=== if_stage ===
if_stage, routing congestion map:
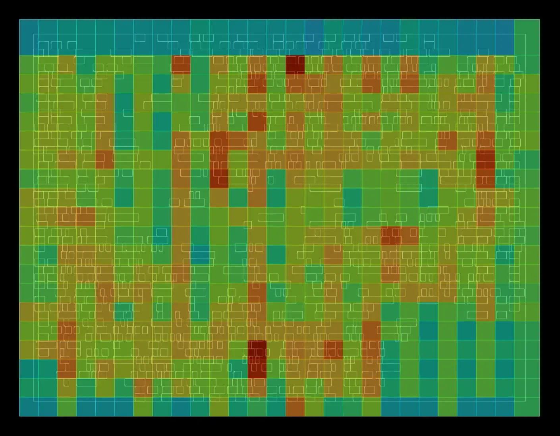

<file path="src/rtl/if_stage.sv">
// -----------------------------------------------------------------------------
// if_stage -- instruction fetch stage with IF/ID pipeline register.
//
// Holds the fetch program counter, presents it to instruction memory, and
// latches the returned word (plus PC+4) into the IF/ID register. A small
// BOOT/RUN/HOLD state machine sequences start-up and stalls; a downstream
// redirect overrides everything except reset.
//
// Ports:
//   clk             in   rising-edge clock
//   rst_n           in   synchronous active-low reset
//   start_pc        in   PC loaded while in reset
//   stall           in   hold PC and IF/ID register
//   redirect        in   taken branch / jump, wins over stall
//   redirect_pc     in   redirect target (bits [1:0] are dropped)
//   imem_addr       out  fetch address, always equal to program_counter
//   imem_rdata      in   instruction at imem_addr, same cycle
//   program_counter out  current fetch PC
//   ifid_instr      out  registered instruction for decode
//   ifid_pc_plus4   out  registered fetch address + 4
//   ifid_valid      out  ifid_instr is a real instruction
//   misalign_err    out  sticky flag: a redirect target was misaligned
//   fetch_count     out  saturating count of delivered instructions
// -----------------------------------------------------------------------------
module if_stage #(
  parameter int                DATA_W    = 32,
  parameter logic [DATA_W-1:0] NOP_INSTR = 32'h0000_0000
) (
  input  logic              clk,
  input  logic              rst_n,
  input  logic [DATA_W-1:0] start_pc,
  input  logic              stall,
  input  logic              redirect,
  input  logic [DATA_W-1:0] redirect_pc,
  output logic [DATA_W-1:0] imem_addr,
  input  logic [DATA_W-1:0] imem_rdata,
  output logic [DATA_W-1:0] program_counter,
  output logic [DATA_W-1:0] ifid_instr,
  output logic [DATA_W-1:0] ifid_pc_plus4,
  output logic              ifid_valid,
  output logic              misalign_err,
  output logic [31:0]       fetch_count
);

  typedef enum logic [1:0] {
    BOOT = 2'd0,
    RUN  = 2'd1,
    HOLD = 2'd2
  } state_t;

  state_t            r_state;
  state_t            w_state_next;
  logic              w_fetch;

  logic [DATA_W-1:0] r_pc;
  logic [DATA_W-1:0] r_ifid_instr;
  logic [DATA_W-1:0] r_ifid_pc_plus4;
  logic              r_ifid_valid;
  logic              r_misalign_err;
  logic [31:0]       r_fetch_count;

  logic [DATA_W-1:0] w_pc_plus4;
  logic [DATA_W-1:0] w_redirect_aligned;
  logic              w_redirect_misaligned;

  // Natural wrap modulo 2^DATA_W is intended.
  assign w_pc_plus4            = r_pc + DATA_W'(4);
  assign w_redirect_aligned    = {redirect_pc[DATA_W-1:2], 2'b00};
  assign w_redirect_misaligned = |redirect_pc[1:0];

  // State register.
  always_ff @(posedge clk) begin
    if (!rst_n) begin
      r_state <= BOOT;
    end else begin
      r_state <= w_state_next;
    end
  end

  // Next state and fetch enable. A fetch only happens in RUN with a clean
  // cycle; leaving BOOT or HOLD costs one edge with no fetch.
  always_comb begin
    w_state_next = r_state;
    w_fetch      = 1'b0;
    if (redirect) begin
      w_state_next = RUN;
    end else begin
      case (r_state)
        BOOT: w_state_next = stall ? HOLD : RUN;
        RUN: begin
          if (stall) begin
            w_state_next = HOLD;
          end else begin
            w_fetch = 1'b1;
          end
        end
        HOLD:    w_state_next = stall ? HOLD : RUN;
        default: w_state_next = BOOT;
      endcase
    end
  end

  // Datapath registers.
  always_ff @(posedge clk) begin
    if (!rst_n) begin
      r_pc            <= start_pc;
      r_ifid_instr    <= NOP_INSTR;
      r_ifid_pc_plus4 <= '0;
      r_ifid_valid    <= 1'b0;
      r_misalign_err  <= 1'b0;
      r_fetch_count   <= '0;
    end else if (redirect) begin
      r_pc            <= w_redirect_aligned;
      r_ifid_instr    <= NOP_INSTR;
      r_ifid_pc_plus4 <= '0;
      r_ifid_valid    <= 1'b0;
      if (w_redirect_misaligned) begin
        r_misalign_err <= 1'b1;
      end
    end else if (w_fetch) begin
      r_pc            <= w_pc_plus4;
      r_ifid_instr    <= imem_rdata;
      r_ifid_pc_plus4 <= w_pc_plus4;
      r_ifid_valid    <= 1'b1;
      if (r_fetch_count != 32'hFFFF_FFFF) begin
        r_fetch_count <= r_fetch_count + 32'd1;
      end
    end
  end

  assign imem_addr       = r_pc;
  assign program_counter = r_pc;
  assign ifid_instr      = r_ifid_instr;
  assign ifid_pc_plus4   = r_ifid_pc_plus4;
  assign ifid_valid      = r_ifid_valid;
  assign misalign_err    = r_misalign_err;
  assign fetch_count     = r_fetch_count;

endmodule

</file>
<file path="config.mk">
export PLATFORM = sky130hd
export DESIGN_NAME = if_stage
export DESIGN_NICKNAME = d
export VERILOG_FILES = /design/src/rtl/if_stage.sv
export SDC_FILE = /design/constraint.sdc
export NUM_CORES = 1
export LEC_CHECK = 0
export ABC_CLOCK_PERIOD_IN_PS = 5900
export CELL_PAD_IN_SITES_DETAIL_PLACEMENT = 1
export CELL_PAD_IN_SITES_GLOBAL_PLACEMENT = 2
export CORE_ASPECT_RATIO = 0.75
export CORE_MARGIN = 5
export CORE_UTILIZATION = 26
export DETAILED_ROUTE_END_ITERATION = 10
export PLACE_DENSITY = 0.89
export SLEW_MARGIN = 10
export SYNTH_ARGS = -nofsm -noshare
export SYNTH_HDL_FRONTEND = slang
export SYNTH_SLANG_ARGS = --single-unit
</file>
<file path="constraint.sdc">
create_clock -name clk -period 5.9 [get_ports clk]
set_input_delay 1.18 -clock clk [delete_from_list [all_inputs] [get_ports clk]]
set_output_delay 1.18 -clock clk [all_outputs]
set_load 0.01 [all_outputs]
</file>
=== seg_scan_ctrl ===
--- src/rtl/seg_scan_ctrl.sv ---
// Time-multiplexed 7-segment scan controller: one digit per slot with leading dead time,
// a double-buffered frame loaded over valid/ready, and per-digit blinking.
module seg_scan_ctrl #(
    parameter int unsigned NUM_DIGITS   = 8,
    parameter int unsigned SCAN_DIV     = 100000,
    parameter int unsigned DEAD_CYC     = 1000,
    parameter int unsigned BLINK_FRAMES = 64
) (
    input  logic                    clk,
    input  logic                    rst,
    input  logic [5*NUM_DIGITS-1:0] frame_in,
    input  logic                    frame_valid,
    output logic                    frame_ready,
    input  logic [NUM_DIGITS-1:0]   blink_mask,
    output logic [NUM_DIGITS-1:0]   digit_en,
    output logic [4:0]              code_out,
    output logic                    frame_tick
);

    localparam int unsigned CntW = (SCAN_DIV > 1) ? $clog2(SCAN_DIV) : 1;
    localparam int unsigned IdxW = (NUM_DIGITS > 1) ? $clog2(NUM_DIGITS) : 1;
    localparam int unsigned BlkW = (BLINK_FRAMES > 1) ? $clog2(BLINK_FRAMES) : 1;

    localparam logic [CntW-1:0] CntLast  = CntW'(SCAN_DIV - 1);
    localparam logic [CntW-1:0] DeadLast = CntW'(DEAD_CYC - 1);
    localparam logic [IdxW-1:0] IdxLast  = IdxW'(NUM_DIGITS - 1);
    localparam logic [BlkW-1:0] BlkLast  = BlkW'(BLINK_FRAMES - 1);
    localparam logic [4:0]      Blank    = 5'h1F;

    typedef enum logic [0:0] {StBlank, StShow} slot_e;

    slot_e                 slot_q, slot_d;
    logic [CntW-1:0]       cnt_q, cnt_d;
    logic [IdxW-1:0]       idx_q, idx_d;
    logic [4:0]            active_q [NUM_DIGITS];
    logic [4:0]            active_d [NUM_DIGITS];
    logic [4:0]            shadow_q [NUM_DIGITS];
    logic [4:0]            shadow_d [NUM_DIGITS];
    logic                  pending_q, pending_d;
    logic [BlkW-1:0]       blk_cnt_q, blk_cnt_d;
    logic                  blk_phase_q, blk_phase_d;
    logic [NUM_DIGITS-1:0] digit_en_q, digit_en_d;
    logic [4:0]            code_q, code_d;
    logic                  tick_q, tick_d;
    logic                  ready_q, ready_d;

    logic slot_end;
    logic boundary;
    logic accept;

    assign slot_end = (cnt_q == CntLast);
    assign boundary = slot_end && (idx_q == IdxLast);
    assign accept   = frame_valid && ready_q;

    // Slot counter, digit index and the BLANK/SHOW phase within a slot.
    always_comb begin
        cnt_d  = cnt_q + CntW'(1);
        idx_d  = idx_q;
        slot_d = slot_q;
        if (slot_end) begin
            cnt_d = '0;
            idx_d = (idx_q == IdxLast) ? '0 : idx_q + IdxW'(1);
        end
        unique case (slot_q)
            StBlank: if (cnt_q == DeadLast) slot_d = StShow;
            StShow:  if (slot_end) slot_d = StBlank;
            default: slot_d = StBlank;
        endcase
    end

    // Frame buffers: swap on the boundary first, so an accept on that same edge
    // lands in the shadow and waits for the next boundary.
    always_comb begin
        active_d  = active_q;
        shadow_d  = shadow_q;
        pending_d = pending_q;
        if (boundary && pending_q) begin
            active_d  = shadow_q;
            pending_d = 1'b0;
        end
        if (accept) begin
            for (int i = 0; i < NUM_DIGITS; i++) begin
                shadow_d[i] = frame_in[5*i +: 5];
            end
            pending_d = 1'b1;
        end
    end

    always_comb begin
        blk_cnt_d   = blk_cnt_q;
        blk_phase_d = blk_phase_q;
        if (boundary) begin
            if (blk_cnt_q == BlkLast) begin
                blk_cnt_d   = '0;
                blk_phase_d = ~blk_phase_q;
            end else begin
                blk_cnt_d = blk_cnt_q + BlkW'(1);
            end
        end
    end

    // Outputs are registered, so they are computed from the next-state values.
    always_comb begin
        tick_d     = boundary;
        ready_d    = ~pending_d;
        code_d     = active_d[idx_d];
        digit_en_d = '0;
        if (slot_d == StShow) begin
            for (int i = 0; i < NUM_DIGITS; i++) begin
                if ((idx_d == IdxW'(i)) && !(blk_phase_d && blink_mask[i])) begin
                    digit_en_d[i] = 1'b1;
                end
            end
        end
    end

    always_ff @(posedge clk) begin
        if (rst) begin
            slot_q      <= StBlank;
            cnt_q       <= '0;
            idx_q       <= '0;
            active_q    <= '{default: Blank};
            shadow_q    <= '{default: Blank};
            pending_q   <= 1'b0;
            blk_cnt_q   <= '0;
            blk_phase_q <= 1'b0;
            digit_en_q  <= '0;
            code_q      <= Blank;
            tick_q      <= 1'b0;
            ready_q     <= 1'b0;
        end else begin
            slot_q      <= slot_d;
            cnt_q       <= cnt_d;
            idx_q       <= idx_d;
            active_q    <= active_d;
            shadow_q    <= shadow_d;
            pending_q   <= pending_d;
            blk_cnt_q   <= blk_cnt_d;
            blk_phase_q <= blk_phase_d;
            digit_en_q  <= digit_en_d;
            code_q      <= code_d;
            tick_q      <= tick_d;
            ready_q     <= ready_d;
        end
    end

    assign digit_en    = digit_en_q;
    assign code_out    = code_q;
    assign frame_tick  = tick_q;
    assign frame_ready = ready_q;

endmodule

--- config.mk ---
export PLATFORM = sky130hd
export DESIGN_NAME = seg_scan_ctrl
export DESIGN_NICKNAME = d
export VERILOG_FILES = /design/src/rtl/seg_scan_ctrl.sv
export SDC_FILE = /design/constraint.sdc
export NUM_CORES = 1
export LEC_CHECK = 0
export CORE_MARGIN = 10
export CORE_UTILIZATION = 43
export CTS_CLUSTER_SIZE = 20
export DETAILED_ROUTE_END_ITERATION = 16
export PLACE_DENSITY = 0.67
export SYNTH_ARGS = -nofsm -noshare
export SYNTH_HDL_FRONTEND = slang
export SYNTH_SLANG_ARGS = --single-unit
--- constraint.sdc ---
create_clock -name clk -period 2.8 [get_ports clk]
set_input_delay 0.28 -clock clk [delete_from_list [all_inputs] [get_ports clk]]
set_output_delay 0.28 -clock clk [all_outputs]
set_load 0.1 [all_outputs]
=== sad_pipe_engine ===
**config.mk**
```make
export PLATFORM = sky130hd
export DESIGN_NAME = sad_pipe_engine
export DESIGN_NICKNAME = d
export VERILOG_FILES = /design/src/rtl/sad_pipe_engine.sv
export SDC_FILE = /design/constraint.sdc
export NUM_CORES = 1
export LEC_CHECK = 0
export CORE_UTILIZATION = 51
export CTS_CLUSTER_DIAMETER = 30
export DETAILED_ROUTE_END_ITERATION = 10
export PLACE_DENSITY = 0.85
export SLEW_MARGIN = 20
export SYNTH_ARGS = -nofsm -noshare
export SYNTH_HDL_FRONTEND = slang
export SYNTH_SLANG_ARGS = --single-unit
```
**constraint.sdc**
```tcl
create_clock -name clk -period 2.8 [get_ports clk]
set_clock_uncertainty 0.1 [all_clocks]
set_input_delay 0.42 -clock clk [delete_from_list [all_inputs] [get_ports clk]]
set_output_delay 0.42 -clock clk [all_outputs]
set_load 0.005 [all_outputs]
```
**src/rtl/sad_pipe_engine.sv**
```systemverilog
// Pipelined sum-of-absolute-differences engine: abs-diff, adder tree and accumulate
// stages over LANES elements per beat, with a block-level valid/ready result handshake.
module sad_pipe_engine #(
  parameter int DATA_W = 8,
  parameter int LANES  = 4,
  parameter int ACC_W  = 32,
  parameter int SIGNED = 0
) (
  input  logic                    clk,
  input  logic                    rst,
  input  logic                    start,
  input  logic [15:0]             len,
  input  logic                    abort,
  input  logic                    in_valid,
  output logic                    in_ready,
  input  logic [LANES*DATA_W-1:0] a_data,
  input  logic [LANES*DATA_W-1:0] b_data,
  output logic                    out_valid,
  input  logic                    out_ready,
  output logic [ACC_W-1:0]        sad_out,
  output logic                    ovf,
  output logic                    busy
);

  localparam int SUM_W  = DATA_W + 1 + $clog2(LANES);
  localparam int FULL_W = ((SUM_W > ACC_W) ? SUM_W : ACC_W) + 1;

  localparam logic [1:0] IDLE  = 2'd0;
  localparam logic [1:0] RUN   = 2'd1;
  localparam logic [1:0] DRAIN = 2'd2;
  localparam logic [1:0] DONE  = 2'd3;

  logic [1:0]                   state;
  logic [15:0]                  len_q;
  logic [15:0]                  cnt;
  logic                         s1_v;
  logic                         s2_v;
  logic [LANES-1:0][DATA_W:0]   s1_diff;
  logic [LANES-1:0][DATA_W:0]   diff;
  logic [SUM_W-1:0]             s2_sum;
  logic [SUM_W-1:0]             tree_sum;
  logic [ACC_W-1:0]             acc;
  logic                         ovf_q;
  logic [FULL_W-1:0]            acc_full;
  logic                         accept;

  logic signed [DATA_W:0]       ea;
  logic signed [DATA_W:0]       eb;
  logic signed [DATA_W:0]       d;
  logic [DATA_W-1:0]            ua;
  logic [DATA_W-1:0]            ub;

  assign in_ready  = (state == RUN);
  assign out_valid = (state == DONE);
  assign busy      = (state != IDLE);
  assign sad_out   = acc;
  assign ovf       = ovf_q;
  assign accept    = in_valid && (state == RUN);

  // Signed mode widens by one bit so that e.g. -128 vs 127 yields 255 without overflow.
  always_comb begin
    diff = '0;
    ea   = '0;
    eb   = '0;
    d    = '0;
    ua   = '0;
    ub   = '0;
    for (int unsigned i = 0; i < LANES; i++) begin
      ua = a_data[i*DATA_W +: DATA_W];
      ub = b_data[i*DATA_W +: DATA_W];
      if (SIGNED != 0) begin
        ea = {ua[DATA_W-1], ua};
        eb = {ub[DATA_W-1], ub};
        d  = ea - eb;
        diff[i] = d[DATA_W] ? -d : d;
      end else begin
        diff[i] = (ua >= ub) ? {1'b0, ua - ub} : {1'b0, ub - ua};
      end
    end
  end

  always_comb begin
    tree_sum = '0;
    for (int unsigned i = 0; i < LANES; i++) begin
      tree_sum = tree_sum + SUM_W'(s1_diff[i]);
    end
  end

  assign acc_full = FULL_W'(acc) + FULL_W'(s2_sum);

  always_ff @(posedge clk or negedge rst) begin
    if (!rst) begin
      state   <= IDLE;
      len_q   <= '0;
      cnt     <= '0;
      s1_v    <= 1'b0;
      s2_v    <= 1'b0;
      s1_diff <= '0;
      s2_sum  <= '0;
      acc     <= '0;
      ovf_q   <= 1'b0;
    end else if (abort) begin
      state <= IDLE;
      cnt   <= '0;
      s1_v  <= 1'b0;
      s2_v  <= 1'b0;
      acc   <= '0;
      ovf_q <= 1'b0;
    end else begin
      s1_v <= accept;
      if (accept) s1_diff <= diff;
      s2_v   <= s1_v;
      s2_sum <= tree_sum;
      if (s2_v) begin
        acc <= acc_full[ACC_W-1:0];
        if (|acc_full[FULL_W-1:ACC_W]) ovf_q <= 1'b1;
      end
      case (state)
        IDLE: begin
          if (start) begin
            acc   <= '0;
            ovf_q <= 1'b0;
            cnt   <= '0;
            if (len != 16'd0) begin
              len_q <= len;
              state <= RUN;
            end else begin
              state <= DONE;
            end
          end
        end
        RUN: begin
          if (accept) begin
            cnt <= cnt + 16'd1;
            if (cnt == len_q - 16'd1) state <= DRAIN;
          end
        end
        // Pipeline is empty once both stage valids are low; the accumulate already landed.
        DRAIN: if (!s1_v && !s2_v) state <= DONE;
        DONE:  if (out_ready) state <= IDLE;
        default: state <= IDLE;
      endcase
    end
  end

endmodule

```
seg_scan_ctrl, M3 wires:
(4 px per um)
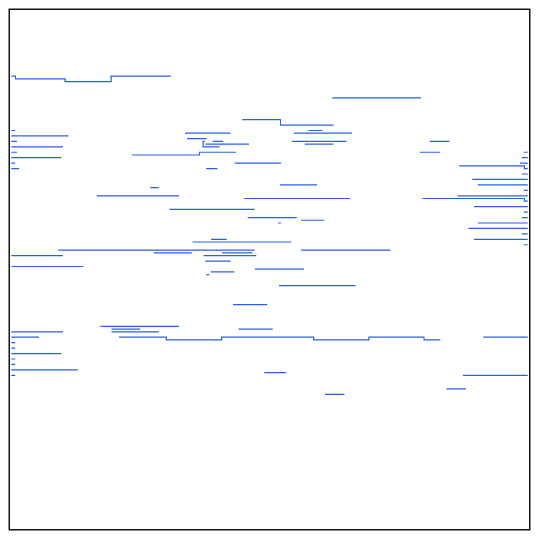
nets with wire on the layer: 65
share of all routed wire: 6.5%
longest straight run: 48.8 um
main direction: horizontal
Vias: 4461
WL final: 14200 um
GR Layer Usage met3: 5.72%

==> results.ini, seg_scan_ctrl <==
[run_status]
status=finished, final reports clean

[cells_and_area]
layout-drive-gt1-share_pct=18.7
antennaDiodeCount=0

[synthesis]
area_leaders=dfxtp_1 (48%), a211o_1 (6.8%), and3_1 (5.7%)
synthMuxAreaShare_pct=2.37
ys_ff=124
synth.top_cell.area_share_pct=47.9
yosysTopAreaCell=dfxtp_1
ys_sh_aoi_pct=18.3
ys_sh_adder_pct=0.966

[critical_path]
critPathKind=reg -> reg
crit_slowest_cell=or4_4

[run]
drv_cap=0

[sta]
max_slew.worst_pin.slew_ps=613
setup_slack_ps=50.6

[floorplan]
initial_utilization_pct=43.5

[pwr]
fin_total_pwr_mw=4.36
power_frac_comb_pct=4.9

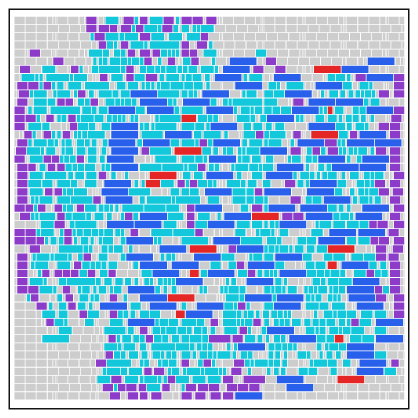
sad_pipe_engine: placement by cell class
(3 px per um) Fill, decap, tap and diode cells in gray.
[all other logic] cyan | cells: 820 | share of their area: 54%
[clock drivers and dummy loads] red | cells: 16 | share of their area: 2.6%
[other buffers and delay cells] purple | cells: 228 | share of their area: 18%
[flip-flops] blue | cells: 111 | share of their area: 25%

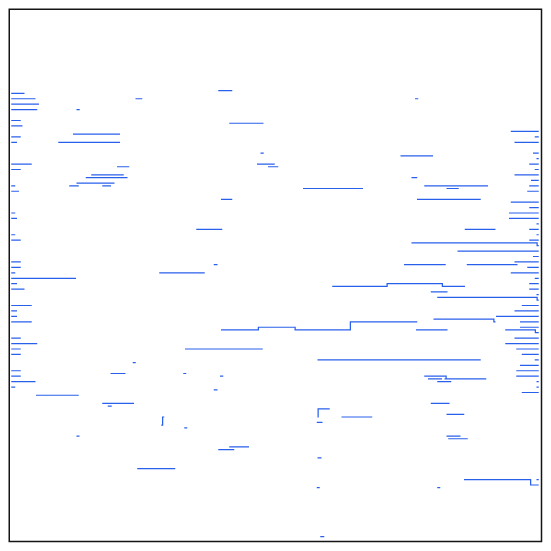
sad_pipe_engine: M3 wires
(4 px per um)
main direction: horizontal
longest straight run: 40.5 um
share of all routed wire: 3.9%
wire length on this layer: 819 um
nets with wire on the layer: 125
WL final: 20800 um
Vias: 7560
GR Layer Usage met3: 2.99%

==> results.ini, sad_pipe_engine <==
[synthesis]
yosysTopAreaCell=dfrtp_1
area_leaders=dfrtp_1 (32%), ha_1 (12%), fa_1 (5.7%)
ys_cells=955
synthMuxAreaShare_pct=5.73
ys_ff=111

[sta]
setup_viol=5
setup_slack_ps=-300
hold_viol=14
max_slew_margin_pct=56.8
hold_ws_ps=-7.85

[global_route]
gr-total-overflow=0

[pwr]
p_leak_nw=5.40
comb_power_mw=5.45
power_frac_comb_pct=59.1

[floorplan]
rows=47
tapCellCount=220

[cells_and_area]
antennaDiodeCount=0
regArea_um2=2780
combGateArea_um2=5750
flops=111

[critical_path]
cp_slowest_stage_delay_ps=560
critical_path.cell_chain=fa_1, fa_1, ha_2, fa_2, a21oi_2, nor2_1, nor2_1, o21bai_1, a21oi_2, nor2b_1, o21ai_1, a21oi_1
reg2regPathDepth=12
crit_start=s1_diff[1]

[place]
dp_hpwl_um=15500
gp_congestion=0.873

[run_status]
status=complete, but fails checks
violations=hold timing, setup timing

[route]
wl_per_cell_um=14.9

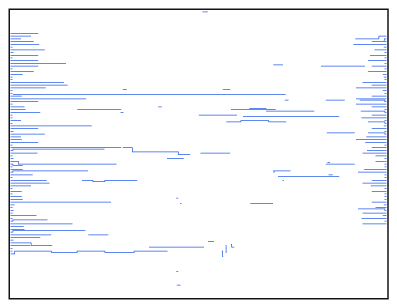
if_stage: M3 wires
(2 px per um)
main direction: horizontal
nets with wire on the layer: 176
share of all routed wire: 8.5%
wire length on this layer: 2070 um
longest straight run: 136 um
GR Layer Usage met3: 5.79%
WL final: 24400 um
Vias: 6112

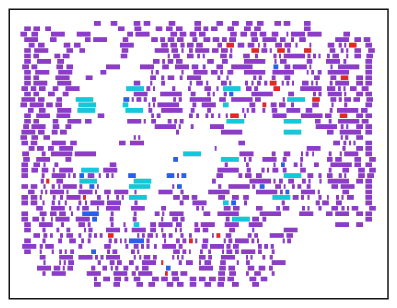
if_stage: cell sizes after repair
(2 px per um)
[drive 2] red | cells: 19 | most used: mux2_2
[drive 1 or less] purple | cells: 852 | most used: clkdlybuf4s50_1
[drive 3 to 4] blue | cells: 19 | most used: buf_4
[drive 6 and up] cyan | cells: 24 | most used: clkbuf_16
slack of the critical path: 2430 ps
area grow syn2layout: 52.4%

## Picture notes: 'routing congestion map' of if_stage
Top Usage Layer GRT: met2
met2 Usage GRT: 27.8%
Global Route Usage Sum: 17.3%
fin util: 39.9%
DR WL/cell: 20.0 um

==> results.ini, if_stage <==
[run_status]
status=finished, final reports clean

[synthesis]
yosysWarnings=0
synth.top_cell.area_share_pct=32.2
yosys.area_share.xor_xnor_pct=3.24
synthesis.instances=685

[clock_tree]
cts_sinks=132

[cells_and_area]
fin_nets=1003
final_common_cell=clkdlybuf4s50_1
flops=132
layout-drive-gt1-share_pct=6.78
fillers=2706

[place]
dp_cells=1188

[route]
wl_met3_um=2070
ant_nets=0

[critical_path]
cp_slowest_stage_delay_ps=820
worst_setup_path_end_kind=register
critPathArrivalTime_ps=3820
crit_buf_inv=1

[global_route]
first_global_vias=6188


=== led_trail_pwm ===
led_trail_pwm, cell sizes after repair:
(3 px per um)
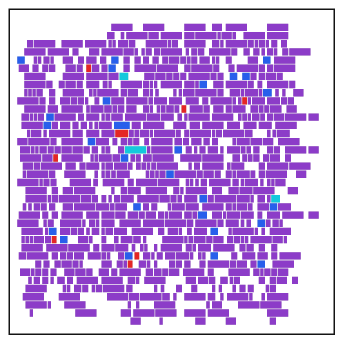

`src/rtl/led_pkg.sv`:
```
// Shared constants and types for the LED comet-trail PWM output stage.
// Holds the default channel count and brightness width, the brightness
// type at the default width and its full-scale value.
package led_pkg;

    localparam int unsigned LED_N_LEDS   = 8;
    localparam int unsigned LED_PWM_BITS = 8;

    typedef logic [LED_PWM_BITS-1:0] bright_t;

    localparam bright_t BRIGHT_MAX = '1;

endpackage

```
`src/rtl/led_pwm_channel.sv`:
```
// One LED channel of the comet-trail PWM stage.
// Keeps the live brightness (set to full on a lit pattern bit, decayed by a
// right shift on each step otherwise) and a shadow copy that is only
// refreshed on load_i, so a period's duty never changes mid-period.
// Optional build macro LED_GAMMA_EN applies a square-law gamma to the
// shadow value before the compare.
//
// Ports:
//   clk_i         system clock
//   sys_rst_i     synchronous active-high reset
//   en_i          output enable (gates the LED bit)
//   step_i        one-cycle pattern step strobe
//   pattern_bit_i this channel's pattern bit, valid with step_i
//   load_i        shadow load strobe (PWM wrap, or every cycle when disabled)
//   pwm_cnt_i     shared PWM counter
//   led_o         registered PWM drive
module led_pwm_channel
    import led_pkg::*;
#(
    parameter int unsigned PWM_BITS    = LED_PWM_BITS,
    parameter int unsigned DECAY_SHIFT = 1
) (
    input  logic                clk_i,
    input  logic                sys_rst_i,
    input  logic                en_i,
    input  logic                step_i,
    input  logic                pattern_bit_i,
    input  logic                load_i,
    input  logic [PWM_BITS-1:0] pwm_cnt_i,
    output logic                led_o
);

    logic [PWM_BITS-1:0] bright;
    logic [PWM_BITS-1:0] shadow;
    logic [PWM_BITS-1:0] duty;

`ifdef LED_GAMMA_EN
    logic [2*PWM_BITS-1:0] shadow_sq;

    // Square-law gamma: keep the upper half of the double-width product.
    always_comb begin
        shadow_sq = {{PWM_BITS{1'b0}}, shadow} * {{PWM_BITS{1'b0}}, shadow};
        duty      = shadow_sq[2*PWM_BITS-1:PWM_BITS];
    end
`else
    always_comb begin
        duty = shadow;
    end
`endif

    always_ff @(posedge clk_i) begin
        if (sys_rst_i) begin
            bright <= '0;
            shadow <= '0;
            led_o  <= 1'b0;
        end else begin
            if (step_i) begin
                if (pattern_bit_i) begin
                    bright <= '1;
                end else begin
                    bright <= bright >> DECAY_SHIFT;
                end
            end
            // Shadow takes the pre-step value; a coincident step lands next period.
            if (load_i) begin
                shadow <= bright;
            end
            led_o <= en_i & (pwm_cnt_i < duty);
        end
    end

endmodule

```
`src/rtl/led_trail_pwm.sv`:
```
// Comet-trail PWM output stage for the 8-bit Knight Rider pattern.
// Owns the shared free-running PWM counter, the period pulse and the enable
// gating; one led_pwm_channel per LED handles brightness, decay and compare.
// Optional build macro LED_GAMMA_EN selects square-law gamma in the channels.
//
// Ports:
//   clk_i      system clock
//   sys_rst_i  synchronous active-high reset
//   en_i       output enable; low forces led_o/period_o to 0 and pwm_cnt to 0
//   step_i     one-cycle strobe marking a valid pattern_i
//   pattern_i  Knight Rider pattern, sampled only with step_i
//   led_o      registered PWM LED drive
//   period_o   one-cycle pulse on the first cycle of each PWM period
module led_trail_pwm
    import led_pkg::*;
#(
    parameter int unsigned N_LEDS      = LED_N_LEDS,
    parameter int unsigned PWM_BITS    = LED_PWM_BITS,
    parameter int unsigned DECAY_SHIFT = 1
) (
    input  logic              clk_i,
    input  logic              sys_rst_i,
    input  logic              en_i,
    input  logic              step_i,
    input  logic [N_LEDS-1:0] pattern_i,
    output logic [N_LEDS-1:0] led_o,
    output logic              period_o
);

    logic [PWM_BITS-1:0] pwm_cnt;
    logic                cnt_at_max;
    logic                shadow_load;

    always_comb begin
        cnt_at_max  = (pwm_cnt == '1);
        // While disabled every cycle counts as a wrap, so the shadow tracks bright.
        shadow_load = cnt_at_max | ~en_i;
    end

    always_ff @(posedge clk_i) begin
        if (sys_rst_i) begin
            pwm_cnt  <= '0;
            period_o <= 1'b0;
        end else begin
            if (en_i) begin
                pwm_cnt <= pwm_cnt + 1'b1;
            end else begin
                pwm_cnt <= '0;
            end
            period_o <= cnt_at_max & en_i;
        end
    end

    for (genvar i = 0; i < N_LEDS; i++) begin : g_chan
        led_pwm_channel #(
            .PWM_BITS    (PWM_BITS),
            .DECAY_SHIFT (DECAY_SHIFT)
        ) u_chan (
            .clk_i         (clk_i),
            .sys_rst_i     (sys_rst_i),
            .en_i          (en_i),
            .step_i        (step_i),
            .pattern_bit_i (pattern_i[i]),
            .load_i        (shadow_load),
            .pwm_cnt_i     (pwm_cnt),
            .led_o         (led_o[i])
        );
    end

endmodule

```
`config.mk`:
```
export PLATFORM = sky130hd
export DESIGN_NAME = led_trail_pwm
export DESIGN_NICKNAME = d
export VERILOG_FILES = /design/src/rtl/led_pkg.sv /design/src/rtl/led_pwm_channel.sv /design/src/rtl/led_trail_pwm.sv
export SDC_FILE = /design/constraint.sdc
export NUM_CORES = 1
export LEC_CHECK = 0
export CAP_MARGIN = 20
export CORE_MARGIN = 2
export CORE_UTILIZATION = 65
export CTS_BUF_LIST = sky130_fd_sc_hd__clkbuf_4
export CTS_CLUSTER_DIAMETER = 200
export DETAILED_ROUTE_END_ITERATION = 16
export HOLD_SLACK_MARGIN = 0.1
export PLACE_DENSITY = 0.89
export REMOVE_ABC_BUFFERS = 1
export SLEW_MARGIN = 10
export SYNTH_ARGS = -nofsm -noshare
export SYNTH_HDL_FRONTEND = slang
export SYNTH_SLANG_ARGS = --single-unit
```
`constraint.sdc`:
```
create_clock -name clk_i -period 4.5 [get_ports clk_i]
set_input_delay 1.125 -clock clk_i [delete_from_list [all_inputs] [get_ports clk_i]]
set_output_delay 1.125 -clock clk_i [all_outputs]
set_load 0.01 [all_outputs]
```
=== mem_access_ctrl_flat ===
$ cat config.mk
export PLATFORM = sky130hd
export DESIGN_NAME = mem_access_ctrl_flat
export DESIGN_NICKNAME = d
export VERILOG_FILES = /design/src/rtl/mem_access_ctrl_if.sv /design/src/rtl/mem_access_ctrl.sv /design/src/flat_wrapper.sv
export SDC_FILE = /design/constraint.sdc
export NUM_CORES = 1
export LEC_CHECK = 0
export CAP_MARGIN = 20
export CORE_MARGIN = 2
export CORE_UTILIZATION = 43
export CTS_BUF_LIST = sky130_fd_sc_hd__clkbuf_4 sky130_fd_sc_hd__clkbuf_8 sky130_fd_sc_hd__clkbuf_16
export CTS_CLUSTER_DIAMETER = 30
export CTS_CLUSTER_SIZE = 25
export DETAILED_ROUTE_END_ITERATION = 8
export GPL_ROUTABILITY_DRIVEN = 0
export PLACE_DENSITY = 0.81
export SLEW_MARGIN = 0
export SYNTH_ARGS = -nofsm -noshare
export SYNTH_HDL_FRONTEND = slang
export SYNTH_SLANG_ARGS = --single-unit
$ cat constraint.sdc
create_clock -name clk -period 1.98 [get_ports clk]
set_clock_uncertainty 0.05 [all_clocks]
set_input_delay 0.198 -clock clk [delete_from_list [all_inputs] [get_ports clk]]
set_output_delay 0.198 -clock clk [all_outputs]
set_load 0.05 [all_outputs]
$ cat src/rtl/mem_access_ctrl_if.sv
`default_nettype none
// mem_access_ctrl_if: CPU-side request/response bus of mem_access_ctrl.
// Rev 1.0
interface mem_access_ctrl_if #(
  parameter int ADDR_WIDTH = 16
);
  logic                  req_valid;
  logic                  req_ready;
  logic                  req_write;
  logic                  req_sz;
  logic [ADDR_WIDTH-1:0] req_addr;
  logic [15:0]           req_wdata;
  logic                  resp_valid;
  logic                  resp_err;
  logic [15:0]           resp_rdata;

  modport master (
    output req_valid, req_write, req_sz, req_addr, req_wdata,
    input  req_ready, resp_valid, resp_err, resp_rdata
  );

  modport slave (
    input  req_valid, req_write, req_sz, req_addr, req_wdata,
    output req_ready, resp_valid, resp_err, resp_rdata
  );
endinterface
`default_nettype wire

$ cat src/rtl/mem_access_ctrl.sv
`default_nettype none
// mem_access_ctrl: single-outstanding CPU transaction controller for the test memory,
// with watchdog timeout and a guaranteed request-low gap. Rev 1.0
module mem_access_ctrl #(
  parameter int ADDR_WIDTH     = 16,
  parameter int TIMEOUT_CYCLES = 15
) (
  input  logic                  clk,
  input  logic                  reset_n,
  mem_access_ctrl_if.slave      cpu,
  output logic                  mem_req_rdwr,
  output logic [ADDR_WIDTH-1:0] mem_addr,
  output logic                  mem_data_acc_sz,
  output logic [7:0]            mem_wdata_8,
  output logic [15:0]           mem_wdata_16,
  output logic                  mem_we_8,
  output logic                  mem_we_16,
  input  logic [7:0]            mem_rdata_8,
  input  logic [15:0]           mem_rdata_16,
  input  logic                  mem_data_ready
);
  // Size encoding of pkg_cpu: cpu_data_acc_sz_8 = 0, cpu_data_acc_sz_16 = 1.
  localparam logic       SZ_16        = 1'b1;
  localparam logic [7:0] TIMEOUT_LAST = 8'(TIMEOUT_CYCLES - 1);

  typedef enum logic [1:0] {
    SETTLE = 2'd0,
    IDLE   = 2'd1,
    ACCESS = 2'd2,
    RESP   = 2'd3
  } state_t;

  state_t     state;
  logic       rst_sync;
  logic       write_q;
  logic [7:0] count;

  // Reset asserts asynchronously; release is seen by the FSM one edge later.
  always_ff @(posedge clk or negedge reset_n) begin
    if (!reset_n) rst_sync <= 1'b0;
    else          rst_sync <= 1'b1;
  end

  assign mem_wdata_8 = mem_wdata_16[7:0];

  always_ff @(posedge clk or negedge reset_n) begin
    if (!reset_n) begin
      state           <= SETTLE;
      cpu.req_ready   <= 1'b0;
      cpu.resp_valid  <= 1'b0;
      cpu.resp_err    <= 1'b0;
      cpu.resp_rdata  <= '0;
      mem_req_rdwr    <= 1'b0;
      mem_addr        <= '0;
      mem_data_acc_sz <= 1'b0;
      mem_wdata_16    <= '0;
      mem_we_8        <= 1'b0;
      mem_we_16       <= 1'b0;
      write_q         <= 1'b0;
      count           <= '0;
    end else if (rst_sync) begin
      unique case (state)
        SETTLE: begin
          cpu.req_ready <= 1'b1;
          state         <= IDLE;
        end
        IDLE: begin
          if (cpu.req_valid) begin
            write_q         <= cpu.req_write;
            mem_addr        <= cpu.req_addr;
            mem_data_acc_sz <= cpu.req_sz;
            mem_wdata_16    <= cpu.req_wdata;
            mem_we_8        <= cpu.req_write & (cpu.req_sz != SZ_16);
            mem_we_16       <= cpu.req_write & (cpu.req_sz == SZ_16);
            mem_req_rdwr    <= 1'b1;
            cpu.req_ready   <= 1'b0;
            count           <= '0;
            state           <= ACCESS;
          end
        end
        ACCESS: begin
          // Ready is checked first so it wins over a coincident timeout.
          if (mem_data_ready) begin
            cpu.resp_valid <= 1'b1;
            cpu.resp_err   <= 1'b0;
            if (write_q)                       cpu.resp_rdata <= '0;
            else if (mem_data_acc_sz == SZ_16) cpu.resp_rdata <= mem_rdata_16;
            else                               cpu.resp_rdata <= {8'h00, mem_rdata_8};
            mem_req_rdwr <= 1'b0;
            mem_we_8     <= 1'b0;
            mem_we_16    <= 1'b0;
            state        <= RESP;
          end else if (count == TIMEOUT_LAST) begin
            cpu.resp_valid <= 1'b1;
            cpu.resp_err   <= 1'b1;
            cpu.resp_rdata <= '0;
            mem_req_rdwr   <= 1'b0;
            mem_we_8       <= 1'b0;
            mem_we_16      <= 1'b0;
            state          <= RESP;
          end else begin
            count <= count + 8'd1;
          end
        end
        RESP: begin
          cpu.resp_valid <= 1'b0;
          cpu.resp_err   <= 1'b0;
          cpu.resp_rdata <= '0;
          state          <= SETTLE;
        end
        default: state <= SETTLE;
      endcase
    end
  end
endmodule
`default_nettype wire

$ cat src/flat_wrapper.sv
// flat-port wrapper written by rule: the top's interface ports become plain ports
module mem_access_ctrl_flat 
#(
  parameter int ADDR_WIDTH     = 16,
  parameter int TIMEOUT_CYCLES = 15
)
  (clk, reset_n, mem_req_rdwr, mem_addr, mem_data_acc_sz, mem_wdata_8, mem_wdata_16, mem_we_8, mem_we_16, mem_rdata_8, mem_rdata_16, mem_data_ready, cpu_req_valid, cpu_req_write, cpu_req_sz, cpu_req_addr, cpu_req_wdata, cpu_req_ready, cpu_resp_valid, cpu_resp_err, cpu_resp_rdata);
  mem_access_ctrl_if #(.ADDR_WIDTH(ADDR_WIDTH)) cpu_i ();
  input  logic clk;
  input  logic reset_n;
  output logic mem_req_rdwr;
  output logic [ADDR_WIDTH-1:0] mem_addr;
  output logic mem_data_acc_sz;
  output logic [7:0] mem_wdata_8;
  output logic [15:0] mem_wdata_16;
  output logic mem_we_8;
  output logic mem_we_16;
  input  logic [7:0] mem_rdata_8;
  input  logic [15:0] mem_rdata_16;
  input  logic mem_data_ready;
  input wire logic [$bits(cpu_i.req_valid)-1:0] cpu_req_valid;
  input wire logic [$bits(cpu_i.req_write)-1:0] cpu_req_write;
  input wire logic [$bits(cpu_i.req_sz)-1:0] cpu_req_sz;
  input wire logic [$bits(cpu_i.req_addr)-1:0] cpu_req_addr;
  input wire logic [$bits(cpu_i.req_wdata)-1:0] cpu_req_wdata;
  output wire logic [$bits(cpu_i.req_ready)-1:0] cpu_req_ready;
  output wire logic [$bits(cpu_i.resp_valid)-1:0] cpu_resp_valid;
  output wire logic [$bits(cpu_i.resp_err)-1:0] cpu_resp_err;
  output wire logic [$bits(cpu_i.resp_rdata)-1:0] cpu_resp_rdata;
  assign cpu_i.req_valid = cpu_req_valid;
  assign cpu_i.req_write = cpu_req_write;
  assign cpu_i.req_sz = cpu_req_sz;
  assign cpu_i.req_addr = cpu_req_addr;
  assign cpu_i.req_wdata = cpu_req_wdata;
  assign cpu_req_ready = cpu_i.req_ready;
  assign cpu_resp_valid = cpu_i.resp_valid;
  assign cpu_resp_err = cpu_i.resp_err;
  assign cpu_resp_rdata = cpu_i.resp_rdata;
  mem_access_ctrl #(.ADDR_WIDTH(ADDR_WIDTH), .TIMEOUT_CYCLES(TIMEOUT_CYCLES)) u_core (.clk(clk), .reset_n(reset_n), .cpu(cpu_i), .mem_req_rdwr(mem_req_rdwr), .mem_addr(mem_addr), .mem_data_acc_sz(mem_data_acc_sz), .mem_wdata_8(mem_wdata_8), .mem_wdata_16(mem_wdata_16), .mem_we_8(mem_we_8), .mem_we_16(mem_we_16), .mem_rdata_8(mem_rdata_8), .mem_rdata_16(mem_rdata_16), .mem_data_ready(mem_data_ready));
endmodule
led_trail_pwm, routing congestion map:
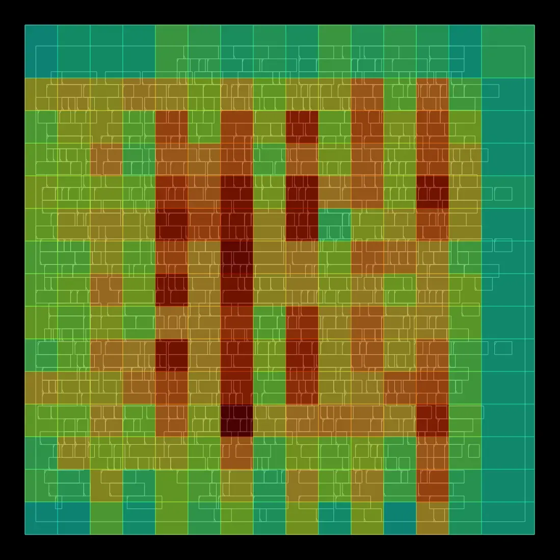
Global Route Usage Sum: 24.2%
met2 Usage GRT: 42.6%
met1 Use GR: 26.9%
GR Layer Usage met3: 8.11%

About 'cell sizes after repair' of led_trail_pwm:
[drive 6 and up] cyan | cells: 3 | most used: inv_6
[drive 2] red | cells: 8 | most used: clkinv_2
[drive 1 or less] purple | cells: 730 | most used: dfxtp_1
[drive 3 to 4] blue | cells: 27 | most used: clkbuf_4

==> results.ini, led_trail_pwm <==
[synthesis]
most_common_cell=dfxtp_1
syn_area_per_cell_um2=9.19
yosysWarnings=0
yosys.area_share.xor_xnor_pct=0.375

[cells_and_area]
final_cell_mix=dfxtp_1 (145), nand2b_1 (144), nor2_1 (87), mux2i_1 (72), ha_1 (57)
fin_nets=824
final-clk-cell-share_pct=3.03
final_util_pct=70.6
comb_share_pct=49.1

[route]
drtIter0Drc=363
wl_per_cell_um=14.2
wl_met1_um=5390
ant_nets=0
drt-total-wl_um=12800

[run_status]
status=finished, final reports clean

[floorplan]
die_y_um=108
chip_area_um2=11600

[critical_path]
critPathCapture=period_o
critPathArrivalTime_ps=1440
cp_slowest_stage_delay_ps=540
critical_path.cell_chain=clkdlybuf4s50_1
regToRegEndpoint=g_chan[7].u_chan.duty[2]

[pwr]
power.density_nw_per_um2=321
pg_seq_mw=1.41
fin_total_pwr_mw=2.36
power.internal_mw=1.71

[clock_tree]
cts_buffers=17

[sta]
fmax_mhz=390
finClkSkew_ps=13.3
hold_viol=0
setup_viol=0
drv_slew=0

[global_route]
gr-total-overflow=0

[worst_hold_path]
hp-class=reg -> reg

[place]
dp_cells=871

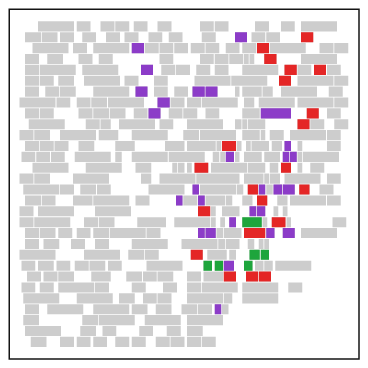
mem_access_ctrl_flat: gate families picked out
(4 px per um)
[AND-OR and OR-AND gates] red | cells: 21
[inverting AOI/OAI gates] purple | cells: 28
[AND and OR gates] green | cells: 6
dominant logic cell type in the layout: clkdlybuf4s50_1
Comb area share: 26.0%
post-route insts no fill: 440

==> results.ini, mem_access_ctrl_flat <==
[global_route]
grtUsageTotal_pct=19.1
grt_max_degree=40
antenna_found_initial=0

[pwr]
p_sw_share_pct=47.1
ir_drop_uv=1250
clkPwrFrac_pct=13.6

[critical_path]
cpMostUsedCell=a21o_1
critPathArrivalTime_ps=2020

[route]
firstDrtPassIters=4

[sta]
setup_viol=0

[place]
dp_hpwl_um=5080

[run_status]
status=finished, final reports clean

[clock_tree]
postCtsSetupRepairBufs=0

[synthesis]
synthesis.instances=228

[floorplan]
rows=30


=== jpeg_zigzag_quant ===
==> src/rtl/jpeg_pkg.sv <==
// jpeg_pkg: shared widths, zigzag scan order and luminance quantizer tables
package jpeg_pkg;
  localparam int COEF_W_DEF = 8;
  localparam int OUT_W_DEF = 8;
  localparam int RECIP_FRAC_DEF = 16;
  localparam int BLK_W = 64;
  typedef logic [5:0] idx_t;
  localparam idx_t ZZ_NAT [64] = '{
     0,  1,  8, 16,  9,  2,  3, 10,
    17, 24, 32, 25, 18, 11,  4,  5,
    12, 19, 26, 33, 40, 48, 41, 34,
    27, 20, 13,  6,  7, 14, 21, 28,
    35, 42, 49, 56, 57, 50, 43, 36,
    29, 22, 15, 23, 30, 37, 44, 51,
    58, 59, 52, 45, 38, 31, 39, 46,
    53, 60, 61, 54, 47, 55, 62, 63
  };
  localparam logic [7:0] QTAB_LUM [64] = '{
    16,  11,  10,  16,  24,  40,  51,  61,
    12,  12,  14,  19,  26,  58,  60,  55,
    14,  13,  16,  24,  40,  57,  69,  56,
    14,  17,  22,  29,  51,  87,  80,  62,
    18,  22,  37,  56,  68, 109, 103,  77,
    24,  35,  55,  64,  81, 104, 113,  92,
    49,  64,  78,  87, 103, 121, 120, 101,
    72,  92,  95,  98, 112, 100, 103,  99
  };
  // round(65536 / QTAB_LUM[n])
  localparam logic [15:0] RECIP_LUM [64] = '{
    4096, 5958, 6554, 4096, 2731, 1638, 1285, 1074,
    5461, 5461, 4681, 3449, 2521, 1130, 1092, 1192,
    4681, 5041, 4096, 2731, 1638, 1150,  950, 1170,
    4681, 3855, 2979, 2260, 1285,  753,  819, 1057,
    3641, 2979, 1771, 1170,  964,  601,  636,  851,
    2731, 1872, 1192, 1024,  809,  630,  580,  712,
    1337, 1024,  840,  753,  636,  542,  546,  649,
     910,  712,  690,  669,  585,  655,  636,  662
  };
endpackage

==> src/rtl/jpeg_quant_unit.sv <==
// jpeg_quant_unit: sign/magnitude reciprocal multiply with round-half-away and saturation
module jpeg_quant_unit #(
  parameter int COEF_W = 8,
  parameter int OUT_W = 8,
  parameter int RECIP_FRAC = 16
) (
  input  logic signed [COEF_W-1:0] coef,
  input  logic [15:0]              recip,
  output logic signed [OUT_W-1:0]  q
);
  localparam int PW = COEF_W + 16;
  localparam logic [PW-1:0] RND = PW'(1) << (RECIP_FRAC - 1);
  localparam logic [PW-1:0] MAXQ = PW'((1 << (OUT_W - 1)) - 1);
  logic [COEF_W-1:0] mag;
  logic [PW-1:0] prod, qm;
  logic [OUT_W-1:0] qs;
  always_comb begin
    mag = coef[COEF_W-1] ? COEF_W'(-coef) : COEF_W'(coef);
    prod = PW'(mag) * PW'(recip) + RND;
    qm = prod >> RECIP_FRAC;
    qs = qm > MAXQ ? OUT_W'(MAXQ) : OUT_W'(qm);
    q = coef[COEF_W-1] ? OUT_W'(-qs) : qs;
  end
endmodule

==> src/rtl/jpeg_zigzag_quant.sv <==
// jpeg_zigzag_quant: ping-pong 8x8 block buffer, drained in zigzag order through the quantizer
module jpeg_zigzag_quant
  import jpeg_pkg::*;
#(
  parameter int COEF_W = COEF_W_DEF,
  parameter int OUT_W = OUT_W_DEF,
  parameter int RECIP_FRAC = RECIP_FRAC_DEF
) (
  input  logic                    clk,
  input  logic                    reset,
  input  logic                    in_valid,
  output logic                    in_ready,
  input  logic [8*COEF_W-1:0]     in_row,
  output logic                    out_valid,
  input  logic                    out_ready,
  output logic signed [OUT_W-1:0] out_coef,
  output logic [5:0]              out_idx,
  output logic                    out_last
);
  logic [8*COEF_W-1:0] bank_q [2][8];
  logic [1:0] full_q, full_d;
  logic wr_bank_q, wr_bank_d, rd_bank_q, rd_bank_d;
  logic [2:0] row_q, row_d;
  idx_t zz_q, zz_d, nat, out_idx_q, out_idx_d;
  logic out_valid_q, out_valid_d, out_last_q, out_last_d;
  logic signed [OUT_W-1:0] out_coef_q, out_coef_d, quant;
  logic [8*COEF_W-1:0] rd_row;
  logic signed [COEF_W-1:0] coef;
  logic [15:0] recip;
  logic wr, ld, wr_done, rd_done;

  jpeg_quant_unit #(.COEF_W(COEF_W), .OUT_W(OUT_W), .RECIP_FRAC(RECIP_FRAC)) u_quant (
    .coef(coef),
    .recip(recip),
    .q(quant)
  );

  always_comb begin
    in_ready = !full_q[wr_bank_q];
    wr = in_valid && in_ready;
    ld = (!out_valid_q || out_ready) && full_q[rd_bank_q];
    wr_done = wr && &row_q;
    rd_done = ld && &zz_q;
    nat = ZZ_NAT[zz_q];
    recip = RECIP_LUM[nat];
    rd_row = bank_q[rd_bank_q][nat[5:3]];
    coef = rd_row[nat[2:0]*COEF_W +: COEF_W];
    // write and drain never target the same bank, so set and clear cannot collide
    full_d = (full_q | (wr_done ? 2'b01 << wr_bank_q : 2'b00)) & ~(rd_done ? 2'b01 << rd_bank_q : 2'b00);
    wr_bank_d = wr_bank_q ^ wr_done;
    rd_bank_d = rd_bank_q ^ rd_done;
    row_d = wr ? row_q + 3'd1 : row_q;
    zz_d = ld ? zz_q + 6'd1 : zz_q;
    out_valid_d = ld || (out_valid_q && !out_ready);
    out_coef_d = ld ? quant : out_coef_q;
    out_idx_d = ld ? zz_q : out_idx_q;
    out_last_d = ld ? &zz_q : out_last_q;
  end

  always_ff @(posedge clk)
    if (wr) bank_q[wr_bank_q][row_q] <= in_row;

  always_ff @(posedge clk) begin
    if (reset) begin
      full_q <= '0;
      wr_bank_q <= 1'b0;
      rd_bank_q <= 1'b0;
      row_q <= '0;
      zz_q <= '0;
      out_valid_q <= 1'b0;
      out_coef_q <= '0;
      out_idx_q <= '0;
      out_last_q <= 1'b0;
    end else begin
      full_q <= full_d;
      wr_bank_q <= wr_bank_d;
      rd_bank_q <= rd_bank_d;
      row_q <= row_d;
      zz_q <= zz_d;
      out_valid_q <= out_valid_d;
      out_coef_q <= out_coef_d;
      out_idx_q <= out_idx_d;
      out_last_q <= out_last_d;
    end
  end

  assign out_valid = out_valid_q;
  assign out_coef = out_coef_q;
  assign out_idx = out_idx_q;
  assign out_last = out_last_q;
endmodule

==> config.mk <==
export PLATFORM = sky130hd
export DESIGN_NAME = jpeg_zigzag_quant
export DESIGN_NICKNAME = d
export VERILOG_FILES = /design/src/rtl/jpeg_pkg.sv /design/src/rtl/jpeg_quant_unit.sv /design/src/rtl/jpeg_zigzag_quant.sv
export SDC_FILE = /design/constraint.sdc
export NUM_CORES = 1
export LEC_CHECK = 0
export CORE_MARGIN = 5
export CORE_UTILIZATION = 53
export DETAILED_ROUTE_END_ITERATION = 10
export HOLD_SLACK_MARGIN = 0.15
export PLACE_DENSITY = 0.8
export SYNTH_ARGS = -nofsm -noshare
export SYNTH_HDL_FRONTEND = slang
export SYNTH_SLANG_ARGS = --single-unit
==> constraint.sdc <==
create_clock -name clk -period 10.9 [get_ports clk]
set_clock_uncertainty 0.2 [all_clocks]
set_input_delay 3.27 -clock clk [delete_from_list [all_inputs] [get_ports clk]]
set_output_delay 3.27 -clock clk [all_outputs]
set_load 0.05 [all_outputs]
=== rgbw_frame_dispatcher_flat ===
`src/rtl/rgbw_frame_dispatcher_pkg.sv`:
```
// Shared definitions for the RGBW SPI frame dispatcher and its consumers:
// FSM encoding, default sync marker and channel slot assignments.
package rgbw_frame_dispatcher_pkg;

    typedef enum logic [1:0] {
        ST_IDLE    = 2'd0,
        ST_PAYLOAD = 2'd1,
        ST_CHECK   = 2'd2,
        ST_COMMIT  = 2'd3
    } state_e;

    localparam logic [7:0] SYNC_BYTE_DEF = 8'h55;

    // Channel slots as seen by the colour generator.
    localparam int CH_LINT      = 0;
    localparam int CH_COLOR_IDX = 1;
    localparam int CH_R         = 2;
    localparam int CH_G         = 3;
    localparam int CH_B         = 4;
    localparam int CH_W         = 5;
    localparam int CH_MODE      = 6;

    function automatic logic [7:0] sat_inc8(input logic [7:0] v);
        return (v == 8'hFF) ? v : v + 8'd1;
    endfunction

endpackage

```
`src/rtl/rgbw_frame_dispatcher_if.sv`:
```
// Byte stream in from the SPI slave and committed channel bus out to the
// colour/PWM stages.
interface rgbw_frame_dispatcher_if #(
    parameter int NUM_CH = 7,
    parameter int DATA_W = 8
);
    logic                       rdy;
    logic [DATA_W-1:0]          buffRx_spi;
    logic [NUM_CH*DATA_W-1:0]   ch_out;
    logic                       frame_valid;
    logic                       frame_err;
    logic [7:0]                 err_cnt;

    modport master (
        output rdy, buffRx_spi,
        input  ch_out, frame_valid, frame_err, err_cnt
    );

    modport slave (
        input  rdy, buffRx_spi,
        output ch_out, frame_valid, frame_err, err_cnt
    );
endinterface

```
`src/rtl/rgbw_frame_dispatcher_rdy_edge_sync.sv`:
```
// Two-flop synchroniser for the SPI byte-ready strobe with a rising-edge
// event output; both flops only advance when the clock enable is high.
module rgbw_rdy_edge_sync (
    input  logic clk,
    input  logic reset,
    input  logic en_i,
    input  logic rdy_i,
    output logic event_o
);
    logic rdy_latch_q;
    logic rdy_prev_q;

    always_ff @(posedge clk or negedge reset) begin
        if (!reset) begin
            rdy_latch_q <= 1'b0;
            rdy_prev_q  <= 1'b0;
        end else if (en_i) begin
            rdy_latch_q <= rdy_i;
            rdy_prev_q  <= rdy_latch_q;
        end
    end

    // Qualified with the enable so the consumer sees one event per rdy edge.
    assign event_o = en_i & rdy_latch_q & ~rdy_prev_q;

endmodule

```
`src/rtl/rgbw_frame_dispatcher.sv`:
```
// Frame hunter/collector: syncs on a marker byte, gathers NUM_CH channels,
// optionally checks an XOR byte, and commits all channels in one edge.
//
//   state   | meaning
//   IDLE    | hunting for SYNC_BYTE, other bytes dropped
//   PAYLOAD | storing channel bytes into the shadow array
//   CHECK   | waiting for the XOR checksum byte
//   COMMIT  | shadow -> ch_out, frame_valid pulse
module rgbw_frame_dispatcher
    import rgbw_frame_dispatcher_pkg::*;
#(
    parameter int                NUM_CH    = 7,
    parameter int                DATA_W    = 8,
    parameter logic [DATA_W-1:0] SYNC_BYTE = DATA_W'(SYNC_BYTE_DEF),
    parameter bit                CHK_EN    = 1'b1,
    parameter int                TIMEOUT   = 1024
) (
    input  logic                    clk,
    input  logic                    reset,
    input  logic                    clk_half,
    rgbw_frame_dispatcher_if.slave  bus
);
    localparam int IDX_W = (NUM_CH > 1) ? $clog2(NUM_CH) : 1;
    localparam int TMO_W = $clog2(TIMEOUT);
    localparam logic [IDX_W-1:0] IDX_LAST = IDX_W'(NUM_CH - 1);
    localparam logic [TMO_W-1:0] TMO_INIT = TMO_W'(TIMEOUT - 1);

    logic                     en;
    logic                     byte_ev;
    logic [DATA_W-1:0]        rx_byte;

    state_e                   state_q;
    logic [IDX_W-1:0]         idx_q;
    logic [DATA_W-1:0]        chk_q;
    logic [TMO_W-1:0]         tmo_q;
    logic [DATA_W-1:0]        shadow_q [NUM_CH];
    logic [NUM_CH*DATA_W-1:0] ch_out_q;
    logic                     frame_valid_q;
    logic                     frame_err_q;
    logic [7:0]               err_cnt_q;
    logic                     pend_q;
    logic [DATA_W-1:0]        pend_byte_q;

    logic                     idle_ev;
    logic [DATA_W-1:0]        idle_byte;

    assign en      = ~clk_half;
    assign rx_byte = bus.buffRx_spi;

    rgbw_rdy_edge_sync u_rdy_sync (
        .clk     (clk),
        .reset   (reset),
        .en_i    (en),
        .rdy_i   (bus.rdy),
        .event_o (byte_ev)
    );

    // A byte caught during COMMIT is replayed in the following IDLE cycle.
    assign idle_ev   = byte_ev | pend_q;
    assign idle_byte = pend_q ? pend_byte_q : rx_byte;

    always_ff @(posedge clk or negedge reset) begin
        if (!reset) begin
            state_q       <= ST_IDLE;
            idx_q         <= '0;
            chk_q         <= '0;
            tmo_q         <= TMO_INIT;
            for (int k = 0; k < NUM_CH; k++) shadow_q[k] <= '0;
            ch_out_q      <= '0;
            frame_valid_q <= 1'b0;
            frame_err_q   <= 1'b0;
            err_cnt_q     <= 8'h00;
            pend_q        <= 1'b0;
            pend_byte_q   <= '0;
        end else if (en) begin
            frame_valid_q <= 1'b0;
            frame_err_q   <= 1'b0;
            case (state_q)
                ST_IDLE: begin
                    pend_q <= 1'b0;
                    if (idle_ev && idle_byte == SYNC_BYTE) begin
                        state_q <= ST_PAYLOAD;
                        idx_q   <= '0;
                        chk_q   <= '0;
                        tmo_q   <= TMO_INIT;
                    end
                end
                ST_PAYLOAD: begin
                    if (byte_ev) begin
                        shadow_q[idx_q] <= rx_byte;
                        chk_q           <= chk_q ^ rx_byte;
                        tmo_q           <= TMO_INIT;
                        if (idx_q == IDX_LAST) begin
                            state_q <= CHK_EN ? ST_CHECK : ST_COMMIT;
                        end else begin
                            idx_q <= idx_q + 1'b1;
                        end
                    end else if (tmo_q == '0) begin
                        frame_err_q <= 1'b1;
                        err_cnt_q   <= sat_inc8(err_cnt_q);
                        state_q     <= ST_IDLE;
                    end else begin
                        tmo_q <= tmo_q - 1'b1;
                    end
                end
                ST_CHECK: begin
                    if (byte_ev) begin
                        if (rx_byte == chk_q) begin
                            state_q <= ST_COMMIT;
                        end else begin
                            frame_err_q <= 1'b1;
                            err_cnt_q   <= sat_inc8(err_cnt_q);
                            state_q     <= ST_IDLE;
                        end
                    end else if (tmo_q == '0) begin
                        frame_err_q <= 1'b1;
                        err_cnt_q   <= sat_inc8(err_cnt_q);
                        state_q     <= ST_IDLE;
                    end else begin
                        tmo_q <= tmo_q - 1'b1;
                    end
                end
                ST_COMMIT: begin
                    for (int k = 0; k < NUM_CH; k++) begin
                        ch_out_q[k*DATA_W +: DATA_W] <= shadow_q[k];
                    end
                    frame_valid_q <= 1'b1;
                    state_q       <= ST_IDLE;
                    if (byte_ev) begin
                        pend_q      <= 1'b1;
                        pend_byte_q <= rx_byte;
                    end
                end
                default: state_q <= ST_IDLE;
            endcase
        end
    end

    assign bus.ch_out      = ch_out_q;
    assign bus.frame_valid = frame_valid_q;
    assign bus.frame_err   = frame_err_q;
    assign bus.err_cnt     = err_cnt_q;

endmodule

```
`src/flat_wrapper.sv`:
```
// flat-port wrapper written by rule: the top's interface ports become plain ports
module rgbw_frame_dispatcher_flat import rgbw_frame_dispatcher_pkg::*;
#(
    parameter int                NUM_CH    = 7,
    parameter int                DATA_W    = 8,
    parameter logic [DATA_W-1:0] SYNC_BYTE = DATA_W'(SYNC_BYTE_DEF),
    parameter bit                CHK_EN    = 1'b1,
    parameter int                TIMEOUT   = 1024
)
  (clk, reset, clk_half, bus_rdy, bus_buffRx_spi, bus_ch_out, bus_frame_valid, bus_frame_err, bus_err_cnt);
  rgbw_frame_dispatcher_if #(.NUM_CH(NUM_CH), .DATA_W(DATA_W)) bus_i ();
  input  logic clk;
  input  logic reset;
  input  logic clk_half;
  input wire logic [$bits(bus_i.rdy)-1:0] bus_rdy;
  input wire logic [$bits(bus_i.buffRx_spi)-1:0] bus_buffRx_spi;
  output wire logic [$bits(bus_i.ch_out)-1:0] bus_ch_out;
  output wire logic [$bits(bus_i.frame_valid)-1:0] bus_frame_valid;
  output wire logic [$bits(bus_i.frame_err)-1:0] bus_frame_err;
  output wire logic [$bits(bus_i.err_cnt)-1:0] bus_err_cnt;
  assign bus_i.rdy = bus_rdy;
  assign bus_i.buffRx_spi = bus_buffRx_spi;
  assign bus_ch_out = bus_i.ch_out;
  assign bus_frame_valid = bus_i.frame_valid;
  assign bus_frame_err = bus_i.frame_err;
  assign bus_err_cnt = bus_i.err_cnt;
  rgbw_frame_dispatcher #(.NUM_CH(NUM_CH), .DATA_W(DATA_W), .SYNC_BYTE(SYNC_BYTE), .CHK_EN(CHK_EN), .TIMEOUT(TIMEOUT)) u_core (.clk(clk), .reset(reset), .clk_half(clk_half), .bus(bus_i));
endmodule
```
`config.mk`:
```
export PLATFORM = sky130hd
export DESIGN_NAME = rgbw_frame_dispatcher_flat
export DESIGN_NICKNAME = d
export VERILOG_FILES = /design/src/rtl/rgbw_frame_dispatcher_pkg.sv /design/src/rtl/rgbw_frame_dispatcher_if.sv /design/src/rtl/rgbw_frame_dispatcher_rdy_edge_sync.sv /design/src/rtl/rgbw_frame_dispatcher.sv /design/src/flat_wrapper.sv
export SDC_FILE = /design/constraint.sdc
export NUM_CORES = 1
export LEC_CHECK = 0
export CAP_MARGIN = 40
export CORE_MARGIN = 4
export CORE_UTILIZATION = 56
export CTS_CLUSTER_SIZE = 40
export DETAILED_ROUTE_END_ITERATION = 10
export PLACE_DENSITY = 0.87
export SLEW_MARGIN = 20
export SYNTH_ARGS = -nofsm -noshare
export SYNTH_HDL_FRONTEND = slang
export SYNTH_SLANG_ARGS = --single-unit
```
`constraint.sdc`:
```
create_clock -name clk -period 2.8 [get_ports clk]
set_input_delay 0.42 -clock clk [delete_from_list [all_inputs] [get_ports clk]]
set_output_delay 0.42 -clock clk [all_outputs]
set_load 0.02 [all_outputs]
```
=== hazard_ctl ===
==> config.mk <==
export PLATFORM = sky130hd
export DESIGN_NAME = hazard_ctl
export DESIGN_NICKNAME = d
export VERILOG_FILES = /design/src/rtl/hazard_ctl.sv
export SDC_FILE = /design/constraint.sdc
export NUM_CORES = 1
export LEC_CHECK = 0
export CELL_PAD_IN_SITES_DETAIL_PLACEMENT = 0
export CELL_PAD_IN_SITES_GLOBAL_PLACEMENT = 1
export CORE_MARGIN = 2
export CORE_UTILIZATION = 27
export CTS_BUF_LIST = sky130_fd_sc_hd__clkbuf_8
export DETAILED_ROUTE_END_ITERATION = 10
export PLACE_DENSITY_LB_ADDON = 0.1
export SYNTH_ARGS = -nofsm -noshare
export SYNTH_HDL_FRONTEND = slang
export SYNTH_SLANG_ARGS = --single-unit
==> constraint.sdc <==
create_clock -name clk -period 3.5 [get_ports clk]
set_input_delay 0.525 -clock clk [delete_from_list [all_inputs] [get_ports clk]]
set_output_delay 0.525 -clock clk [all_outputs]
set_load 0.01 [all_outputs]
==> src/rtl/hazard_ctl.sv <==
// Pipeline hazard controller: MDU freeze, branch flush, load-use stall and operand forwarding.
// Define HAZARD_STATS_EN to add the saturating StallCnt/FlushCnt statistics outputs.
module hazard_ctl #(
   parameter int unsigned MDU_LAT = 4,
   parameter int unsigned CNT_W   = 4
) (
   input  logic       clk,
   input  logic       reset,
   input  logic [4:0] Rs_ID,
   input  logic [4:0] Rt_ID,
   input  logic       UsesRs_ID,
   input  logic       UsesRt_ID,
   input  logic [4:0] WriteReg_EX,
   input  logic       RegWrite_EX,
   input  logic       MemToReg_EX,
   input  logic [4:0] WriteReg_ME,
   input  logic       RegWrite_ME,
   input  logic       MduStart_EX,
   input  logic       BranchTaken_EX,
   output logic       AnyStall,
   output logic       StallFront,
   output logic       Flush_ID,
   output logic       Flush_EX,
   output logic [1:0] FwdA_ID,
   output logic [1:0] FwdB_ID,
   output logic       Busy
`ifdef HAZARD_STATS_EN
   ,
   output logic [15:0] StallCnt,
   output logic [15:0] FlushCnt
`endif
);

   localparam logic [0:0] StIdle    = 1'b0;
   localparam logic [0:0] StMduBusy = 1'b1;

   localparam logic [CNT_W-1:0] LatM1 = CNT_W'(MDU_LAT - 1);

   logic [0:0]       state_q, state_d;
   logic [CNT_W-1:0] cnt_q, cnt_d;

   logic idle, busy, mdu_stall, branch_flush, load_hit, load_use;

   always_comb begin
      idle         = (state_q == StIdle);
      busy         = (state_q == StMduBusy);
      mdu_stall    = busy | (idle & MduStart_EX);
      branch_flush = idle & ~MduStart_EX & BranchTaken_EX;
      load_hit     = RegWrite_EX & MemToReg_EX & (WriteReg_EX != 5'd0) &
                     ((UsesRs_ID & (Rs_ID == WriteReg_EX)) |
                      (UsesRt_ID & (Rt_ID == WriteReg_EX)));
      // Branch squashes the wrong-path instruction, so its load-use is moot.
      load_use     = idle & ~MduStart_EX & ~BranchTaken_EX & load_hit;
   end

   always_comb begin
      state_d = state_q;
      cnt_d   = cnt_q;
      if (idle) begin
         if (MduStart_EX && (MDU_LAT > 1)) begin
            state_d = StMduBusy;
            cnt_d   = LatM1;
         end
      end else begin
         if (cnt_q == CNT_W'(1)) begin
            state_d = StIdle;
            cnt_d   = '0;
         end else begin
            cnt_d = cnt_q - CNT_W'(1);
         end
      end
   end

   always_ff @(posedge clk or posedge reset) begin
      if (reset) begin
         state_q <= StIdle;
         cnt_q   <= '0;
      end else begin
         state_q <= state_d;
         cnt_q   <= cnt_d;
      end
   end

   function automatic logic [1:0] fwd_sel(input logic [4:0] src);
      logic [1:0] sel;
      sel = 2'b00;
      if (RegWrite_EX && !MemToReg_EX && (WriteReg_EX != 5'd0) && (src == WriteReg_EX)) begin
         sel = 2'b10;
      end else if (RegWrite_ME && (WriteReg_ME != 5'd0) && (src == WriteReg_ME)) begin
         sel = 2'b01;
      end
      return sel;
   endfunction

   // Outputs are gated by reset so they read zero for the whole reset assertion.
   always_comb begin
      AnyStall   = ~reset & mdu_stall;
      StallFront = ~reset & load_use;
      Flush_ID   = ~reset & branch_flush;
      Flush_EX   = ~reset & (branch_flush | load_use);
      Busy       = ~reset & busy;
      FwdA_ID    = reset ? 2'b00 : fwd_sel(Rs_ID);
      FwdB_ID    = reset ? 2'b00 : fwd_sel(Rt_ID);
   end

`ifdef HAZARD_STATS_EN
   logic [15:0] stall_cnt_q, stall_cnt_d;
   logic [15:0] flush_cnt_q, flush_cnt_d;

   always_comb begin
      stall_cnt_d = stall_cnt_q;
      flush_cnt_d = flush_cnt_q;
      if ((AnyStall | StallFront) && (stall_cnt_q != 16'hFFFF)) begin
         stall_cnt_d = stall_cnt_q + 16'd1;
      end
      if (Flush_ID && (flush_cnt_q != 16'hFFFF)) begin
         flush_cnt_d = flush_cnt_q + 16'd1;
      end
   end

   always_ff @(posedge clk or posedge reset) begin
      if (reset) begin
         stall_cnt_q <= '0;
         flush_cnt_q <= '0;
      end else begin
         stall_cnt_q <= stall_cnt_d;
         flush_cnt_q <= flush_cnt_d;
      end
   end

   assign StallCnt = stall_cnt_q;
   assign FlushCnt = flush_cnt_q;
`endif

endmodule

=== uart_frame_rx ===
$ cat config.mk
export PLATFORM = sky130hd
export DESIGN_NAME = uart_frame_rx
export DESIGN_NICKNAME = d
export VERILOG_FILES = /design/src/rtl/uart_frame_pkg.sv /design/src/rtl/uart_byte_rx.sv /design/src/rtl/uart_frame_rx.sv
export SDC_FILE = /design/constraint.sdc
export NUM_CORES = 1
export LEC_CHECK = 0
export CAP_MARGIN = 30
export CORE_MARGIN = 4
export CORE_UTILIZATION = 45
export DETAILED_ROUTE_END_ITERATION = 7
export DONT_BUFFER_PORTS = 1
export GPL_TIMING_DRIVEN = 1
export SLEW_MARGIN = 20
export SYNTH_ARGS = -nofsm -noshare
export SYNTH_HDL_FRONTEND = slang
export SYNTH_SLANG_ARGS = --single-unit
$ cat constraint.sdc
create_clock -name clk -period 4.92 [get_ports clk]
set_input_delay 0.738 -clock clk [delete_from_list [all_inputs] [get_ports clk]]
set_output_delay 0.738 -clock clk [all_outputs]
set_load 0.02 [all_outputs]
$ cat src/rtl/uart_frame_pkg.sv
// Shared constants and state encodings for the framed UART receiver.
package uart_frame_pkg;

  localparam logic [7:0] HDR_BYTE         = 8'hAA;
  localparam logic [7:0] TRL_BYTE         = 8'hBB;
  localparam int         CLKS_PER_BIT_DEF = 52;

  typedef enum logic [1:0] {
    IDLE  = 2'd0,
    START = 2'd1,
    DATA  = 2'd2,
    STOP  = 2'd3
  } byte_state_e;

  typedef enum logic [2:0] {
    HDR = 3'd0,
    B3  = 3'd1,
    B2  = 3'd2,
    B1  = 3'd3,
    B0  = 3'd4,
    TRL = 3'd5
  } frame_state_e;

endpackage

$ cat src/rtl/uart_byte_rx.sv
// 8N1 byte receiver: two-flop synchronizer, start-edge detect and mid-bit sampling.
module uart_byte_rx
  import uart_frame_pkg::*;
#(
  parameter int CLKS_PER_BIT = CLKS_PER_BIT_DEF
) (
  input  logic       clk,
  input  logic       rst_n,
  input  logic       uart_rx,
  output logic [7:0] data,
  output logic       byte_done,
  output logic       stop_err,
  output logic       idle
);

  localparam int            CW   = $clog2(CLKS_PER_BIT);
  localparam logic [CW-1:0] FULL = CW'(CLKS_PER_BIT - 1);
  localparam logic [CW-1:0] HALF = CW'(CLKS_PER_BIT / 2 - 1);

  logic          sync1_q, sync2_q, prev_q;
  byte_state_e   state_q, state_d;
  logic [CW-1:0] cnt_q, cnt_d;
  logic [2:0]    bit_q, bit_d;
  logic [7:0]    shreg_q, shreg_d;

  // Synchronize the raw line and keep its previous value for edge detection.
  always_ff @(posedge clk or negedge rst_n) begin
    if (!rst_n) begin
      sync1_q <= 1'b1;
      sync2_q <= 1'b1;
      prev_q  <= 1'b1;
    end else begin
      sync1_q <= uart_rx;
      sync2_q <= sync1_q;
      prev_q  <= sync2_q;
    end
  end

  // Byte FSM and bit-timing registers.
  always_ff @(posedge clk or negedge rst_n) begin
    if (!rst_n) begin
      state_q <= IDLE;
      cnt_q   <= '0;
      bit_q   <= '0;
      shreg_q <= '0;
    end else begin
      state_q <= state_d;
      cnt_q   <= cnt_d;
      bit_q   <= bit_d;
      shreg_q <= shreg_d;
    end
  end

  // Next-state logic; each sample is taken when the countdown reaches zero.
  always_comb begin
    state_d   = state_q;
    cnt_d     = cnt_q;
    bit_d     = bit_q;
    shreg_d   = shreg_q;
    byte_done = 1'b0;
    stop_err  = 1'b0;
    case (state_q)
      IDLE: begin
        if (prev_q && !sync2_q) begin
          state_d = START;
          cnt_d   = HALF;
        end
      end
      START: begin
        if (cnt_q == '0) begin
          if (!sync2_q) begin
            state_d = DATA;
            cnt_d   = FULL;
            bit_d   = 3'd0;
          end else begin
            state_d = IDLE;
          end
        end else begin
          cnt_d = cnt_q - 1'b1;
        end
      end
      DATA: begin
        if (cnt_q == '0) begin
          shreg_d = {sync2_q, shreg_q[7:1]};
          cnt_d   = FULL;
          if (bit_q == 3'd7) begin
            state_d = STOP;
          end else begin
            bit_d = bit_q + 1'b1;
          end
        end else begin
          cnt_d = cnt_q - 1'b1;
        end
      end
      STOP: begin
        if (cnt_q == '0) begin
          byte_done = sync2_q;
          stop_err  = !sync2_q;
          state_d   = IDLE;
        end else begin
          cnt_d = cnt_q - 1'b1;
        end
      end
      default: state_d = IDLE;
    endcase
  end

  assign data = shreg_q;
  assign idle = (state_q == IDLE);

endmodule

$ cat src/rtl/uart_frame_rx.sv
// Frame decoder: AA, four payload bytes (MSB first), BB; aborts on bad trailer, stop error or gap timeout.
module uart_frame_rx
  import uart_frame_pkg::*;
#(
  parameter int CLKS_PER_BIT = CLKS_PER_BIT_DEF,
  parameter int TIMEOUT_CLKS = 20000
) (
  input  logic        clk,
  input  logic        rst_n,
  input  logic        uart_rx,
  output logic [31:0] value,
  output logic        value_valid,
  output logic        frame_err,
  output logic        busy
);

  localparam int            GW       = $clog2(TIMEOUT_CLKS + 1);
  localparam logic [GW-1:0] GAP_LAST = GW'(TIMEOUT_CLKS - 1);

  logic [7:0]    rx_data;
  logic          byte_done, stop_err, byte_idle;

  frame_state_e  state_q, state_d;
  logic [31:0]   shadow_q, shadow_d;
  logic [31:0]   value_q, value_d;
  logic          value_valid_q, value_valid_d;
  logic          frame_err_q, frame_err_d;
  logic [GW-1:0] gap_q, gap_d;

  uart_byte_rx #(
    .CLKS_PER_BIT(CLKS_PER_BIT)
  ) u_byte_rx (
    .clk      (clk),
    .rst_n    (rst_n),
    .uart_rx  (uart_rx),
    .data     (rx_data),
    .byte_done(byte_done),
    .stop_err (stop_err),
    .idle     (byte_idle)
  );

  // Frame state, payload shadow, published value, pulses and gap counter.
  always_ff @(posedge clk or negedge rst_n) begin
    if (!rst_n) begin
      state_q       <= HDR;
      shadow_q      <= '0;
      value_q       <= '0;
      value_valid_q <= 1'b0;
      frame_err_q   <= 1'b0;
      gap_q         <= '0;
    end else begin
      state_q       <= state_d;
      shadow_q      <= shadow_d;
      value_q       <= value_d;
      value_valid_q <= value_valid_d;
      frame_err_q   <= frame_err_d;
      gap_q         <= gap_d;
    end
  end

  // Frame sequencing; a received byte takes priority over abort conditions.
  always_comb begin
    state_d       = state_q;
    shadow_d      = shadow_q;
    value_d       = value_q;
    value_valid_d = 1'b0;
    frame_err_d   = 1'b0;
    gap_d         = gap_q;

    if (state_q == HDR || byte_done) begin
      gap_d = '0;
    end else if (byte_idle) begin
      gap_d = gap_q + 1'b1;
    end

    if (byte_done) begin
      case (state_q)
        HDR: if (rx_data == HDR_BYTE) state_d = B3;
        B3: begin shadow_d[31:24] = rx_data; state_d = B2;  end
        B2: begin shadow_d[23:16] = rx_data; state_d = B1;  end
        B1: begin shadow_d[15:8]  = rx_data; state_d = B0;  end
        B0: begin shadow_d[7:0]   = rx_data; state_d = TRL; end
        TRL: begin
          if (rx_data == TRL_BYTE) begin
            value_d       = shadow_q;
            value_valid_d = 1'b1;
          end else begin
            frame_err_d = 1'b1;
          end
          state_d = HDR;
        end
        default: state_d = HDR;
      endcase
    end else if (stop_err) begin
      if (state_q != HDR) begin
        frame_err_d = 1'b1;
        state_d     = HDR;
      end
    end else if (state_q != HDR && byte_idle && gap_q == GAP_LAST) begin
      frame_err_d = 1'b1;
      state_d     = HDR;
    end
  end

  assign value       = value_q;
  assign value_valid = value_valid_q;
  assign frame_err   = frame_err_q;
  assign busy        = (state_q != HDR);

endmodule

rgbw_frame_dispatcher_flat, placement by cell class:
(3 px per um) Fill, decap, tap and diode cells in gray.
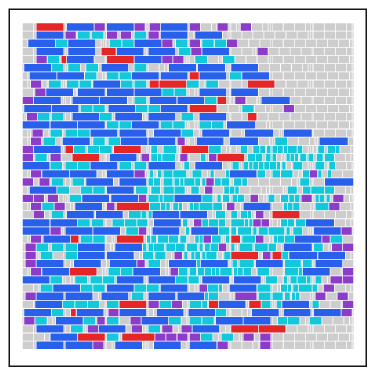
[all other logic] cyan | cells: 337 | share of their area: 34%
[other buffers and delay cells] purple | cells: 105 | share of their area: 12%
[clock drivers and dummy loads] red | cells: 32 | share of their area: 7.2%
[flip-flops] blue | cells: 156 | share of their area: 47%

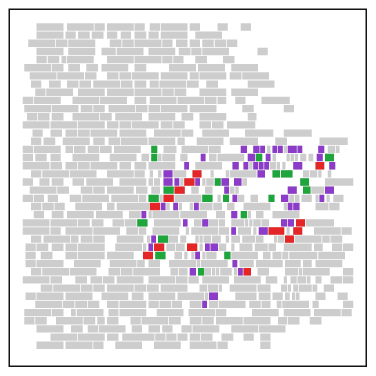
rgbw_frame_dispatcher_flat: gate families picked out
(3 px per um)
[inverting AOI/OAI gates] purple | cells: 56
[AND-OR and OR-AND gates] red | cells: 14 | where: center
[AND and OR gates] green | cells: 20
post-route insts no fill: 777
Comb area share: 32.6%
dominant logic cell type in the layout: dfrtp_1

==> results.ini, rgbw_frame_dispatcher_flat <==
[clock_tree]
cts_max_level=4

[critical_path]
critPathCapture=u_core.bus.err_cnt[7]
cp_slowest_stage_delay_ps=620
required_ps=3110
critical_path.cell_chain=or4_1, or4_4, a21o_4, nor4_2, mux2_1

[cells_and_area]
fillers=790
design_area_um2=8510
layout-drive-gt1-share_pct=32.5
nClkBuffers=18
largest_class=flip-flops and latches
num-multi-input-gates=326

[global_route]
antenna_found_initial=0
gr-total-overflow=0
grt_pass1_wl_um=26600

[floorplan]
die_y_um=119

[pwr]
p_seq_share_pct=42.6
comb_power_mw=2.23
power_leader=registers

[sta]
hold_ws_ps=504
max_slew.worst_pin.slew_ps=609
finClkSkew_ps=11.0
drv_slew=0

[worst_hold_path]
min_from=u_core.shadow_q[41]

[run_status]
status=finished, final reports clean

[route]
drc=0
highest_layer=met4
ant_nets=0

[place]
dpl-instance-area_um2=7910
dp_cells=744

[synthesis]
floorplan.nets=547
yosys.area_share.xor_xnor_pct=1.66
ys_sh_aoi_pct=6.97

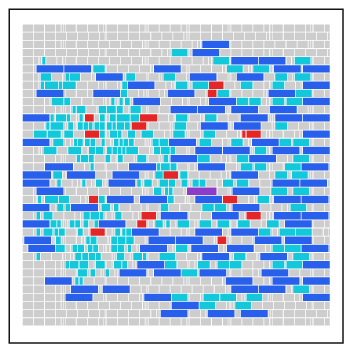
uart_frame_rx: placement by cell class
(3 px per um) Fill, decap, tap and diode cells in gray.
[clock drivers and dummy loads] red | cells: 16 | share of their area: 3.9%
[other buffers and delay cells] purple | cells: 1 | share of their area: 0.57%
[all other logic] cyan | cells: 240 | share of their area: 41%
[flip-flops] blue | cells: 106 | share of their area: 55%
flop share of the area: 52.8%
core area: 10300 um^2
Finished Cell Area: 5030 um^2

==> results.ini, uart_frame_rx <==
[run_status]
status=finished, final reports clean

[synthesis]
area_leaders=dfrtp_1 (54%), mux2_2 (10%), mux2_4 (9.5%)
yosysTopAreaCell=dfrtp_1
syn_area_per_cell_um2=13.3

[critical_path]
critPathArrivalTime_ps=3090
critical_path_depth=7

[pwr]
clkPwrFrac_pct=28.1
p_sw_uw=549

[clock_tree]
clk_path_buf_depth=2
tritoncts=done
root_buffer=clkbuf_8

[route]
wl_met2_um=4020
route.vias.total=2676

[cells_and_area]
synthToLayoutAreaGrowth_pct=5.93

[floorplan]
num_io_pins=38

[place]
place_ws_ps=2070

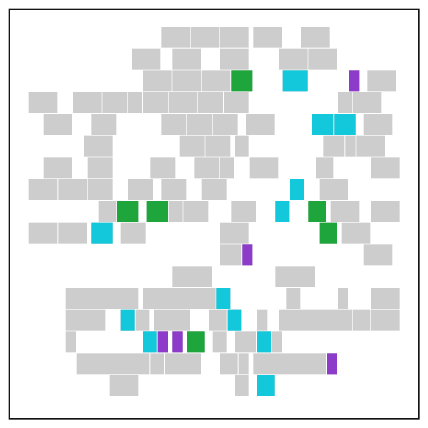
hazard_ctl: gate families picked out
(8 px per um)
[inverters] purple | cells: 5
[AND and OR gates] green | cells: 6 | where: center
[inverting AOI/OAI gates] cyan | cells: 12

==> results.ini, hazard_ctl <==
[run_status]
status=finished, final reports clean

[synthesis]
edf_count=0
floorplan.nets=106
yosys.area_share.xor_xnor_pct=29.4
syn_area_per_cell_um2=7.96
ys_sh_aoi_pct=12.2
synthesis.instances=75
yosys_area_um2=597
ys_top_logic_family=simple AND/OR/NAND/NOR gates
most_common_cell=xnor2_1

[clock_tree]
clk_latency_ps=220
cts_hold_buf=0
cts_buffers=3
root_buffer=clkbuf_8
postCtsSetupRepairBufs=0

[global_route]
use_met2_pct=20.1
antenna_found_initial=0

[sta]
drv_slew=0
setup_viol=0
max_slew_margin_pct=78.4

[pwr]
power_frac_comb_pct=45.7
power.density_nw_per_um2=391

[critical_path]
rrSetupSlack_ps=2350
crit_family=buffers and inverters
reg2regPathDepth=3
start_kind=input pin

[cells_and_area]
fin_nets=148
flops=5
inverters=5
nClkBuffers=3
comb_share_pct=42.7
largest_class=logic gates
seq_share_pct=11.9

[place]
dp_cells=140
dpl-instance-area_um2=1010
gp_congestion=0.818
dp_hpwl_um=1420

[worst_hold_path]
min_path_cells=1

[floorplan]
die_y_um=51.0
initial_utilization_pct=27.8

[route]
ant_nets=0
highest_layer=met4

[run]
drv_cap=0

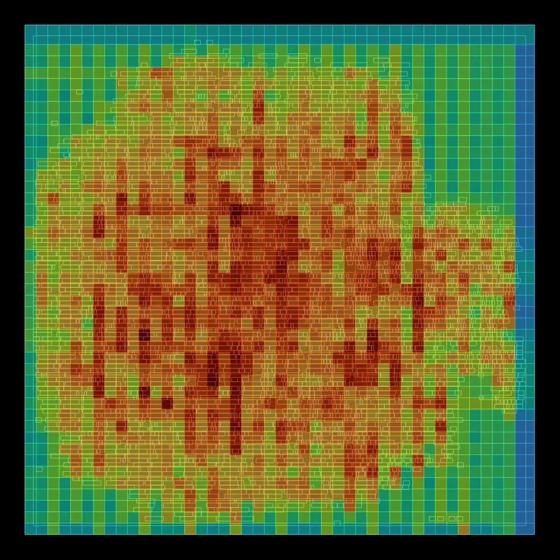
jpeg_zigzag_quant: routing congestion map
met1 Use GR: 36.7%
met2 Usage GRT: 43.8%

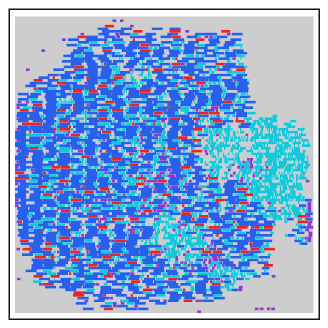
jpeg_zigzag_quant: placement by cell class
(1 px per um) Fill, decap, tap and diode cells in gray.
[other buffers and delay cells] purple | cells: 259 | share of their area: 4.4%
[all other logic] cyan | cells: 1938 | share of their area: 29%
[flip-flops] blue | cells: 1053 | share of their area: 60%
[clock drivers and dummy loads] red | cells: 190 | share of their area: 6.7%
flop share of the area: 58.3%
Rows: 109
core area: 88400 um^2
Finished Cell Area: 53700 um^2
fin util: 60.8%

==> results.ini, jpeg_zigzag_quant <==
[critical_path]
crit_start=zz_q[1]
crit_slowest_cell=or4b_1

[synthesis]
ys_ff=1053
mappedNetlistArea_um2=47200
synth.top_cell.area_share_pct=65.1

[cells_and_area]
synthToLayoutAreaGrowth_pct=13.8
final_common_cell=edfxtp_1
largest_class=flip-flops and latches

[clock_tree]
clk_latency_ps=700
cts_hold_buf=0
cts_buffers=101
clk_path_buf_depth=3

[route]
ant_nets=0
viasPerCell=6.63

[pwr]
p_leak_nw=18.2
p_sw_share_pct=20.5
p_seq_share_pct=53.3

[place]
gp_congestion=0.963
dp_hpwl_um=81800

[run_status]
status=finished, final reports clean

[floorplan]
initial_utilization_pct=53.4
chip_area_um2=95100


==> gallery <==
Cell sizes after repair.
picture 1
(8 px per um)
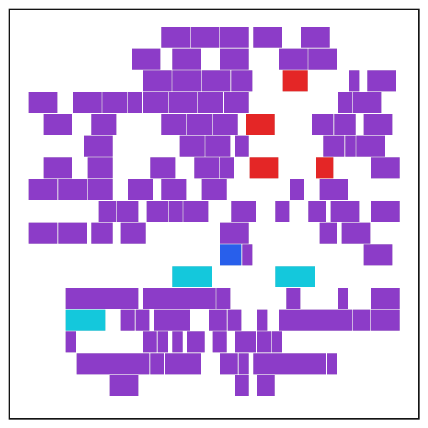
picture 2
(3 px per um)
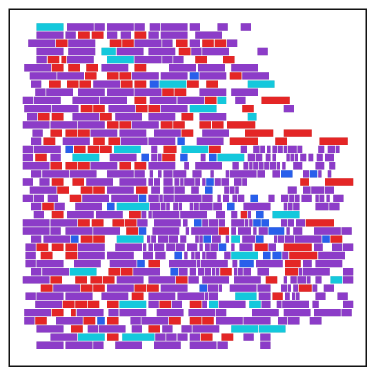
picture 3
(3 px per um)
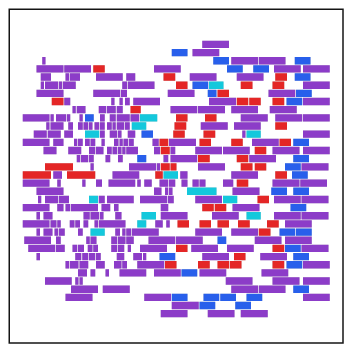
The one with the smallest die is picture 1.
picture 2 -> rgbw_frame_dispatcher_flat
picture 1 -> hazard_ctl
picture 3 -> uart_frame_rx



==> gallery <==
M3 wires.
Plate I
(10 px per um)
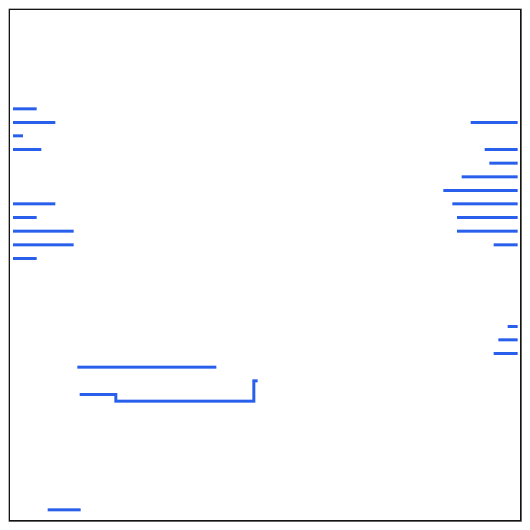
Plate II
(4 px per um)
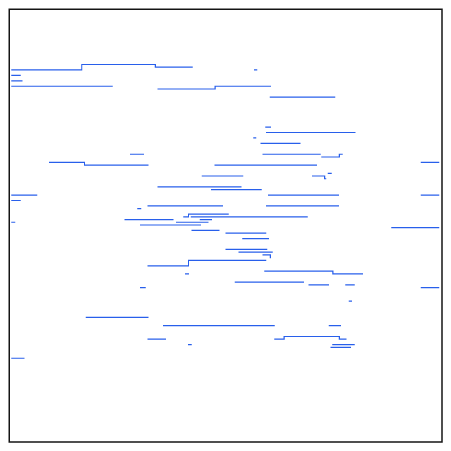
Plate III
(4 px per um)
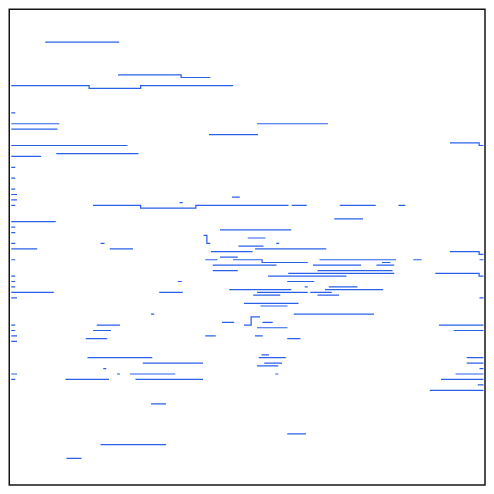
Plate IV
(1.5 px per um)
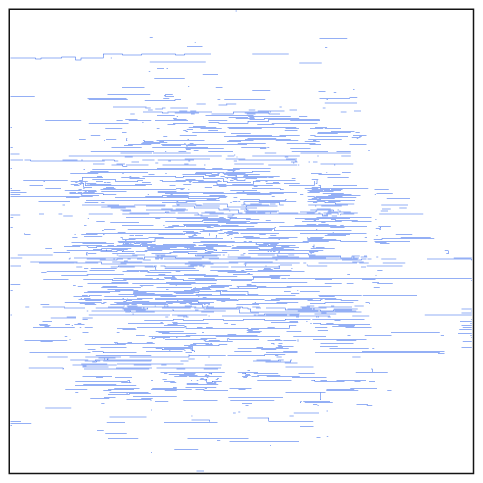
Plate V
(6 px per um)
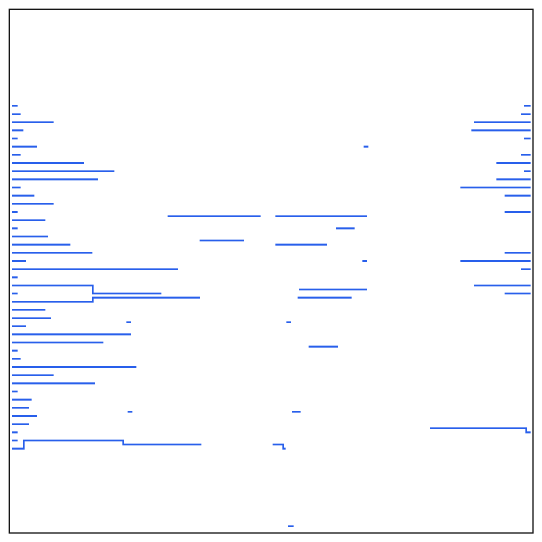
Plate VI
(4 px per um)
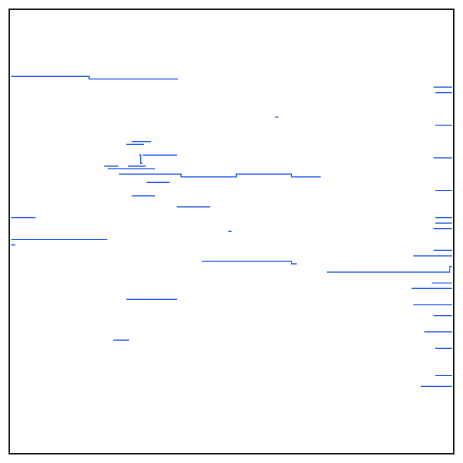
For jpeg_zigzag_quant, see Plate IV.
For led_trail_pwm, see Plate II.
For hazard_ctl, see Plate I.
For uart_frame_rx, see Plate VI.
For rgbw_frame_dispatcher_flat, see Plate III.
For mem_access_ctrl_flat, see Plate V.

Key to Plate I:
nets with wire on the layer: 23
main direction: horizontal


==> screenshots <==
Gate families picked out.
(a)
(2 px per um)
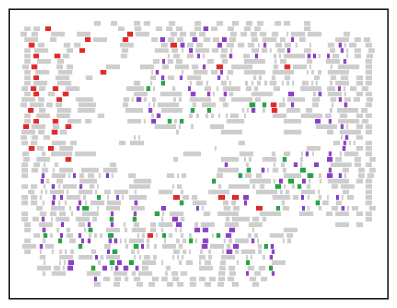
(b)
(3 px per um)
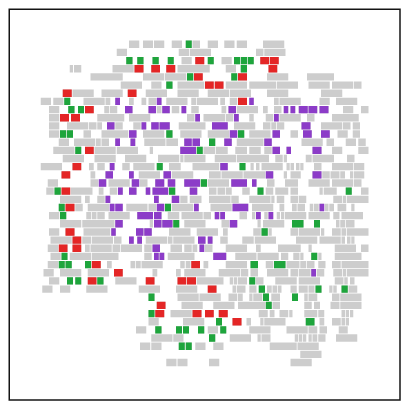
(c)
(3 px per um)
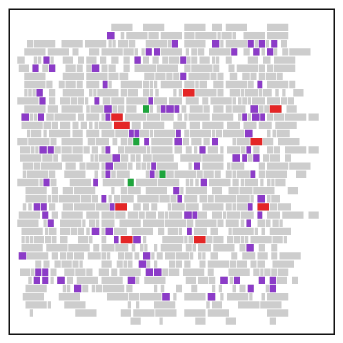
(d)
(3 px per um)
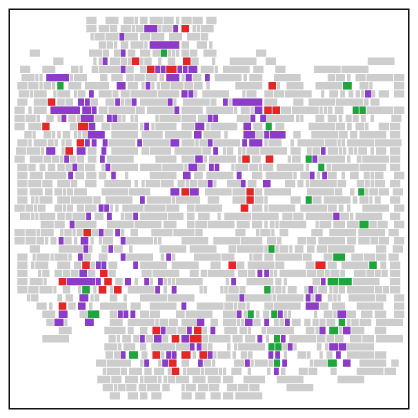
(e)
(3 px per um)
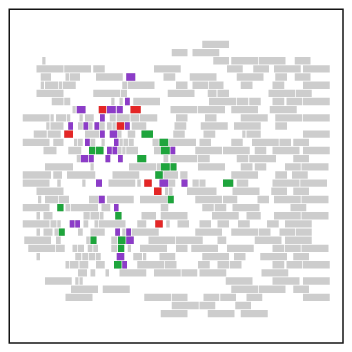
The one with the fewest cells is (e).
The one with the largest die is (a).
(a) comes from if_stage.
(e) comes from uart_frame_rx.
(d) comes from sad_pipe_engine.
(b) comes from seg_scan_ctrl.
(c) comes from led_trail_pwm.

Key to (c):
[AND-OR and OR-AND gates] red | cells: 9
[inverting AOI/OAI gates] purple | cells: 100 | where: all over the die
[AND and OR gates] green | cells: 4 | where: center

